# block 1

File: src/rtl/fitbit_display_scheduler_if.sv
// Metric-in / display-out bundle for the display scheduler; hold exists only with DISPLAY_HOLD_EN.
// Latency: none (wires only).
// Backpressure: none; the source drives levels and the scheduler samples them every cycle.
interface fitbit_display_scheduler_if;
    logic [63:0] metric_data;
    logic [3:0]  metric_valid;
`ifdef DISPLAY_HOLD_EN
    logic        hold;
`endif
    logic [15:0] disp_value;
    logic [1:0]  disp_sel;
    logic        disp_valid;
    logic        sec_tick;
    logic        rotate_pulse;

    modport master (
`ifdef DISPLAY_HOLD_EN
        output hold,
`endif
        output metric_data, metric_valid,
        input  disp_value, disp_sel, disp_valid, sec_tick, rotate_pulse
    );

    modport slave (
`ifdef DISPLAY_HOLD_EN
        input  hold,
`endif
        input  metric_data, metric_valid,
        output disp_value, disp_sel, disp_valid, sec_tick, rotate_pulse
    );
endinterface

File: src/rtl/fitbit_display_scheduler.sv
// Round-robin metric display rotator with 1 s prescaler; DISPLAY_HOLD_EN adds a rotation freeze input.
// Latency: disp_sel 2 cycles after first valid, disp_value 1 cycle after disp_sel/data change.
// Backpressure: none; metric inputs are levels sampled every cycle.
module fitbit_display_scheduler #(
    parameter int CLK_HZ  = 100000000,
    parameter int DWELL_S = 2
) (
    input  logic clk100MHz,
    input  logic reset_n,
    fitbit_display_scheduler_if.slave io_disp
);

    typedef enum logic [1:0] {
        IDLE    = 2'd0,
        SHOW    = 2'd1,
        ADVANCE = 2'd2
    } state_t;

    localparam int              PW         = (CLK_HZ > 1) ? $clog2(CLK_HZ) : 1;
    localparam logic [PW-1:0]   PRESC_LAST = PW'(CLK_HZ - 1);
    localparam logic [3:0]      DWELL_LAST = 4'(DWELL_S - 1);
    localparam logic [15:0]     SAT_MAX    = 16'd9999;

    state_t        r_state;
    state_t        w_state_nxt;
    logic [PW-1:0] r_presc;
    logic [3:0]    r_dwell;
    logic [3:0]    w_dwell_nxt;
    logic [1:0]    r_sel;
    logic [1:0]    w_sel_nxt;
    logic          r_rotate;
    logic          w_rotate_nxt;
    logic          r_from_idle;
    logic          w_from_idle_nxt;
    logic [15:0]   r_value;
    logic [15:0]   w_slot;
    logic          w_tick;
    logic          w_hold;
    logic          w_found;
    logic [1:0]    w_pick;
    logic [1:0]    w_base;
    logic [1:0]    w_idx;

    assign w_tick = (r_presc == PRESC_LAST);
    assign w_slot = io_disp.metric_data[{r_sel, 4'b0000} +: 16];

`ifdef DISPLAY_HOLD_EN
    assign w_hold = io_disp.hold;
`else
    assign w_hold = 1'b0;
`endif

    always_ff @(posedge clk100MHz or negedge reset_n) begin
        if (!reset_n) begin
            r_presc <= '0;
        end else if (w_tick) begin
            r_presc <= '0;
        end else begin
            r_presc <= r_presc + 1'b1;
        end
    end

    // Coming out of IDLE the search starts at the held slot itself, so a
    // fresh start shows slot 0 first rather than skipping past it.
    always_comb begin
        w_found = 1'b0;
        w_pick  = r_sel;
        w_base  = r_from_idle ? r_sel : r_sel + 2'd1;
        w_idx   = w_base;
        for (int i = 0; i < 4; i++) begin
            w_idx = w_base + 2'(i);
            if (!w_found && io_disp.metric_valid[w_idx]) begin
                w_found = 1'b1;
                w_pick  = w_idx;
            end
        end
    end

    always_ff @(posedge clk100MHz or negedge reset_n) begin
        if (!reset_n) begin
            r_state     <= IDLE;
            r_dwell     <= '0;
            r_sel       <= '0;
            r_rotate    <= 1'b0;
            r_from_idle <= 1'b0;
        end else begin
            r_state     <= w_state_nxt;
            r_dwell     <= w_dwell_nxt;
            r_sel       <= w_sel_nxt;
            r_rotate    <= w_rotate_nxt;
            r_from_idle <= w_from_idle_nxt;
        end
    end

    always_comb begin
        w_state_nxt     = r_state;
        w_dwell_nxt     = r_dwell;
        w_sel_nxt       = r_sel;
        w_rotate_nxt    = 1'b0;
        w_from_idle_nxt = r_from_idle;
        case (r_state)
            IDLE: begin
                w_dwell_nxt = '0;
                if (|io_disp.metric_valid) begin
                    w_state_nxt     = ADVANCE;
                    w_from_idle_nxt = 1'b1;
                end
            end
            SHOW: begin
                // Valid-drop outranks dwell expiry so a coincident tick yields one ADVANCE.
                if (io_disp.metric_valid == 4'b0000) begin
                    w_state_nxt = IDLE;
                end else if (!io_disp.metric_valid[r_sel]) begin
                    w_state_nxt = ADVANCE;
                    w_dwell_nxt = '0;
                end else if (w_tick && !w_hold) begin
                    if (r_dwell >= DWELL_LAST) begin
                        w_state_nxt = ADVANCE;
                        w_dwell_nxt = '0;
                    end else begin
                        w_dwell_nxt = r_dwell + 4'd1;
                    end
                end
            end
            ADVANCE: begin
                w_dwell_nxt     = '0;
                w_from_idle_nxt = 1'b0;
                if (w_found) begin
                    w_state_nxt  = SHOW;
                    w_sel_nxt    = w_pick;
                    w_rotate_nxt = (w_pick != r_sel);
                end else begin
                    w_state_nxt = IDLE;
                end
            end
            default: begin
                w_state_nxt     = IDLE;
                w_dwell_nxt     = '0;
                w_from_idle_nxt = 1'b0;
            end
        endcase
    end

    always_ff @(posedge clk100MHz or negedge reset_n) begin
        if (!reset_n) begin
            r_value <= '0;
        end else if (r_state != IDLE) begin
            r_value <= (w_slot > SAT_MAX) ? SAT_MAX : w_slot;
        end
    end

    assign io_disp.disp_value   = r_value;
    assign io_disp.disp_sel     = r_sel;
    assign io_disp.disp_valid   = (r_state != IDLE);
    assign io_disp.sec_tick     = w_tick;
    assign io_disp.rotate_pulse = r_rotate;

endmodule

File: src/flat_wrapper.sv
// flat-port wrapper written by rule: the top's interface ports become plain ports
module fitbit_display_scheduler_flat 
#(
    parameter int CLK_HZ  = 100000000,
    parameter int DWELL_S = 2
)
  (clk100MHz, reset_n, io_disp_metric_data, io_disp_metric_valid, io_disp_disp_value, io_disp_disp_sel, io_disp_disp_valid, io_disp_sec_tick, io_disp_rotate_pulse);
  fitbit_display_scheduler_if io_disp_i ();
  input  logic clk100MHz;
  input  logic reset_n;
  input wire logic [$bits(io_disp_i.metric_data)-1:0] io_disp_metric_data;
  input wire logic [$bits(io_disp_i.metric_valid)-1:0] io_disp_metric_valid;
  output wire logic [$bits(io_disp_i.disp_value)-1:0] io_disp_disp_value;
  output wire logic [$bits(io_disp_i.disp_sel)-1:0] io_disp_disp_sel;
  output wire logic [$bits(io_disp_i.disp_valid)-1:0] io_disp_disp_valid;
  output wire logic [$bits(io_disp_i.sec_tick)-1:0] io_disp_sec_tick;
  output wire logic [$bits(io_disp_i.rotate_pulse)-1:0] io_disp_rotate_pulse;
  assign io_disp_i.metric_data = io_disp_metric_data;
  assign io_disp_i.metric_valid = io_disp_metric_valid;
  assign io_disp_disp_value = io_disp_i.disp_value;
  assign io_disp_disp_sel = io_disp_i.disp_sel;
  assign io_disp_disp_valid = io_disp_i.disp_valid;
  assign io_disp_sec_tick = io_disp_i.sec_tick;
  assign io_disp_rotate_pulse = io_disp_i.rotate_pulse;
  fitbit_display_scheduler #(.CLK_HZ(CLK_HZ), .DWELL_S(DWELL_S)) u_core (.clk100MHz(clk100MHz), .reset_n(reset_n), .io_disp(io_disp_i));
endmodule
File: config.mk
export PLATFORM = sky130hd
export DESIGN_NAME = fitbit_display_scheduler_flat
export DESIGN_NICKNAME = d
export VERILOG_FILES = /design/src/rtl/fitbit_display_scheduler_if.sv /design/src/rtl/fitbit_display_scheduler.sv /design/src/flat_wrapper.sv
export SDC_FILE = /design/constraint.sdc
export NUM_CORES = 1
export LEC_CHECK = 0
export CAP_MARGIN = 5
export CORE_MARGIN = 2
export CORE_UTILIZATION = 32
export CTS_CLUSTER_DIAMETER = 120
export DETAILED_ROUTE_END_ITERATION = 8
export MAX_ROUTING_LAYER = met4
export PLACE_DENSITY = 0.54
export SYNTH_ARGS = -nofsm -noshare
export SYNTH_HDL_FRONTEND = slang
export SYNTH_SLANG_ARGS = --single-unit
File: constraint.sdc
create_clock -name clk100MHz -period 2.2 [get_ports clk100MHz]
set_input_delay 0.33 -clock clk100MHz [delete_from_list [all_inputs] [get_ports clk100MHz]]
set_output_delay 0.33 -clock clk100MHz [all_outputs]
set_load 0.02 [all_outputs]
block_1/sizing.png
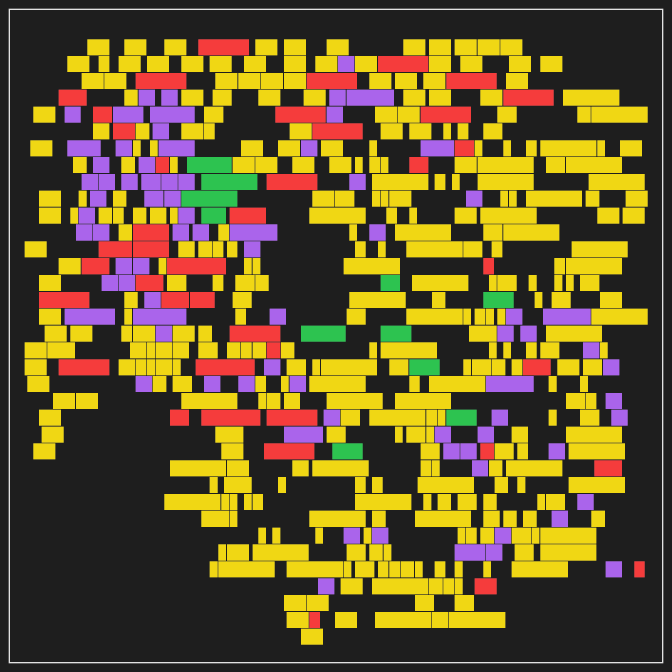
legend:
  green:
    size: x6 and larger
    cells: 11
    most_used: clkbuf_8
  purple:
    size: x3 and x4
    cells: 78
    most_used: buf_4
  yellow:
    size: x1 and smaller
    cells: 340
    most_used: clkdlybuf4s50_1
  red:
    size: x2
    cells: 41
    most_used: mux4_2
Design Area, Final: 5050 um2
Signal buffers: 156
setup ws final: 6.84 ps

block_1/ff_map.png
Bar = 20 um. Other sequential cells in the stronger gray, the rest of the logic in the fainter gray.
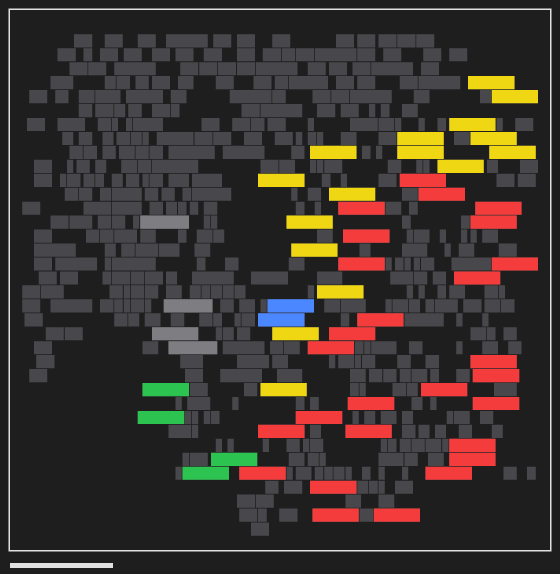
legend:
  yellow:
    name_in_the_netlist: `u_core.io_disp.disp_value`
    flops: 16
  red:
    name_in_the_netlist: `u_core.r_presc`
    flops: 27
  blue:
    name_in_the_netlist: `u_core.r_state`
    flops: 2
  green:
    name_in_the_netlist: `u_core.r_dwell`
    flops: 4
not colored: 4
flop share of the area: 26.3%
Seq. pwr: 1.26 mW

==> results.py <==
# Metrics from the implementation run
metrics = {
    "status": {
        "status": "finished, final reports clean",
    },
    "route": {
        "dr.pass1.iters": 4,
        "drt_iter0_markers": 144,
    },
    "clock_network": {
        "cts_tree": "done",
        "ctsRootBufferMaster": "clkbuf_8",
    },
    "logic_synthesis": {
        "ys_area_um2": 3280,
        "synthTopLogicFamily": "simple AND/OR/NAND/NOR gates",
        "ys_seq_elements": 53,
        "ys_sh_adder_pct": 1.52,
        "yosysUniqueCellTypes": 65,
    },
    "sta": {
        "slew_headroom_pct": 53.5,
        "worstMarginPinSlew_ps": 687,
    },
    "final_layout": {
        "comb_area_um2": 1960,
        "drive_above_1_share_pct": 27.7,
        "multiInputCombCellCount": 238,
    },
    "global_routing": {
        "grt_usage_pct": 17.3,
    },
    "power_and_ir_drop": {
        "power_density_nw_per_um2": 1010,
    },
    "placed_design": {
        "portBuffers": 90,
    },
    "critical_path": {
        "cp.arrival_ps": 2390,
        "crit_path_start_kind": "flop",
        "crit_path_max_incr_delay_ps": 480,
    },
    "die": {
        "dieHeight_um": 105,
    },
}
## stage by stage
stage / worst slack (ps) / hold slack [ps] / cell area (um2) / cells
final: 6.84 / 139 / 5050 / 603
after global routing: -89.3 / 194 / 5050 / 603
after CTS: -24.1 / 160 / 4830 / 595
after detailed placement: -235 / 453 / 4720 / 587
after global placement: -219 / 447 / 4720 / 587
after floorplan: 69.6 / 34.4 / 3280 / 320
## timing repair
item / 4_1_cts / 5_1_grt
pin swaps: 1 / 21
gates resized: 8 / 27
endpoints found under the hold margin: 0 / 0
setup endpoints to repair: 18 / 21
gates cloned: 0 / 3
buffers inserted: 0 / 5
## registers in the layout, summed over array words and instances (netlist names)
signal	cells
u_core.io_disp.disp_sel	2
u_core.io_disp.disp_value	16
u_core.io_disp.rotate_pulse	1
u_core.r_dwell	4
u_core.r_from_idle	1
u_core.r_presc	27
u_core.r_state	2
## per-layer routing
layer / global-route usage (%) / routed length, um / up-vias / share of wire [%]
met4: 3.71 / 168 / 0 / 1.8
met1: 23.2 / 4180 / 1466 / 44
li1: - / - / 1467 / -
met2: 28.1 / 4740 / 79 / 50
met5: - / 0 / - / 0
met3: 2.35 / 344 / 19 / 3.6

# block 2

block_2/ff_map.png
Bar = 50 um. Other sequential cells in the stronger gray, the rest of the logic in the fainter gray.
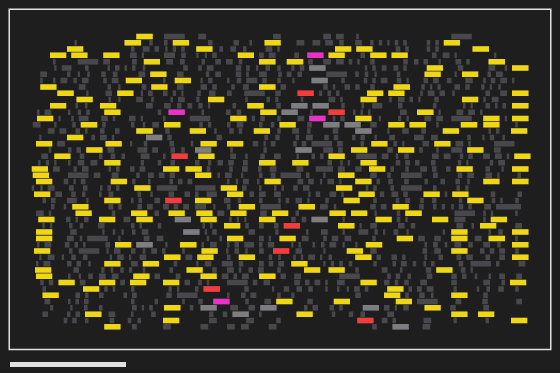
`src/rtl/key_sw_debounce_if.sv`:
```
// rtl/key_sw_debounce_if.sv - raw board inputs and conditioned outputs of the key/switch debouncer
interface key_sw_debounce_if;
    logic [3:0] key;
    logic [3:0] sw;
    logic [3:0] key_db;
    logic [3:0] sw_db;
    logic [3:0] key_press;
    logic [3:0] key_release;

    modport master (
        output key,
        output sw,
        input  key_db,
        input  sw_db,
        input  key_press,
        input  key_release
    );

    modport slave (
        input  key,
        input  sw,
        output key_db,
        output sw_db,
        output key_press,
        output key_release
    );
endinterface

```
`src/rtl/key_sw_debounce.sv`:
```
// rtl/key_sw_debounce.sv - two-flop synchroniser, per-bit debounce counter and key press/release pulses
module key_sw_debounce #(
    parameter int unsigned DB_CYCLES      = 240000,
    parameter bit          KEY_ACTIVE_LOW = 1'b1,
    parameter int unsigned CNT_W          = 24
) (
    input  logic             clk,
    input  logic             rst_n,
    key_sw_debounce_if.slave dbi
);
    localparam logic [3:0]       REL     = KEY_ACTIVE_LOW ? 4'hF : 4'h0;
    localparam logic [7:0]       RST_LVL = {4'h0, REL};
    localparam logic [CNT_W-1:0] CNT_MAX = CNT_W'(DB_CYCLES - 1);

    // Bits [3:0] are keys, bits [7:4] are switches; all eight are handled identically.
    logic [7:0]       s1;
    logic [7:0]       s2;
    logic [7:0]       stable;
    logic [7:0]       stable_nxt;
    logic [7:0]       upd;
    logic [CNT_W-1:0] cnt     [8];
    logic [CNT_W-1:0] cnt_nxt [8];
    logic [3:0]       press_q;
    logic [3:0]       release_q;

    always_comb begin
        stable_nxt = stable;
        upd        = '0;
        for (int i = 0; i < 8; i++) begin
            cnt_nxt[i] = '0;
            if (s2[i] != stable[i]) begin
                if (cnt[i] == CNT_MAX) begin
                    stable_nxt[i] = s2[i];
                    upd[i]        = 1'b1;
                end else begin
                    cnt_nxt[i] = cnt[i] + CNT_W'(1);
                end
            end
        end
    end

    always_ff @(posedge clk) begin
        if (!rst_n) begin
            s1        <= RST_LVL;
            s2        <= RST_LVL;
            stable    <= RST_LVL;
            press_q   <= '0;
            release_q <= '0;
            for (int i = 0; i < 8; i++) begin
                cnt[i] <= '0;
            end
        end else begin
            s1     <= {dbi.sw, dbi.key};
            s2     <= s1;
            stable <= stable_nxt;
            for (int i = 0; i < 8; i++) begin
                cnt[i] <= cnt_nxt[i];
            end
            // Pulses are registered alongside the level, so they line up with the key_db edge.
            press_q   <= upd[3:0] & (stable_nxt[3:0] ^ REL);
            release_q <= upd[3:0] & ~(stable_nxt[3:0] ^ REL);
        end
    end

    assign dbi.key_db      = stable[3:0];
    assign dbi.sw_db       = stable[7:4];
    assign dbi.key_press   = press_q;
    assign dbi.key_release = release_q;
endmodule

```
`src/flat_wrapper.sv`:
```
// flat-port wrapper written by rule: the top's interface ports become plain ports
module key_sw_debounce_flat 
#(
    parameter int unsigned DB_CYCLES      = 240000,
    parameter bit          KEY_ACTIVE_LOW = 1'b1,
    parameter int unsigned CNT_W          = 24
)
  (clk, rst_n, dbi_key, dbi_sw, dbi_key_db, dbi_sw_db, dbi_key_press, dbi_key_release);
  key_sw_debounce_if dbi_i ();
  input  logic clk;
  input  logic rst_n;
  input wire logic [$bits(dbi_i.key)-1:0] dbi_key;
  input wire logic [$bits(dbi_i.sw)-1:0] dbi_sw;
  output wire logic [$bits(dbi_i.key_db)-1:0] dbi_key_db;
  output wire logic [$bits(dbi_i.sw_db)-1:0] dbi_sw_db;
  output wire logic [$bits(dbi_i.key_press)-1:0] dbi_key_press;
  output wire logic [$bits(dbi_i.key_release)-1:0] dbi_key_release;
  assign dbi_i.key = dbi_key;
  assign dbi_i.sw = dbi_sw;
  assign dbi_key_db = dbi_i.key_db;
  assign dbi_sw_db = dbi_i.sw_db;
  assign dbi_key_press = dbi_i.key_press;
  assign dbi_key_release = dbi_i.key_release;
  key_sw_debounce #(.DB_CYCLES(DB_CYCLES), .KEY_ACTIVE_LOW(KEY_ACTIVE_LOW), .CNT_W(CNT_W)) u_core (.clk(clk), .rst_n(rst_n), .dbi(dbi_i));
endmodule
```
`config.mk`:
```
export PLATFORM = sky130hd
export DESIGN_NAME = key_sw_debounce_flat
export DESIGN_NICKNAME = d
export VERILOG_FILES = /design/src/rtl/key_sw_debounce_if.sv /design/src/rtl/key_sw_debounce.sv /design/src/flat_wrapper.sv
export SDC_FILE = /design/constraint.sdc
export NUM_CORES = 1
export LEC_CHECK = 0
export CELL_PAD_IN_SITES_DETAIL_PLACEMENT = 2
export CELL_PAD_IN_SITES_GLOBAL_PLACEMENT = 2
export CORE_ASPECT_RATIO = 0.6
export CORE_MARGIN = 8
export CORE_UTILIZATION = 35
export DETAILED_ROUTE_END_ITERATION = 8
export PLACE_DENSITY_LB_ADDON = 0.1
export SYNTH_ARGS = -nofsm -noshare
export SYNTH_HDL_FRONTEND = slang
export SYNTH_SLANG_ARGS = --single-unit
```
`constraint.sdc`:
```
create_clock -name clk -period 4.4 [get_ports clk]
set_input_delay 0.88 -clock clk [delete_from_list [all_inputs] [get_ports clk]]
set_output_delay 0.88 -clock clk [all_outputs]
set_load 0.01 [all_outputs]
```
==> results.py <==
# Metrics from the implementation run
metrics = {
    "power_and_ir_drop": {
        "power.group.top": "registers",
        "power_density_nw_per_um2": 366,
        "switching_share_pct": 20.8,
    },
    "final_layout": {
        "fin_area_um2": 11200,
        "n_all_buffers": 34,
        "seq_share_pct": 39.9,
    },
    "min_path": {
        "hold_path_depth": 1,
    },
    "route": {
        "vias_per_cell": 5.38,
        "vias": 8342,
    },
    "status": {
        "status": "finished, final reports clean",
    },
    "global_routing": {
        "antenna_found_initial": 0,
        "grtUsageMet3_pct": 2.57,
    },
    "clock_network": {
        "cts.repair.resized": 0,
        "clk_latency_ps": 520,
        "path_clk_slew_ps": 60,
    },
    "critical_path": {
        "reg2reg_depth": 5,
        "critical-path-top-delay-family": "simple AND/OR/NAND/NOR gates",
        "reg2reg_from": "u_core.cnt[0][40]",
        "slowest_stage": "o21bai_1",
        "crit_path_max_incr_delay_ps": 830,
    },
    "logic_synthesis": {
        "synth-edff-count": 0,
        "common_cells": "dfxtp_1 (224), nor2_1 (132), nand3_1 (76), a21oi_1 (72), xnor2_1 (67)",
        "yosysUniqueCellTypes": 43,
    },
    "die": {
        "taps": 367,
    },
    "placed_design": {
        "portBuffers": 25,
    },
    "flow_run": {
        "warnings": 26,
    },
}
About block_2/ff_map.png:
legend:
  magenta:
    name_in_the_netlist: `u_core.dbi.key_release`
    flops: 4
  yellow:
    name_in_the_netlist: `u_core.cnt`
    flops: 192
    where: spread over the die
  red:
    name_in_the_netlist: `u_core.s1`
    flops: 8
not colored: 20

sequential cells by signal, indices dropped and copies added (netlist names):
register / count
u_core.dbi.key_press: 4
u_core.dbi.key_release: 4
u_core.s1: 8
u_core.s2: 8
u_core.stable: 8
u_core.cnt: 192
logic make-up after synthesis:
family / Yosys count / synth area share, %
DFF: 224 / 45.5
buffers and inverters: 89 / 3.48
AOI/OAI and AO/OA: 166 / 9.59
and+or+nand+nor: 553 / 30.5
adders and majority gates: 8 / 1.02
xor gates and xnor gates: 112 / 9.95
placed cells by master (no fill, tap or decap), drive strengths merged, types with 29 or more instances in the layout:
| cell | n |
|---|---|
| or3 | 51 |
| dfxtp | 224 |
| clkbuf | 40 |
| and3 | 29 |
| nand2 | 56 |
| inv | 44 |
| o21ai | 52 |
| xor2 | 45 |
| nand4 | 50 |
| nor2 | 132 |
| or4 | 36 |
| nand3 | 76 |
| xnor2 | 67 |
| nor4 | 34 |
| a21oi | 72 |
stage by stage:
stage / utilization [%] / setup WS [ps]
floorplan: - / 2440
global placement: 37.9 / 1860
detailed placement: 37.9 / 1780
CTS: 40.7 / 1790
global route: 40.7 / 1580
finish: 40.7 / 1860

# block 3

`src/rtl/banked_mem.sv`:
```
// Four-bank 16-bit word memory with per-bank busy windows and a two-stage read pipeline.
// Requests to a busy bank stall; malformed requests raise err and are dropped.
module banked_mem (
  input  logic        clk,
  input  logic        rst,
  input  logic        createdump,
  input  logic [15:0] addr,
  input  logic [15:0] data_in,
  input  logic        rd,
  input  logic        wr,
  output logic [15:0] data_out,
  output logic        rd_valid,
  output logic        stall,
  output logic [3:0]  busy,
  output logic        err
);

  logic [1:0]  w_bank;
  logic [5:0]  w_idx;
  logic [7:0]  w_waddr;
  logic        w_req;
  logic        w_err;
  logic        w_stall;
  logic        w_accept;
  logic [3:0]  w_busy;
  logic        w_unused;

  logic [2:0]  r_cnt [4];
  logic [15:0] r_mem [256];
  logic        r_s1_valid;
  logic [15:0] r_s1_data;
  logic        r_s2_valid;
  logic [15:0] r_s2_data;

  assign w_bank  = addr[2:1];
  assign w_idx   = addr[8:3];
  assign w_waddr = {w_bank, w_idx};

  // Upper address bits and the dump hook have no function in hardware.
  assign w_unused = ^{createdump, addr[15:9]};

  always_comb begin
    w_busy = 4'b0000;
    for (int b = 0; b < 4; b++) begin
      w_busy[b] = (r_cnt[b] != 3'd0);
    end
  end

  assign w_req    = rd | wr;
  assign w_err    = rst & w_req & ((rd & wr) | addr[0]);
  assign w_stall  = rst & w_req & ~w_err & w_busy[w_bank];
  assign w_accept = rst & w_req & ~w_err & ~w_busy[w_bank];

  always_ff @(posedge clk) begin
    if (!rst) begin
      for (int b = 0; b < 4; b++) begin
        r_cnt[b] <= 3'd0;
      end
    end else begin
      for (int b = 0; b < 4; b++) begin
        if (w_accept && (w_bank == 2'(b))) begin
          r_cnt[b] <= 3'd4;
        end else if (r_cnt[b] != 3'd0) begin
          r_cnt[b] <= r_cnt[b] - 3'd1;
        end
      end
    end
  end

  // Storage is deliberately outside reset; w_accept already excludes reset cycles.
  always_ff @(posedge clk) begin
    if (w_accept && wr) begin
      r_mem[w_waddr] <= data_in;
    end
  end

  // Data stages hold zero whenever their valid is low, so data_out needs no gating.
  always_ff @(posedge clk) begin
    if (!rst) begin
      r_s1_valid <= 1'b0;
      r_s1_data  <= 16'h0000;
      r_s2_valid <= 1'b0;
      r_s2_data  <= 16'h0000;
    end else begin
      r_s1_valid <= w_accept & rd;
      r_s1_data  <= (w_accept & rd) ? r_mem[w_waddr] : 16'h0000;
      r_s2_valid <= r_s1_valid;
      r_s2_data  <= r_s1_data;
    end
  end

  assign data_out = r_s2_data;
  assign rd_valid = r_s2_valid;
  assign stall    = w_stall;
  assign busy     = w_busy;
  assign err      = w_err;

endmodule

```
`config.mk`:
```
export PLATFORM = sky130hd
export DESIGN_NAME = banked_mem
export DESIGN_NICKNAME = d
export VERILOG_FILES = /design/src/rtl/banked_mem.sv
export SDC_FILE = /design/constraint.sdc
export NUM_CORES = 2
export LEC_CHECK = 0
export CORE_MARGIN = 10
export CORE_UTILIZATION = 30
export CTS_CLUSTER_DIAMETER = 80
export DETAILED_ROUTE_END_ITERATION = 10
export HOLD_SLACK_MARGIN = 0.05
export PLACE_DENSITY = 0.4
export SLEW_MARGIN = 20
export SYNTH_ARGS = -nofsm -noshare
export SYNTH_HDL_FRONTEND = slang
export SYNTH_MEMORY_MAX_BITS = 65536
export SYNTH_SLANG_ARGS = --single-unit
```
`constraint.sdc`:
```
create_clock -name clk -period 6.5 [get_ports clk]
set_input_delay 0.65 -clock clk [delete_from_list [all_inputs] [get_ports clk]]
set_output_delay 0.65 -clock clk [all_outputs]
set_load 0.01 [all_outputs]
```
block_3/ff_map.png
Bar = 200 um. Other sequential cells in the stronger gray, the rest of the logic in the fainter gray.
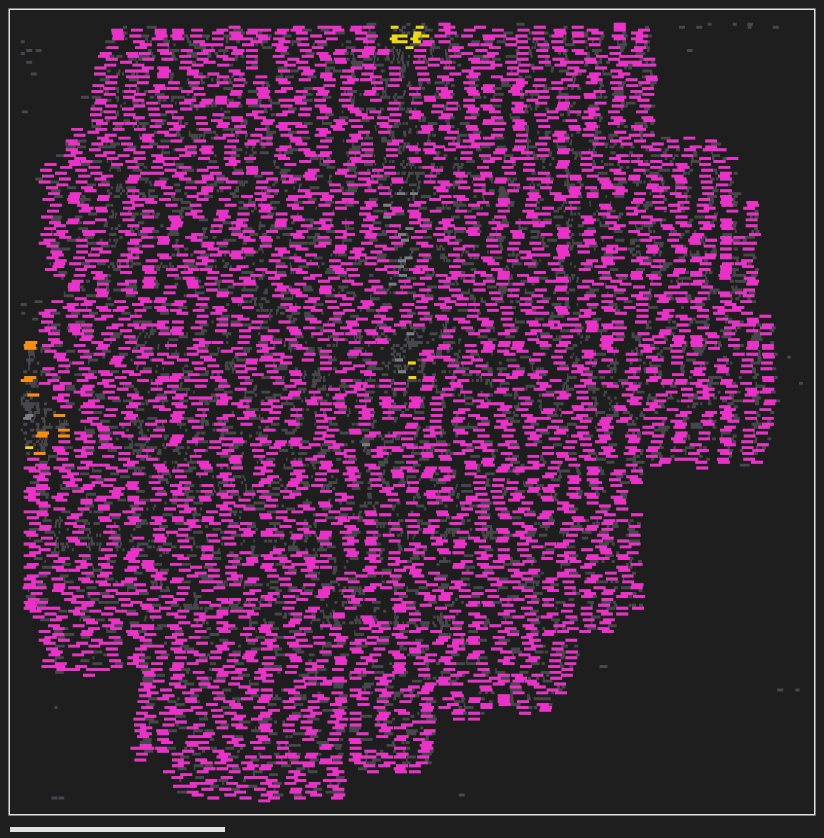
legend:
  orange:
    name_in_the_netlist: `r_cnt`
    flops: 12
    where: west
  magenta:
    name_in_the_netlist: `r_mem`
    flops: 4096
    where: spread over the die
  yellow:
    name_in_the_netlist: `data_out`
    flops: 16
area occupied by registers: 124000 um2
flop share of the area: 66.9%
Seq. pwr: 29.4 mW
Post-Route Utilization: 35.1%

block_3/placed.png
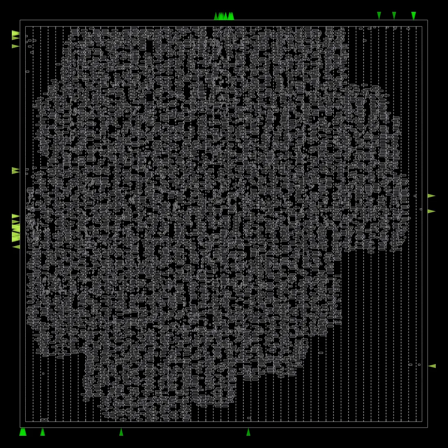
Well Taps: 6994
Core ar.: 529000 um2

-- sequential cells by signal, summed over array words and instances, names as in the netlist --
| name | cells |
|---|---|
| r_mem | 4096 |
| data_out | 16 |
| r_s1_data | 16 |
| r_cnt | 12 |
| r_s1_valid | 1 |
| rd_valid | 1 |
-- path summary, 6_finish.rpt --
kind | endpoint | slack (ps) | depth (start not counted)
setup / recovery | r_s1_data[7] | 2160 | 10
hold / removal | r_mem[134][0] | 110 | 1
setup reg to reg | r_mem[128][4] | 2420 | 8
hold reg to reg | data_out[5] | 440 | 1
-- per-stage QoR --
| stage | util [%] | area (um2) | std cells | setup slack [ps] |
|---|---|---|---|---|
| 5_1_grt | 35.1 | 185000 | 15900 | 2220 |
| 6_report | 35.1 | 186000 | 15900 | 2160 |
| 2_1_floorplan | - | 159000 | 7961 | 2910 |
| 4_1_cts | 35.0 | 185000 | 15900 | 2180 |
| 3_5_place_dp | 32.3 | 171000 | 15000 | 1050 |
| 3_3_place_gp | 32.3 | 171000 | 15000 | 1090 |
-- power by group --
group	internal (mW)	leakage, nW	switching, mW
sequential	29.4	37.2	0.0207
clock	14.1	6.94	10.7
combinational	0.869	14.9	1.87
==> results.py <==
# Metrics from the implementation run
metrics = {
    "placed_design": {
        "place_congestion": 0.780,
    },
    "status": {
        "status": "finished, final reports clean",
    },
    "clock_network": {
        "clk_latency_ps": 1030,
        "htree_num_levels": 5,
        "path_clk_slew_ps": 60,
        "cts_buffer_depth": 4,
    },
    "logic_synthesis": {
        "most_common_cell": "edfxtp_1",
        "synthesis.nets": 8006,
        "synthTopLogicFamily": "multiplexers",
        "synth_top_area_share_pct": 77.4,
    },
    "final_layout": {
        "nNetsFinal": 8552,
        "comb_area_um2": 33300,
        "seq_cell_count": 4142,
        "largestClassByArea": "flip-flops and latches",
    },
    "global_routing": {
        "met1_usage_pct": 24.1,
        "gr-usage-met2_pct": 27.5,
        "grtUsageMet3_pct": 2.58,
    },
    "power_and_ir_drop": {
        "ir_worst_vdd_mv": 0.254,
    },
    "critical_path": {
        "cp.arrival_ps": 5200,
        "worstSetupEndpointType": "flop",
    },
    "route": {
        "drt_iter0_markers": 7618,
    },
    "die": {
        "die_area_um2": 561000,
    },
}

# block 4

`src/rtl/cla_adder_pipe.sv`:
```
// Two-stage pipelined carry-lookahead adder/subtractor with valid/ready on both sides.
// Stage 1 registers operands plus group generate/propagate; stage 2 resolves carries and registers the result.
module cla_adder_pipe #(
  parameter int WIDTH = 16,
  parameter int BLOCK = 4
) (
  input  logic             clk,
  input  logic             rst,
  input  logic             in_valid,
  output logic             in_ready,
  input  logic [WIDTH-1:0] a,
  input  logic [WIDTH-1:0] b,
  input  logic             carry_in,
  input  logic             sub,
  output logic             out_valid,
  input  logic             out_ready,
  output logic [WIDTH-1:0] sum,
  output logic             carry_out,
  output logic             overflow
);

  localparam int NG = WIDTH / BLOCK;

  generate
    if ((BLOCK < 1) || (BLOCK > 5) || ((WIDTH % BLOCK) != 0)) begin : g_param_check
      $error("cla_adder_pipe: WIDTH must be a multiple of BLOCK and BLOCK must be 1..5");
    end
  endgenerate

  logic [WIDTH-1:0] b_eff_s;
  logic [WIDTH-1:0] p_in_s;
  logic [WIDTH-1:0] g_in_s;
  logic [NG-1:0]    grp_p_s;
  logic [NG-1:0]    grp_g_s;
  logic             s1_fire_s;
  logic             s2_fire_s;
  logic             s2_ready_s;

  logic             v1_r;
  logic [WIDTH-1:0] a_r;
  logic [WIDTH-1:0] b_r;
  logic             c0_r;
  logic [NG-1:0]    grp_p_r;
  logic [NG-1:0]    grp_g_r;

  logic [WIDTH-1:0] p2_s;
  logic [WIDTH-1:0] g2_s;
  logic [NG:0]      grp_c_s;
  logic [WIDTH-1:0] sum_s;
  logic             cout_s;
  logic             ovf_s;

  logic             out_valid_r;
  logic [WIDTH-1:0] sum_r;
  logic             cout_r;
  logic             ovf_r;

  assign s2_ready_s = !out_valid_r || out_ready;
  assign in_ready   = !v1_r || s2_ready_s;
  assign s1_fire_s  = in_valid && in_ready;
  assign s2_fire_s  = v1_r && s2_ready_s;

  // Stage 1 operand conditioning and per-group generate/propagate
  always_comb begin
    logic g_acc;
    g_acc   = 1'b0;
    b_eff_s = sub ? ~b : b;
    p_in_s  = a ^ b_eff_s;
    g_in_s  = a & b_eff_s;
    grp_p_s = '0;
    grp_g_s = '0;
    for (int k = 0; k < NG; k++) begin
      grp_p_s[k] = &p_in_s[k*BLOCK +: BLOCK];
      g_acc = 1'b0;
      for (int i = 0; i < BLOCK; i++) begin
        g_acc = g_in_s[k*BLOCK+i] | (p_in_s[k*BLOCK+i] & g_acc);
      end
      grp_g_s[k] = g_acc;
    end
  end

  // Stage 2 group-carry lookahead, then in-group ripple to form sum bits
  always_comb begin
    logic term;
    logic c;
    logic c_msb;
    term    = 1'b0;
    c       = 1'b0;
    c_msb   = 1'b0;
    p2_s    = a_r ^ b_r;
    g2_s    = a_r & b_r;
    grp_c_s = '0;
    sum_s   = '0;
    grp_c_s[0] = c0_r;
    for (int k = 0; k < NG; k++) begin
      grp_c_s[k+1] = grp_g_r[k];
      term = grp_p_r[k];
      for (int j = k - 1; j >= 0; j--) begin
        grp_c_s[k+1] = grp_c_s[k+1] | (term & grp_g_r[j]);
        term = term & grp_p_r[j];
      end
      grp_c_s[k+1] = grp_c_s[k+1] | (term & c0_r);
    end
    for (int k = 0; k < NG; k++) begin
      c = grp_c_s[k];
      for (int i = 0; i < BLOCK; i++) begin
        sum_s[k*BLOCK+i] = p2_s[k*BLOCK+i] ^ c;
        c = g2_s[k*BLOCK+i] | (p2_s[k*BLOCK+i] & c);
      end
    end
    c_msb  = p2_s[WIDTH-1] ^ sum_s[WIDTH-1];
    cout_s = grp_c_s[NG];
    ovf_s  = c_msb ^ grp_c_s[NG];
  end

  // Stage 1 registers: load on accept, drain when stage 2 takes the data
  always_ff @(posedge clk or posedge rst) begin
    if (rst) begin
      v1_r    <= 1'b0;
      a_r     <= '0;
      b_r     <= '0;
      c0_r    <= 1'b0;
      grp_p_r <= '0;
      grp_g_r <= '0;
    end else if (s1_fire_s) begin
      v1_r    <= 1'b1;
      a_r     <= a;
      b_r     <= b_eff_s;
      c0_r    <= sub ? 1'b1 : carry_in;
      grp_p_r <= grp_p_s;
      grp_g_r <= grp_g_s;
    end else if (s2_ready_s) begin
      v1_r    <= 1'b0;
    end else begin
      v1_r    <= v1_r;
    end
  end

  // Stage 2 result registers: held stable while downstream stalls
  always_ff @(posedge clk or posedge rst) begin
    if (rst) begin
      out_valid_r <= 1'b0;
      sum_r       <= '0;
      cout_r      <= 1'b0;
      ovf_r       <= 1'b0;
    end else if (s2_fire_s) begin
      out_valid_r <= 1'b1;
      sum_r       <= sum_s;
      cout_r      <= cout_s;
      ovf_r       <= ovf_s;
    end else if (s2_ready_s) begin
      out_valid_r <= 1'b0;
    end else begin
      out_valid_r <= out_valid_r;
    end
  end

  assign out_valid = out_valid_r;
  assign sum       = sum_r;
  assign carry_out = cout_r;
  assign overflow  = ovf_r;

endmodule
```
`config.mk`:
```
export PLATFORM = sky130hd
export DESIGN_NAME = cla_adder_pipe
export DESIGN_NICKNAME = d
export VERILOG_FILES = /design/src/rtl/cla_adder_pipe.sv
export SDC_FILE = /design/constraint.sdc
export NUM_CORES = 1
export LEC_CHECK = 0
export CORE_MARGIN = 3
export CORE_UTILIZATION = 45
export DETAILED_ROUTE_END_ITERATION = 10
export PLACE_DENSITY_LB_ADDON = 0.05
export SYNTH_ARGS = -nofsm -noshare
export SYNTH_HDL_FRONTEND = slang
export SYNTH_SLANG_ARGS = --single-unit
```
`constraint.sdc`:
```
create_clock -name clk -period 2.7 [get_ports clk]
set_input_delay 0.27 -clock clk [delete_from_list [all_inputs] [get_ports clk]]
set_output_delay 0.27 -clock clk [all_outputs]
set_load 0.02 [all_outputs]
```
==> results.py <==
# Metrics from the implementation run
metrics = {
    "sta": {
        "report.final.hold_viol_count": 0,
        "fin_hold_ws_ps": 314,
        "skew_ps": 11.9,
        "setup-tns-final_ps": 0,
        "min_period_ps": 2550,
        "worstMarginPinSlew_ps": 578,
        "max_freq_ghz": 0.393,
        "slew_headroom_pct": 61.4,
    },
    "status": {
        "status": "finished, final reports clean",
    },
    "final_layout": {
        "comb_area_um2": 1620,
        "clock_area_share_pct": 4.66,
        "nNetsFinal": 364,
        "n_all_buffers": 63,
        "synthToLayoutAreaGrowth_pct": 26.8,
        "largestClassByArea": "logic gates",
        "drive_above_1_share_pct": 24.1,
        "inv_count": 5,
        "layout_top_cells": "dfrtp_1 (61), clkdlybuf4s50_1 (57), mux2_4 (30), xor2_1 (19), nand2_1 (17)",
        "layout.nonclk_buf_share_pct": 15.8,
    },
    "logic_synthesis": {
        "synth_cells": 233,
        "ys_seq_elements": 61,
        "synth_warnings": 0,
        "syn_avg_cell_area_um2": 14.0,
    },
    "clock_network": {
        "cts_tree": "done",
        "cts_buffer_depth": 2,
        "htree_num_levels": 3,
        "cts.repair.resized": 1,
    },
    "route": {
        "drtAntennaViolNets": 0,
        "wirelength_um": 5630,
        "route.met2.wl_um": 2650,
        "dr.pass1.iters": 4,
    },
    "placed_design": {
        "place_inst": 383,
        "dpl_worst_slack_ps": -2.34,
    },
    "global_routing": {
        "grt.overflow.total": 0,
        "met1_usage_pct": 20.6,
        "antenna_found_initial": 0,
    },
    "flow_run": {
        "cap_viol_max_count": 0,
    },
    "critical_path": {
        "critical-path-top-delay-family": "adder cells",
    },
    "power_and_ir_drop": {
        "power_density_nw_per_um2": 787,
        "comb_power_share_pct": 35.7,
    },
}
-- cell usage after synthesis (all sizes together) --
master	number	area share, %
dfrtp	61	47
mux2	43	18
xor2	20	5.4
nand2	19	2.5
ha	16	6.1
o21ai	13	2.0
fa	12	7.4
a21o	10	2.3
buf	9	3.4
a21oi	5	0.77
inv	5	0.58
xnor2	4	1.1
nand2b	3	0.65
nand4	3	0.58
a221oi	2	0.54
and3	2	0.38
a211o	1	0.27
nand3	1	0.15
nand3b	1	0.35
nor2	1	0.12
nor3	1	0.15
o211ai	1	0.23
-- power groups by stage --
stage          logic, mW  clock network (mW)  registers, mW
3_5_place_dp        1.17                   0           1.32
5_1_grt             1.28               0.862           1.34
2_1_floorplan      0.562                   0           1.46
4_1_cts             1.18               0.813           1.30
6_report            1.16               0.789           1.30
3_3_place_gp        1.16                   0           1.32
-- worst paths after layout --
path,endpoint,slack [ps],depth (start not counted)
max,sum[15],150,9
min,b_r[4],310,2
max reg2reg,sum[15],150,9
min reg2reg,grp_g_r[0],480,2
max in group asynchronous,a_r[7],1790,3
min in group clk,grp_g_r[0],480,2
block_4/clock_wires.png
Bar = 20 um.
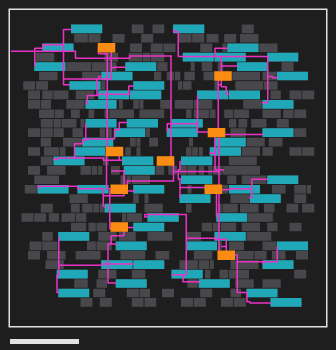
legend:
  orange:
    item: clock-net drivers
    count: 9
  cyan:
    item: flip-flops
    count: 61
  magenta:
    item: clock wires
    length: 788 um
flops lie: spread over the die
routed clock nets: 10
Clk Latency, worst-skew pair: 330 ps
Clock Power: 789 uW
clock network power share: 24.2%

block_4/ff_map.png
Bar = 20 um. Other sequential cells in the stronger gray, the rest of the logic in the fainter gray.
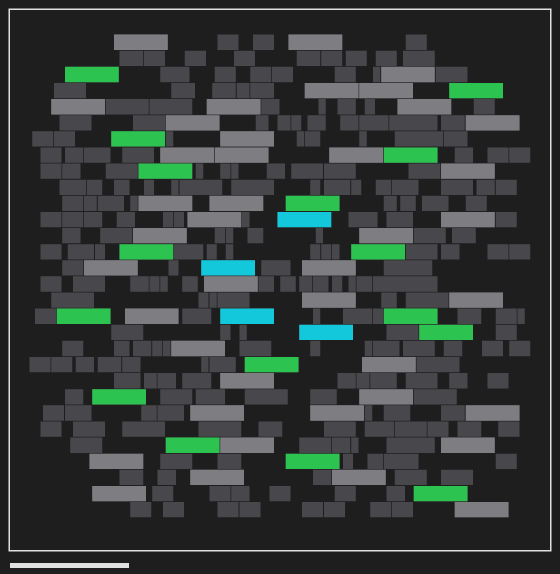
legend:
  cyan:
    name_in_the_netlist: `grp_g_r`
    flops: 4
    where: center
  green:
    name_in_the_netlist: `b_r`
    flops: 16
    where: spread over the die
Seq. pwr: 1.30 mW
Post-Route Utilization: 59.9%
area occupied by registers: 1530 um2
flop share of the area: 36.9%


# block 5

## src/rtl/module_spi_transfer_engine_if.sv

```systemverilog
// Register-bank side of the SPI transfer engine: the control register and the data bank ports.
// The engine uses the master modport and the register bank uses the slave modport.
interface module_spi_transfer_engine_if #(
    parameter int unsigned ADDR_W = 5
);
    logic [31:0]       ctrl_i;
    logic              ctrl_wr_o;
    logic [31:0]       ctrl_data_o;
    logic [ADDR_W-1:0] data_addr_o;
    logic [7:0]        data_rd_i;
    logic              data_wr_o;
    logic [7:0]        data_wd_o;

    modport master (
        input  ctrl_i, data_rd_i,
        output ctrl_wr_o, ctrl_data_o, data_addr_o, data_wr_o, data_wd_o
    );

    modport slave (
        output ctrl_i, data_rd_i,
        input  ctrl_wr_o, ctrl_data_o, data_addr_o, data_wr_o, data_wd_o
    );
endinterface

```

## src/rtl/module_spi_transfer_engine.sv

```systemverilog
// SPI master transfer engine (mode 0, MSB first). When the send bit is set it streams
// n_tx_end+1 bytes from the data bank out on MOSI, stores each received byte back into the
// same slot, then clears send through the control write port.
// Optional feature macro: SPI_LOOPBACK_EN (receive path samples mosi_o instead of miso_i).
module module_spi_transfer_engine #(
    parameter int unsigned CLK_DIV = 4,
    parameter int unsigned ADDR_W  = 5
) (
    input  logic                            clk_i,
    input  logic                            rst_i,
    module_spi_transfer_engine_if.master    bus_io,
    output logic                            busy_o,
    output logic                            sclk_o,
    output logic                            mosi_o,
    input  logic                            miso_i,
    output logic                            cs_o
);

    localparam int unsigned DivW = (CLK_DIV > 1) ? $clog2(CLK_DIV) : 1;
    localparam logic [DivW-1:0] DivLast = DivW'(CLK_DIV - 1);

    typedef enum logic [2:0] {StIdle, StLoad, StShift, StStore, StDone} state_e;

    state_e          state_q, state_d;
    logic [31:0]     ctrl_q, ctrl_d;
    logic [8:0]      tx_cnt_q, tx_cnt_d;
    logic            load_wait_q, load_wait_d;
    logic [DivW-1:0] div_q, div_d;
    logic [2:0]      bit_q, bit_d;
    logic            sclk_q, sclk_d;
    logic [7:0]      tx_q, tx_d;
    logic [7:0]      rx_q, rx_d;
    logic            rx_bit;

`ifdef SPI_LOOPBACK_EN
    assign rx_bit = tx_q[7];
`else
    assign rx_bit = miso_i;
`endif

    // State register with synchronous reset; reset mid-transfer simply abandons it.
    always_ff @(posedge clk_i) begin
        if (rst_i) begin
            state_q     <= StIdle;
            ctrl_q      <= '0;
            tx_cnt_q    <= '0;
            load_wait_q <= 1'b0;
            div_q       <= '0;
            bit_q       <= '0;
            sclk_q      <= 1'b0;
            tx_q        <= '0;
            rx_q        <= '0;
        end else begin
            state_q     <= state_d;
            ctrl_q      <= ctrl_d;
            tx_cnt_q    <= tx_cnt_d;
            load_wait_q <= load_wait_d;
            div_q       <= div_d;
            bit_q       <= bit_d;
            sclk_q      <= sclk_d;
            tx_q        <= tx_d;
            rx_q        <= rx_d;
        end
    end

    // Next-state logic: byte load, SCLK phase timing and shift/sample sequencing.
    always_comb begin
        state_d     = state_q;
        ctrl_d      = ctrl_q;
        tx_cnt_d    = tx_cnt_q;
        load_wait_d = load_wait_q;
        div_d       = div_q;
        bit_d       = bit_q;
        sclk_d      = sclk_q;
        tx_d        = tx_q;
        rx_d        = rx_q;
        unique case (state_q)
            StIdle: begin
                if (bus_io.ctrl_i[0]) begin
                    // Latched copy already has send cleared, ready for the final write-back.
                    ctrl_d      = {bus_io.ctrl_i[31:1], 1'b0};
                    tx_cnt_d    = '0;
                    load_wait_d = 1'b0;
                    state_d     = StLoad;
                end
            end
            StLoad: begin
                // First cycle covers the bank read latency after the address changed.
                if (!load_wait_q) begin
                    load_wait_d = 1'b1;
                end else begin
                    if (ctrl_q[2]) begin
                        tx_d = 8'hFF;
                    end else if (ctrl_q[3]) begin
                        tx_d = 8'h00;
                    end else begin
                        tx_d = bus_io.data_rd_i;
                    end
                    div_d   = '0;
                    bit_d   = '0;
                    sclk_d  = 1'b0;
                    state_d = StShift;
                end
            end
            StShift: begin
                if (div_q == DivLast) begin
                    div_d  = '0;
                    sclk_d = ~sclk_q;
                    if (!sclk_q) begin
                        rx_d = {rx_q[6:0], rx_bit};
                    end else begin
                        tx_d  = {tx_q[6:0], 1'b0};
                        bit_d = bit_q + 3'd1;
                        if (bit_q == 3'd7) begin
                            state_d = StStore;
                        end
                    end
                end else begin
                    div_d = div_q + DivW'(1);
                end
            end
            StStore: begin
                if (tx_cnt_q == ctrl_q[12:4]) begin
                    state_d = StDone;
                end else begin
                    tx_cnt_d    = tx_cnt_q + 9'd1;
                    load_wait_d = 1'b0;
                    state_d     = StLoad;
                end
            end
            StDone: begin
                state_d = StIdle;
            end
            default: begin
                state_d = StIdle;
            end
        endcase
    end

    // Outputs decoded from registered state.
    always_comb begin
        busy_o             = (state_q != StIdle);
        cs_o               = (state_q == StIdle) ? ~bus_io.ctrl_i[1] : 1'b0;
        sclk_o             = sclk_q;
        mosi_o             = tx_q[7];
        bus_io.data_wr_o   = (state_q == StStore);
        bus_io.data_wd_o   = rx_q;
        bus_io.data_addr_o = tx_cnt_q[ADDR_W-1:0];
        bus_io.ctrl_wr_o   = (state_q == StDone);
        bus_io.ctrl_data_o = ctrl_q;
    end

endmodule

```

## src/flat_wrapper.sv

```systemverilog
// flat-port wrapper written by rule: the top's interface ports become plain ports
module module_spi_transfer_engine_flat 
#(
    parameter int unsigned CLK_DIV = 4,
    parameter int unsigned ADDR_W  = 5
)
  (clk_i, rst_i, busy_o, sclk_o, mosi_o, miso_i, cs_o, bus_io_ctrl_i, bus_io_data_rd_i, bus_io_ctrl_wr_o, bus_io_ctrl_data_o, bus_io_data_addr_o, bus_io_data_wr_o, bus_io_data_wd_o);
  module_spi_transfer_engine_if #(.ADDR_W(ADDR_W)) bus_io_i ();
  input  logic clk_i;
  input  logic rst_i;
  output logic busy_o;
  output logic sclk_o;
  output logic mosi_o;
  input  logic miso_i;
  output logic cs_o;
  input wire logic [$bits(bus_io_i.ctrl_i)-1:0] bus_io_ctrl_i;
  input wire logic [$bits(bus_io_i.data_rd_i)-1:0] bus_io_data_rd_i;
  output wire logic [$bits(bus_io_i.ctrl_wr_o)-1:0] bus_io_ctrl_wr_o;
  output wire logic [$bits(bus_io_i.ctrl_data_o)-1:0] bus_io_ctrl_data_o;
  output wire logic [$bits(bus_io_i.data_addr_o)-1:0] bus_io_data_addr_o;
  output wire logic [$bits(bus_io_i.data_wr_o)-1:0] bus_io_data_wr_o;
  output wire logic [$bits(bus_io_i.data_wd_o)-1:0] bus_io_data_wd_o;
  assign bus_io_i.ctrl_i = bus_io_ctrl_i;
  assign bus_io_i.data_rd_i = bus_io_data_rd_i;
  assign bus_io_ctrl_wr_o = bus_io_i.ctrl_wr_o;
  assign bus_io_ctrl_data_o = bus_io_i.ctrl_data_o;
  assign bus_io_data_addr_o = bus_io_i.data_addr_o;
  assign bus_io_data_wr_o = bus_io_i.data_wr_o;
  assign bus_io_data_wd_o = bus_io_i.data_wd_o;
  module_spi_transfer_engine #(.CLK_DIV(CLK_DIV), .ADDR_W(ADDR_W)) u_core (.clk_i(clk_i), .rst_i(rst_i), .bus_io(bus_io_i), .busy_o(busy_o), .sclk_o(sclk_o), .mosi_o(mosi_o), .miso_i(miso_i), .cs_o(cs_o));
endmodule
```

## config.mk

```make
export PLATFORM = sky130hd
export DESIGN_NAME = module_spi_transfer_engine_flat
export DESIGN_NICKNAME = d
export VERILOG_FILES = /design/src/rtl/module_spi_transfer_engine_if.sv /design/src/rtl/module_spi_transfer_engine.sv /design/src/flat_wrapper.sv
export SDC_FILE = /design/constraint.sdc
export NUM_CORES = 1
export LEC_CHECK = 0
export CAP_MARGIN = 0
export CORE_AREA = 2 2 81 83
export CTS_CLUSTER_DIAMETER = 80
export DETAILED_ROUTE_END_ITERATION = 12
export DIE_AREA = 0 0 83 85
export PLACE_DENSITY = 0.83
export SETUP_SLACK_MARGIN = 0.1
export SLEW_MARGIN = 20
export SYNTH_ARGS = -nofsm -noshare
export SYNTH_HDL_FRONTEND = slang
export SYNTH_SLANG_ARGS = --single-unit
```

## constraint.sdc

```tcl
create_clock -name clk_i -period 4.47 [get_ports clk_i]
set_input_delay 0.447 -clock clk_i [delete_from_list [all_inputs] [get_ports clk_i]]
set_output_delay 0.447 -clock clk_i [all_outputs]
set_load 0.05 [all_outputs]
```

block_5/placed.png
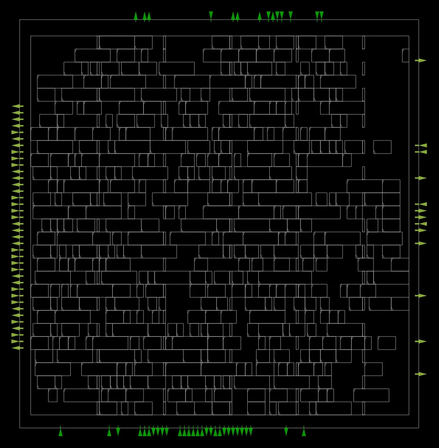
Well Taps: 77
Post-Route Utilization: 66.1%
FFs & Latches: 66

block_5/clock_wires.png
Bar = 20 um.
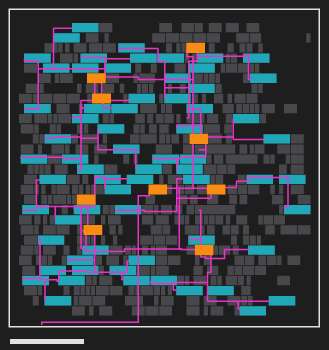
legend:
  cyan:
    item: flip-flops
    count: 66
  orange:
    item: clock-net drivers
    count: 9
  magenta:
    item: clock wires
    length: 833 um
routed clock nets: 10
flops lie: spread over the die
Clock Power: 574 uW
Worst Skew: 5.55 ps
Clk Latency, worst-skew pair: 340 ps
clock network power share: 38.7%

==> results.py <==
# Metrics from the implementation run
metrics = {
    "status": {
        "status": "finished, final reports clean",
    },
    "global_routing": {
        "antenna_found_initial": 0,
        "grt_usage_pct": 21.7,
        "busiest_layer": "met2",
        "gr-usage-met2_pct": 33.5,
    },
    "final_layout": {
        "nClkBuffers": 12,
        "insertedDiodeCount": 0,
        "fill_cells": 539,
        "n_all_buffers": 96,
        "drive_above_1_share_pct": 6.26,
        "clock_area_share_pct": 5.58,
        "comb_area_um2": 1480,
        "largestClassByArea": "logic gates",
    },
    "critical_path": {
        "crit_fanout": 13,
        "worstSetupEndpoint": "bus_io_data_wr_o",
        "slowest_stage": "clkdlybuf4s50_1",
        "worstSetupEndpointType": "output port",
        "crit_path_start_kind": "flop",
    },
    "die": {
        "core_area_um2": 6200,
        "std_cell_rows": 29,
    },
    "logic_synthesis": {
        "synthArstFlopShare_pct": 0,
        "ys_area_um2": 2970,
        "ys_cells": 366,
    },
    "sta": {
        "slew_violations": 0,
        "timing.final.crit_share_pct": 65.0,
        "fin_hold_ws_ps": 453,
    },
    "route": {
        "dr.max_layer_used": "met4",
        "vias_per_cell": 5.45,
        "drt-met1-wl_um": 3340,
        "route.met2.wl_um": 3580,
        "wl_met3_um": 677,
        "drtAntennaViolNets": 0,
    },
    "clock_network": {
        "htree_num_levels": 3,
        "cts.repair.resized": 0,
        "cts_tree": "done",
        "cts_buffers": 9,
        "cts_hold_buf": 0,
    },
    "power_and_ir_drop": {
        "power_density_nw_per_um2": 362,
    },
}
block_5/ff_map.png
Bar = 20 um. Other sequential cells in the stronger gray, the rest of the logic in the fainter gray.
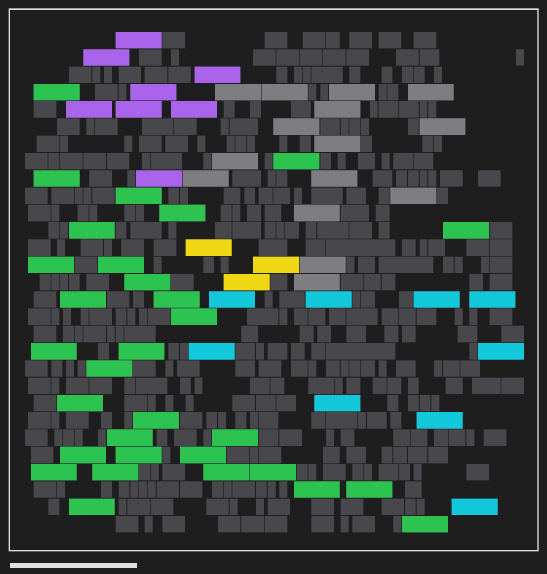
legend:
  yellow:
    name_in_the_netlist: `u_core.bit_q`
    flops: 3
  cyan:
    name_in_the_netlist: `u_core.tx_cnt_q`
    flops: 9
  purple:
    name_in_the_netlist: `u_core.bus_io.data_wd_o`
    flops: 8
    where: north-west
  green:
    name_in_the_netlist: `u_core.bus_io.ctrl_data_o`
    flops: 31
not colored: 15

## per-stage QoR
step	worst slack, ps	total power, mW	std cells
after floorplan	2250	0.816	366
after global placement	2060	0.917	508
after detailed placement	1990	0.923	508
after CTS	1610	1.49	524
after global routing	1460	1.54	524
final	1560	1.48	524
## where the power goes
group | internal [mW] | switching (mW) | total (mW)
combinational | 0.103 | 0.175 | 0.278
clock | 0.345 | 0.229 | 0.574
sequential | 0.613 | 0.0203 | 0.633
## tightest hold or removal path, delay by kind of cell (launching register included)
family	cells	cell delay (ps)
compound gates	1	50
flops	1	310
simple gates	1	50
## state kept, by name (all words and copies together), names as in the netlist
name                       flops
u_core.bit_q                   3
u_core.bus_io.ctrl_data_o     31
u_core.bus_io.data_wd_o        8
u_core.div_q                   2
u_core.load_wait_q             1
u_core.sclk_o                  1
u_core.state_q                 3
u_core.tx_cnt_q                9
u_core.tx_q                    8
## kinds of logic (layout without fill, tap and decap cells)
group	count (synthesis)	count (layout)	share of synthesized area, %
and+or+nand+nor	152	152	24.2
AOI/OAI and AO/OA	85	85	17.3
DFF	66	66	44.4
buffers and inverters	39	120	6.10
muxes	10	10	3.45
xor gates and xnor gates	9	9	2.65
adders and majority gates	4	4	1.68
other	1	1	0.126

# block 6

block_6/sizing.png
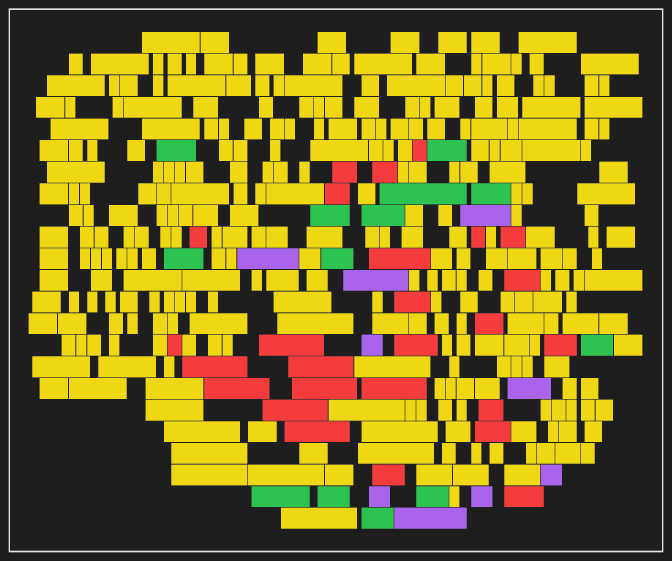
==> config.mk <==
export PLATFORM = sky130hd
export DESIGN_NAME = chan_scanner
export DESIGN_NICKNAME = d
export VERILOG_FILES = /design/src/rtl/chan_scanner.sv
export SDC_FILE = /design/constraint.sdc
export NUM_CORES = 1
export LEC_CHECK = 0
export CAP_MARGIN = 20
export CORE_AREA = 2 2 80 66
export CTS_CLUSTER_SIZE = 28
export DETAILED_ROUTE_END_ITERATION = 10
export DIE_AREA = 0 0 82 68
export GPL_ROUTABILITY_DRIVEN = 0
export GPL_TIMING_DRIVEN = 0
export PLACE_DENSITY = 0.78
export SYNTH_ARGS = -nofsm -noshare
export SYNTH_HDL_FRONTEND = slang
export SYNTH_SLANG_ARGS = --single-unit
==> constraint.sdc <==
create_clock -name i_clk -period 3.5 [get_ports i_clk]
set_input_delay 0.875 -clock i_clk [delete_from_list [all_inputs] [get_ports i_clk]]
set_output_delay 0.875 -clock i_clk [all_outputs]
set_load 0.03 [all_outputs]
==> src/rtl/chan_scanner.sv <==
// chan_scanner: steps a 3-to-8 demux select through the enabled channels,
// holding each for dwell+1 cycles, in single-pass or continuous mode.
module chan_scanner #(
   parameter int DWELL_W = 8
) (
   input  logic               i_clk,
   input  logic               i_rst_n,
   input  logic               i_start,
   input  logic               i_stop,
   input  logic               i_single,
   input  logic [7:0]         i_en_mask,
   input  logic [DWELL_W-1:0] i_dwell,
   output logic [2:0]         o_s,
   output logic               o_s_valid,
   output logic               o_busy,
   output logic               o_pass_done,
   output logic               o_err_nomask
);
   typedef enum logic {IDLE, SCAN} state_t;
   state_t             r_state, w_state_nx;
   logic [2:0]         r_s, w_s_nx, w_first, w_adv;
   logic               r_s_valid, w_s_valid_nx;
   logic               r_pass_done, w_pass_done_nx;
   logic               r_err, w_err_nx;
   logic               r_single, w_single_nx;
   logic               w_wrap;
   logic [7:0]         r_mask, w_mask_nx;
   logic [DWELL_W-1:0] r_dwell, w_dwell_nx, r_cnt, w_cnt_nx;
   // w_first: lowest enabled input channel; w_adv: next enabled channel above r_s, wrapping
   always_comb begin
      w_first = 3'd0;
      for (int i = 7; i >= 0; i--)
         if (i_en_mask[i]) w_first = 3'(i);
      w_adv  = r_s;
      w_wrap = 1'b0;
      for (int k = 8; k >= 1; k--)
         if (r_mask[3'(int'(r_s) + k)]) begin
            w_adv  = 3'(int'(r_s) + k);
            w_wrap = (int'(r_s) + k) >= 8;
         end
   end
   always_comb begin
      w_state_nx     = r_state;
      w_s_nx         = r_s;
      w_s_valid_nx   = r_s_valid;
      w_cnt_nx       = r_cnt;
      w_mask_nx      = r_mask;
      w_dwell_nx     = r_dwell;
      w_single_nx    = r_single;
      w_pass_done_nx = 1'b0;
      w_err_nx       = 1'b0;
      if (r_state == IDLE) begin
         if (i_start && !i_stop && |i_en_mask) begin
            w_state_nx   = SCAN;
            w_mask_nx    = i_en_mask;
            w_dwell_nx   = i_dwell;
            w_single_nx  = i_single;
            w_s_nx       = w_first;
            w_s_valid_nx = 1'b1;
            w_cnt_nx     = i_dwell;
         end else if (i_start && !i_stop) begin
            w_err_nx = 1'b1;
         end
      end else if (i_stop) begin
         w_state_nx   = IDLE;
         w_s_nx       = 3'd0;
         w_s_valid_nx = 1'b0;
         w_cnt_nx     = '0;
      end else if (r_cnt != '0) begin
         w_cnt_nx = r_cnt - DWELL_W'(1);
      end else begin
         w_s_nx         = w_adv;
         w_cnt_nx       = r_dwell;
         w_pass_done_nx = w_wrap;
         if (w_wrap && r_single) begin
            w_state_nx   = IDLE;
            w_s_nx       = 3'd0;
            w_s_valid_nx = 1'b0;
            w_cnt_nx     = '0;
         end
      end
   end
   always_ff @(posedge i_clk) begin
      if (!i_rst_n) begin
         r_state     <= IDLE;
         r_s         <= 3'd0;
         r_s_valid   <= 1'b0;
         r_cnt       <= '0;
         r_mask      <= 8'd0;
         r_dwell     <= '0;
         r_single    <= 1'b0;
         r_pass_done <= 1'b0;
         r_err       <= 1'b0;
      end else begin
         r_state     <= w_state_nx;
         r_s         <= w_s_nx;
         r_s_valid   <= w_s_valid_nx;
         r_cnt       <= w_cnt_nx;
         r_mask      <= w_mask_nx;
         r_dwell     <= w_dwell_nx;
         r_single    <= w_single_nx;
         r_pass_done <= w_pass_done_nx;
         r_err       <= w_err_nx;
      end
   end
   assign o_s          = r_s;
   assign o_s_valid    = r_s_valid;
   assign o_busy       = (r_state == SCAN);
   assign o_pass_done  = r_pass_done;
   assign o_err_nomask = r_err;
endmodule

==> results.py <==
# Metrics from the implementation run
metrics = {
    "logic_synthesis": {
        "ys_area_um2": 2640,
        "mux_share_pct": 21.0,
        "ys_sh_aoi_pct": 21.4,
        "ys_sh_adder_pct": 4.75,
        "ys_cells": 303,
        "simple_gate_share_pct": 20.6,
        "synthArstFlopShare_pct": 0,
    },
    "global_routing": {
        "grt.overflow.total": 0,
        "busiest_layer": "met1",
    },
    "final_layout": {
        "seq_cell_count": 32,
        "layout_top_cells": "nand2_1 (52), dfxtp_1 (31), a21oi_1 (29), nor2_1 (27), clkdlybuf4s50_1 (27)",
    },
    "clock_network": {
        "ctsRootBufferMaster": "clkbuf_8",
        "path_clk_slew_ps": 70,
        "postCtsSetupBuffers": 0,
        "cts_hold_buf": 0,
        "htree_num_levels": 2,
    },
    "critical_path": {
        "critPathBufInv": 5,
        "worst_path_most_repeated_cell": "buf_6",
        "worstSetupEndpointType": "flop",
        "crit_path_max_incr_delay_ps": 550,
        "crit_path_start_kind": "flop",
        "cp.arrival_ps": 3580,
    },
    "power_and_ir_drop": {
        "power_switching_uw": 663,
    },
    "route": {
        "drtAntennaViolNets": 0,
        "drt-met1-wl_um": 3330,
        "drt_iter0_markers": 297,
    },
    "die": {
        "std_cell_rows": 23,
        "ioPinCount": 28,
    },
    "placed_design": {
        "dpl_worst_slack_ps": -148,
        "place_area_um2": 2980,
    },
    "status": {
        "status": "finished, final reports clean",
    },
    "sta": {
        "timing.final.crit_share_pct": 97.8,
        "fin_hold_ws_ps": 460,
        "slew_headroom_pct": 53.8,
    },
}
Notes on block_6/sizing.png above:
legend:
  red:
    size: x2
    cells: 26
    most_used: mux4_2
  green:
    size: x6 and larger
    cells: 13
  purple:
    size: x3 and x4
    cells: 9
    most_used: buf_4
  yellow:
    size: x1 and smaller
    cells: 292
    most_used: nand2_1

[kinds of logic (layout without fill, tap and decap cells)]
| kind of cell | count (synthesis) | after routing |
|---|---|---|
| DFF | 32 | 32 |
| AOI/OAI and AO/OA | 84 | 84 |
| adders and majority gates | 10 | 10 |
| and+or+nand+nor | 118 | 118 |
| buffers and inverters | 28 | 65 |
| xor gates and xnor gates | 4 | 4 |
| muxes | 27 | 27 |
[worst paths after layout]
check                     to  slack [ps]  cells after the start  startpoint
setup / recovery    r_cnt[3]          80                     14      o_s[0]
hold / removal    r_dwell[5]         460                      2  r_dwell[5]
setup reg to reg    r_cnt[3]          80                     14      o_s[0]
hold reg to reg   r_dwell[5]         460                      2  r_dwell[5]
[power by group through the flow]
| stage | combinational, mW | clock [mW] | sequential [mW] |
|---|---|---|---|
| 2_1_floorplan | 0.623 | 0 | 0.459 |
| 3_5_place_dp | 0.828 | 0 | 0.448 |
| 5_1_grt | 0.945 | 0.368 | 0.447 |
| 4_1_cts | 0.844 | 0.355 | 0.440 |
| 3_3_place_gp | 0.812 | 0 | 0.447 |
| 6_report | 0.875 | 0.352 | 0.442 |

# block 7

--- config.mk ---
export PLATFORM = sky130hd
export DESIGN_NAME = stereo_cam_cfg_seq
export DESIGN_NICKNAME = d
export VERILOG_FILES = /design/src/rtl/stereo_cam_pkg.sv /design/src/rtl/stereo_cam_cfg_seq_timer.sv /design/src/rtl/stereo_cam_cfg_seq.sv
export SDC_FILE = /design/constraint.sdc
export NUM_CORES = 1
export LEC_CHECK = 0
export CAP_MARGIN = 20
export CORE_MARGIN = 2
export CORE_UTILIZATION = 55
export CTS_BUF_LIST = sky130_fd_sc_hd__clkbuf_4 sky130_fd_sc_hd__clkbuf_8
export DETAILED_ROUTE_END_ITERATION = 8
export PLACE_DENSITY = 0.78
export SKIP_CTS_REPAIR_TIMING = 1
export SLEW_MARGIN = 20
export SYNTH_ARGS = -nofsm -noshare
export SYNTH_HDL_FRONTEND = slang
export SYNTH_HIERARCHICAL = 1
export SYNTH_SLANG_ARGS = --single-unit
--- constraint.sdc ---
create_clock -name clk -period 8.49 [get_ports clk]
set_input_delay 2.1225 -clock clk [delete_from_list [all_inputs] [get_ports clk]]
set_output_delay 2.1225 -clock clk [all_outputs]
set_load 0.01 [all_outputs]
--- src/rtl/stereo_cam_pkg.sv ---
`default_nettype none
// +------------------------------------------------------------------+
// | Module : stereo_cam_pkg                                          |
// | Brief  : Shared types and constants for the stereo camera        |
// |          configuration sequencer.                                |
// | Rev    : 1.0  initial release                                    |
// +------------------------------------------------------------------+
package stereo_cam_pkg;

  typedef enum logic [3:0] {
    IDLE       = 4'd0,
    RST_ASSERT = 4'd1,
    RST_WAIT   = 4'd2,
    FETCH      = 4'd3,
    DECODE     = 4'd4,
    WRITE      = 4'd5,
    DELAY      = 4'd6,
    DONE       = 4'd7,
    ERROR      = 4'd8
  } cfg_state_t;

  localparam logic CAM_LEFT  = 1'b0;
  localparam logic CAM_RIGHT = 1'b1;

  // Table entry encodings: all-ones ends the table, reg 0xFF is a delay.
  localparam logic [15:0] CFG_END       = 16'hFFFF;
  localparam logic [7:0]  CFG_DELAY_TAG = 8'hFF;

endpackage
`default_nettype wire

--- src/rtl/stereo_cam_cfg_seq_timer.sv ---
`default_nettype none
// +------------------------------------------------------------------+
// | Module : cam_cfg_timer                                           |
// | Brief  : Loadable down-counter, stops at zero.                   |
// | Rev    : 1.0  initial release                                    |
// | Ports  : clk, rst      clock, synchronous active-high reset      |
// |          load          load load_val this cycle (wins over count)|
// |          load_val[W]   value to load                             |
// |          zero          counter currently reads zero              |
// +------------------------------------------------------------------+
module cam_cfg_timer #(
  parameter int W = 32
) (
  input  logic         clk,
  input  logic         rst,
  input  logic         load,
  input  logic [W-1:0] load_val,
  output logic         zero
);

  logic [W-1:0] cnt_q;
  logic [W-1:0] cnt_d;

  always_comb begin
    cnt_d = cnt_q;
    if (load) begin
      cnt_d = load_val;
    end else if (cnt_q != '0) begin
      cnt_d = cnt_q - W'(1);
    end
  end

  always_ff @(posedge clk) begin
    if (rst) begin
      cnt_q <= '0;
    end else begin
      cnt_q <= cnt_d;
    end
  end

  assign zero = (cnt_q == '0);

endmodule
`default_nettype wire

--- src/rtl/stereo_cam_cfg_seq.sv ---
`default_nettype none
// +------------------------------------------------------------------+
// | Module : stereo_cam_cfg_seq                                      |
// | Brief  : Boot-time sequencer: pulses the sensor reset, then walks|
// |          a ROM register table and writes every entry to each     |
// |          enabled camera through one shared SCCB byte master.     |
// | Rev    : 1.0  initial release                                    |
// | Ports  : start/cam_en      PS control (cam_en sampled on start)  |
// |          rom_addr/rom_data table ROM, data 1 cycle after address |
// |          sccb_*            write request/response handshake      |
// |          cam_rst_n         active-low reset to both sensors      |
// |          busy/done/error   status; err_idx/err_dev locate a fail |
// +------------------------------------------------------------------+
module stereo_cam_cfg_seq
  import stereo_cam_pkg::*;
#(
  parameter  int unsigned NUM_REGS   = 128,
  parameter  int unsigned RST_CYCLES = 100000,
  parameter  int unsigned PWR_CYCLES = 2000000,
  parameter  int unsigned DELAY_UNIT = 100000,
  parameter  int unsigned MAX_RETRY  = 3,
  localparam int          AW         = $clog2(NUM_REGS)
) (
  input  logic          clk,
  input  logic          rst,
  input  logic          start,
  input  logic [1:0]    cam_en,
  output logic [AW-1:0] rom_addr,
  input  logic [15:0]   rom_data,
  output logic          sccb_req,
  output logic          sccb_dev,
  output logic [7:0]    sccb_reg,
  output logic [7:0]    sccb_dat,
  input  logic          sccb_ack,
  input  logic          sccb_nack,
  output logic          cam_rst_n,
  output logic          busy,
  output logic          done,
  output logic          error,
  output logic [AW-1:0] err_idx,
  output logic          err_dev
);

  // Shared counter must hold the longest of the three waits; the delay
  // product is formed at this width so 255*DELAY_UNIT cannot wrap.
  localparam longint unsigned DLY_MAX  = 64'(DELAY_UNIT) * 64'd255;
  localparam longint unsigned CNT_MAX0 = (64'(PWR_CYCLES) > DLY_MAX) ? 64'(PWR_CYCLES) : DLY_MAX;
  localparam longint unsigned CNT_MAX  = (64'(RST_CYCLES) > CNT_MAX0) ? 64'(RST_CYCLES) : CNT_MAX0;
  localparam int              CW_RAW   = $clog2(CNT_MAX + 64'd1);
  localparam int              CW       = (CW_RAW < 9) ? 9 : CW_RAW;
  localparam int              RW_RAW   = $clog2(MAX_RETRY + 1);
  localparam int              RW       = (RW_RAW < 1) ? 1 : RW_RAW;

  // The counter is loaded on entry to a state and the state exits when it
  // reads zero, so a wait of N cycles loads N-1.
  localparam logic [CW-1:0] RST_LOAD = (RST_CYCLES == 0) ? '0 : CW'(RST_CYCLES - 1);
  localparam logic [CW-1:0] PWR_LOAD = (PWR_CYCLES == 0) ? '0 : CW'(PWR_CYCLES - 1);
  localparam logic [CW-1:0] DU_W     = CW'(DELAY_UNIT);
  localparam logic [AW-1:0] LAST_IDX = AW'(NUM_REGS - 1);

  cfg_state_t    state_q, state_d;
  logic [AW-1:0] idx_q, idx_d;
  logic [1:0]    cam_en_q, cam_en_d;
  logic          req_q, req_d;
  logic          dev_q, dev_d;
  logic [7:0]    reg_q, reg_d;
  logic [7:0]    dat_q, dat_d;
  logic [RW-1:0] retry_q, retry_d;
  logic          cam_rst_n_q, cam_rst_n_d;
  logic [AW-1:0] err_idx_q, err_idx_d;
  logic          err_dev_q, err_dev_d;
  logic          busy_q, busy_d;
  logic          done_q, done_d;
  logic          error_q, error_d;

  logic          tmr_load;
  logic [CW-1:0] tmr_val;
  logic          tmr_zero;
  logic          advance;
  logic [CW-1:0] dly_prod;

  assign dly_prod = CW'(rom_data[7:0]) * DU_W;

  cam_cfg_timer #(
    .W (CW)
  ) u_timer (
    .clk      (clk),
    .rst      (rst),
    .load     (tmr_load),
    .load_val (tmr_val),
    .zero     (tmr_zero)
  );

  always_comb begin
    state_d     = state_q;
    idx_d       = idx_q;
    cam_en_d    = cam_en_q;
    req_d       = req_q;
    dev_d       = dev_q;
    reg_d       = reg_q;
    dat_d       = dat_q;
    retry_d     = retry_q;
    cam_rst_n_d = cam_rst_n_q;
    err_idx_d   = err_idx_q;
    err_dev_d   = err_dev_q;
    tmr_load    = 1'b0;
    tmr_val     = '0;
    advance     = 1'b0;

    case (state_q)
      IDLE, DONE, ERROR: begin
        if (start) begin
          state_d     = RST_ASSERT;
          cam_en_d    = cam_en;
          cam_rst_n_d = 1'b0;
          err_idx_d   = '0;
          err_dev_d   = 1'b0;
          tmr_load    = 1'b1;
          tmr_val     = RST_LOAD;
        end
      end
      RST_ASSERT: begin
        if (tmr_zero) begin
          state_d     = RST_WAIT;
          cam_rst_n_d = 1'b1;
          tmr_load    = 1'b1;
          tmr_val     = PWR_LOAD;
        end
      end
      RST_WAIT: begin
        if (tmr_zero) begin
          state_d = FETCH;
          idx_d   = '0;
        end
      end
      FETCH: begin
        state_d = DECODE;
      end
      DECODE: begin
        if (rom_data == CFG_END) begin
          state_d = DONE;
        end else if (rom_data[15:8] == CFG_DELAY_TAG) begin
          if (rom_data[7:0] == 8'd0) begin
            advance = 1'b1;
          end else begin
            state_d  = DELAY;
            tmr_load = 1'b1;
            tmr_val  = dly_prod - CW'(1);
          end
        end else if (cam_en_q == 2'b00) begin
          advance = 1'b1;
        end else begin
          state_d = WRITE;
          req_d   = 1'b1;
          dev_d   = cam_en_q[0] ? CAM_LEFT : CAM_RIGHT;
          reg_d   = rom_data[15:8];
          dat_d   = rom_data[7:0];
          retry_d = '0;
        end
      end
      WRITE: begin
        // req drops for one cycle after every response; a retry or the
        // second camera re-raises it from here with the payload held.
        if (!req_q) begin
          req_d = 1'b1;
        end else if (sccb_nack) begin
          req_d = 1'b0;
          if (retry_q >= RW'(MAX_RETRY)) begin
            state_d   = ERROR;
            err_idx_d = idx_q;
            err_dev_d = dev_q;
          end else begin
            retry_d = retry_q + RW'(1);
          end
        end else if (sccb_ack) begin
          req_d   = 1'b0;
          retry_d = '0;
          if (dev_q == CAM_LEFT && cam_en_q[1]) begin
            dev_d = CAM_RIGHT;
          end else begin
            advance = 1'b1;
          end
        end
      end
      DELAY: begin
        if (tmr_zero) begin
          advance = 1'b1;
        end
      end
      default: begin
        state_d = IDLE;
      end
    endcase

    if (advance) begin
      if (idx_q == LAST_IDX) begin
        state_d = DONE;
      end else begin
        idx_d   = idx_q + AW'(1);
        state_d = FETCH;
      end
    end

    busy_d  = !(state_d == IDLE || state_d == DONE || state_d == ERROR);
    done_d  = (state_d == DONE);
    error_d = (state_d == ERROR);
  end

  always_ff @(posedge clk) begin
    if (rst) begin
      state_q     <= IDLE;
      idx_q       <= '0;
      cam_en_q    <= 2'b00;
      req_q       <= 1'b0;
      dev_q       <= 1'b0;
      reg_q       <= 8'd0;
      dat_q       <= 8'd0;
      retry_q     <= '0;
      cam_rst_n_q <= 1'b1;
      err_idx_q   <= '0;
      err_dev_q   <= 1'b0;
      busy_q      <= 1'b0;
      done_q      <= 1'b0;
      error_q     <= 1'b0;
    end else begin
      state_q     <= state_d;
      idx_q       <= idx_d;
      cam_en_q    <= cam_en_d;
      req_q       <= req_d;
      dev_q       <= dev_d;
      reg_q       <= reg_d;
      dat_q       <= dat_d;
      retry_q     <= retry_d;
      cam_rst_n_q <= cam_rst_n_d;
      err_idx_q   <= err_idx_d;
      err_dev_q   <= err_dev_d;
      busy_q      <= busy_d;
      done_q      <= done_d;
      error_q     <= error_d;
    end
  end

  assign rom_addr  = idx_q;
  assign sccb_req  = req_q;
  assign sccb_dev  = dev_q;
  assign sccb_reg  = reg_q;
  assign sccb_dat  = dat_q;
  assign cam_rst_n = cam_rst_n_q;
  assign busy      = busy_q;
  assign done      = done_q;
  assign error     = error_q;
  assign err_idx   = err_idx_q;
  assign err_dev   = err_dev_q;

endmodule
`default_nettype wire

block_7/clock_wires.png
Bar = 20 um.
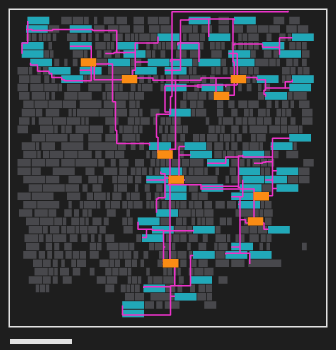
legend:
  cyan:
    item: flip-flops
    count: 70
  magenta:
    item: clock wires
    length: 925 um
  orange:
    item: clock-net drivers
    count: 9
flops lie: spread over the die
routed clock nets: 10

==> results.py <==
# Metrics from the implementation run
metrics = {
    "sta": {
        "finalSetupViolCount": 0,
        "slew_headroom_pct": 32.0,
    },
    "logic_synthesis": {
        "synthTopLogicFamily": "simple AND/OR/NAND/NOR gates",
        "synth_warnings": 6,
        "common_cells": "nand2_1 (80), dfxtp_1 (70), ha_1 (61), a21oi_1 (56), o21ai_0 (44)",
        "ys_cells": 652,
    },
    "route": {
        "wl_met3_um": 452,
        "vias_per_cell": 5.77,
        "dr.pass1.iters": 5,
    },
    "min_path": {
        "hp-start": "err_idx[1]",
        "min_to": "err_idx[1]",
    },
    "final_layout": {
        "fin_area_um2": 6300,
    },
    "critical_path": {
        "crit_fanout": 7,
        "crit_path_max_incr_delay_ps": 560,
        "regToRegEndpoint": "u_timer/cnt_q[10]",
        "slowest_stage": "or4_4",
    },
    "status": {
        "status": "finished, final reports clean",
    },
    "clock_network": {
        "cts_buffer_depth": 2,
    },
    "die": {
        "die_area_um2": 10600,
    },
}
block_7/ff_map.png
Bar = 20 um. Other sequential cells in the stronger gray, the rest of the logic in the fainter gray.
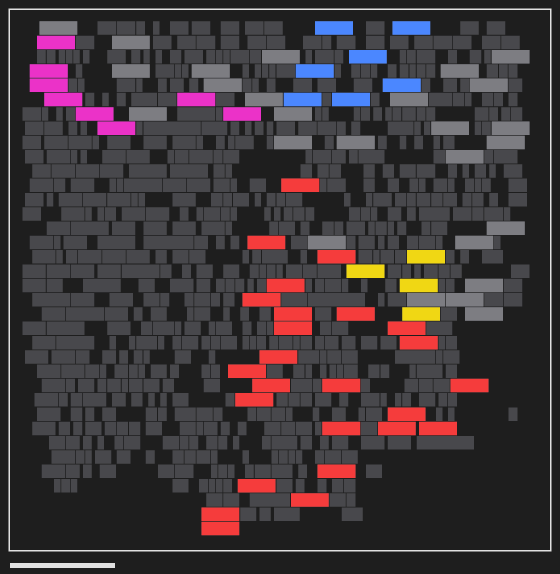
legend:
  blue:
    name_in_the_netlist: `err_idx`
    flops: 7
  magenta:
    name_in_the_netlist: `sccb_dat`
    flops: 8
    where: north-west
  yellow:
    name_in_the_netlist: `state_q`
    flops: 4
    where: east
  red:
    name_in_the_netlist: `u_timer/cnt_q`
    flops: 25
not colored: 26
flop share of the area: 22.3%
area occupied by registers: 1400 um2
Post-Route Utilization: 65.6%
Seq. pwr: 443 uW

-- cell usage in the layout, fill, tap and decap left out, types with 6 or more instances in the layout --
cell type	n
nor2b_1	8
xnor2_1	35
a21o_1	9
inv_1	23
nand2_1	80
nor4_1	9
nand4_1	9
clkdlybuf4s50_1	58
fa_1	12
and3_1	9
clkbuf_8	9
nand3_1	18
mux2i_1	6
or3_1	11
nor3_1	22
ha_1	61
dfxtp_1	70
a21oi_1	56
o21ai_0	44
nor2_1	41
xor2_1	11
-- logic make-up (layout without fill, tap and decap cells) --
group / count (synthesis) / in the layout
AND/OR/NAND/NOR: 248 / 248
AND-OR/OR-AND: 160 / 160
adder cells (fa/ha/maj): 73 / 73
flip-flops: 70 / 70
XOR/XNOR: 46 / 46
buffers and inverters: 46 / 101
multiplexers: 9 / 9
-- power breakdown --
| group | switching (mW) | internal [mW] |
|---|---|---|
| logic | 0.530 | 0.400 |
| clock network | 0.125 | 0.205 |
| registers | 0.0627 | 0.380 |
-- metrics by stage --
step / total power [mW] / setup slack (ps)
after floorplan: 1.17 / 1700
after global placement: 1.32 / 964
after detailed placement: 1.36 / 815
after CTS: 1.70 / 1170
after global routing: 1.83 / 893
final: 1.70 / 1140


==> notes/layouts.md <==
Pictures saved along the way, in no particular order.

Signal metal coverage by tile.
panel A
The die is cut into 18 by 18 equal tiles; dark blue is low, red is high, scaled to the fullest tile. Values are wire area over tile area, all layers added.
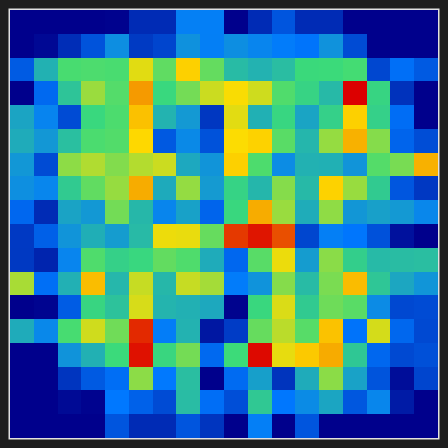
panel B
The die is cut into 21 by 21 equal tiles; dark blue is low, red is high, scaled to the fullest tile. Values are wire area over tile area, all layers added.
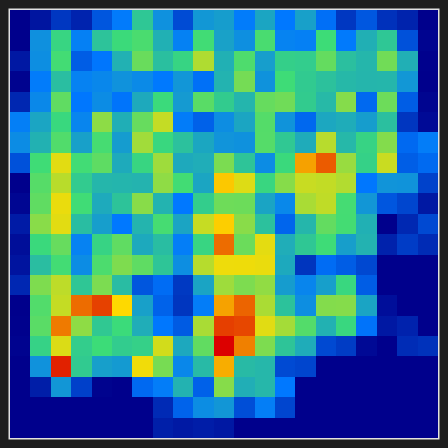
panel C
The die is cut into 17 by 17 equal tiles; dark blue is low, red is high, scaled to the fullest tile. Values are wire area over tile area, all layers added.
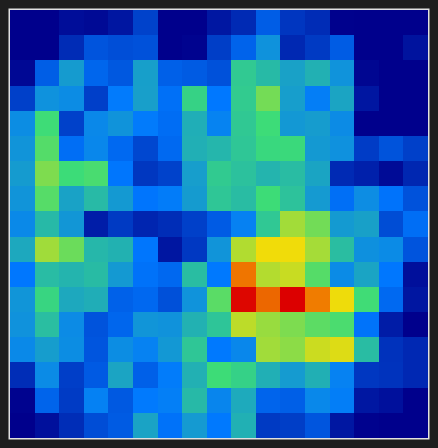
panel D
The die is cut into 23 by 15 equal tiles; dark blue is low, red is high, scaled to the fullest tile. Values are wire area over tile area, all layers added.
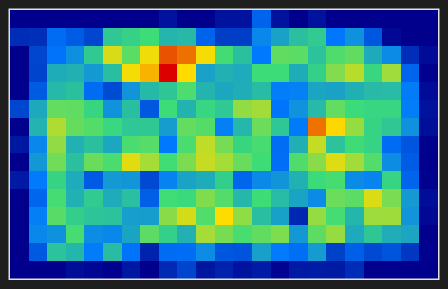
panel E
The die is cut into 16 by 14 equal tiles; dark blue is low, red is high, scaled to the fullest tile. Values are wire area over tile area, all layers added.
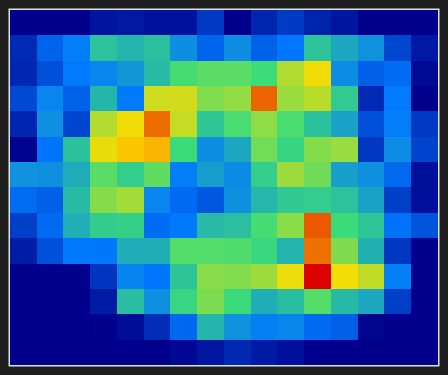
panel F
The die is cut into 37 by 37 equal tiles; dark blue is low, red is high, scaled to the fullest tile. Values are wire area over tile area, all layers added.
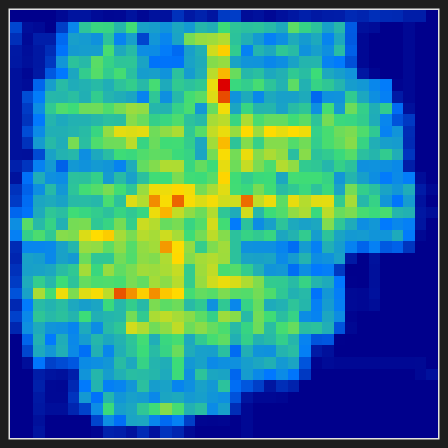
block 4: panel A
block 2: panel D
block 6: panel E
block 3: panel F
block 7: panel B
block 5: panel C


==> screenshots <==
Placement view.
picture 1
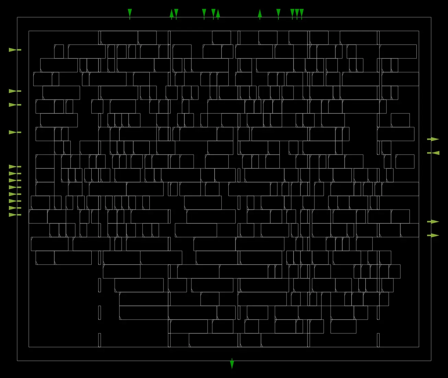
picture 2
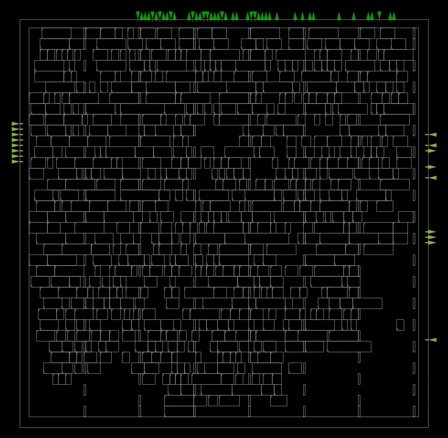
picture 3
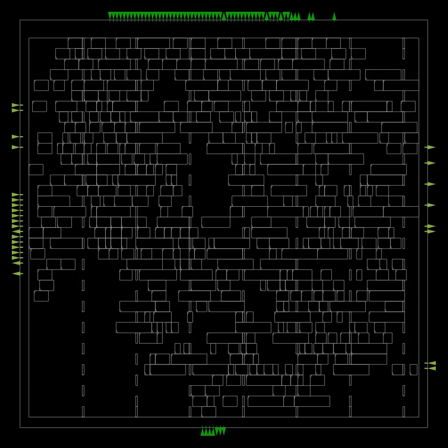
picture 4
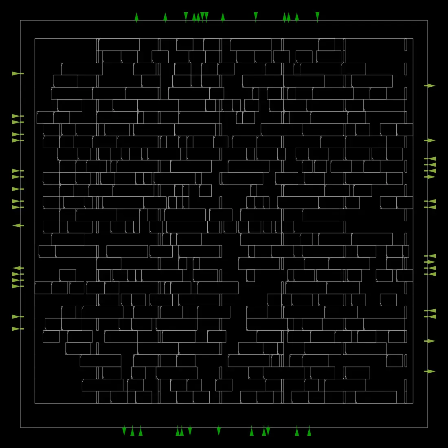
picture 5
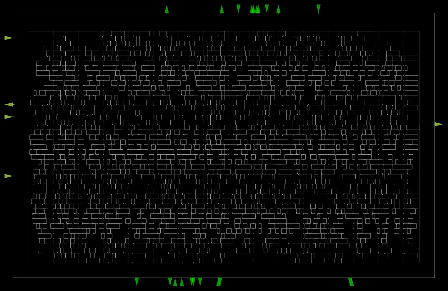
The one with the lowest utilization is picture 5.
- picture 4 = block 4
- picture 5 = block 2
- picture 3 = block 1
- picture 1 = block 6
- picture 2 = block 7

Power figures rest on the tool's default switching activity, not on a simulated workload.
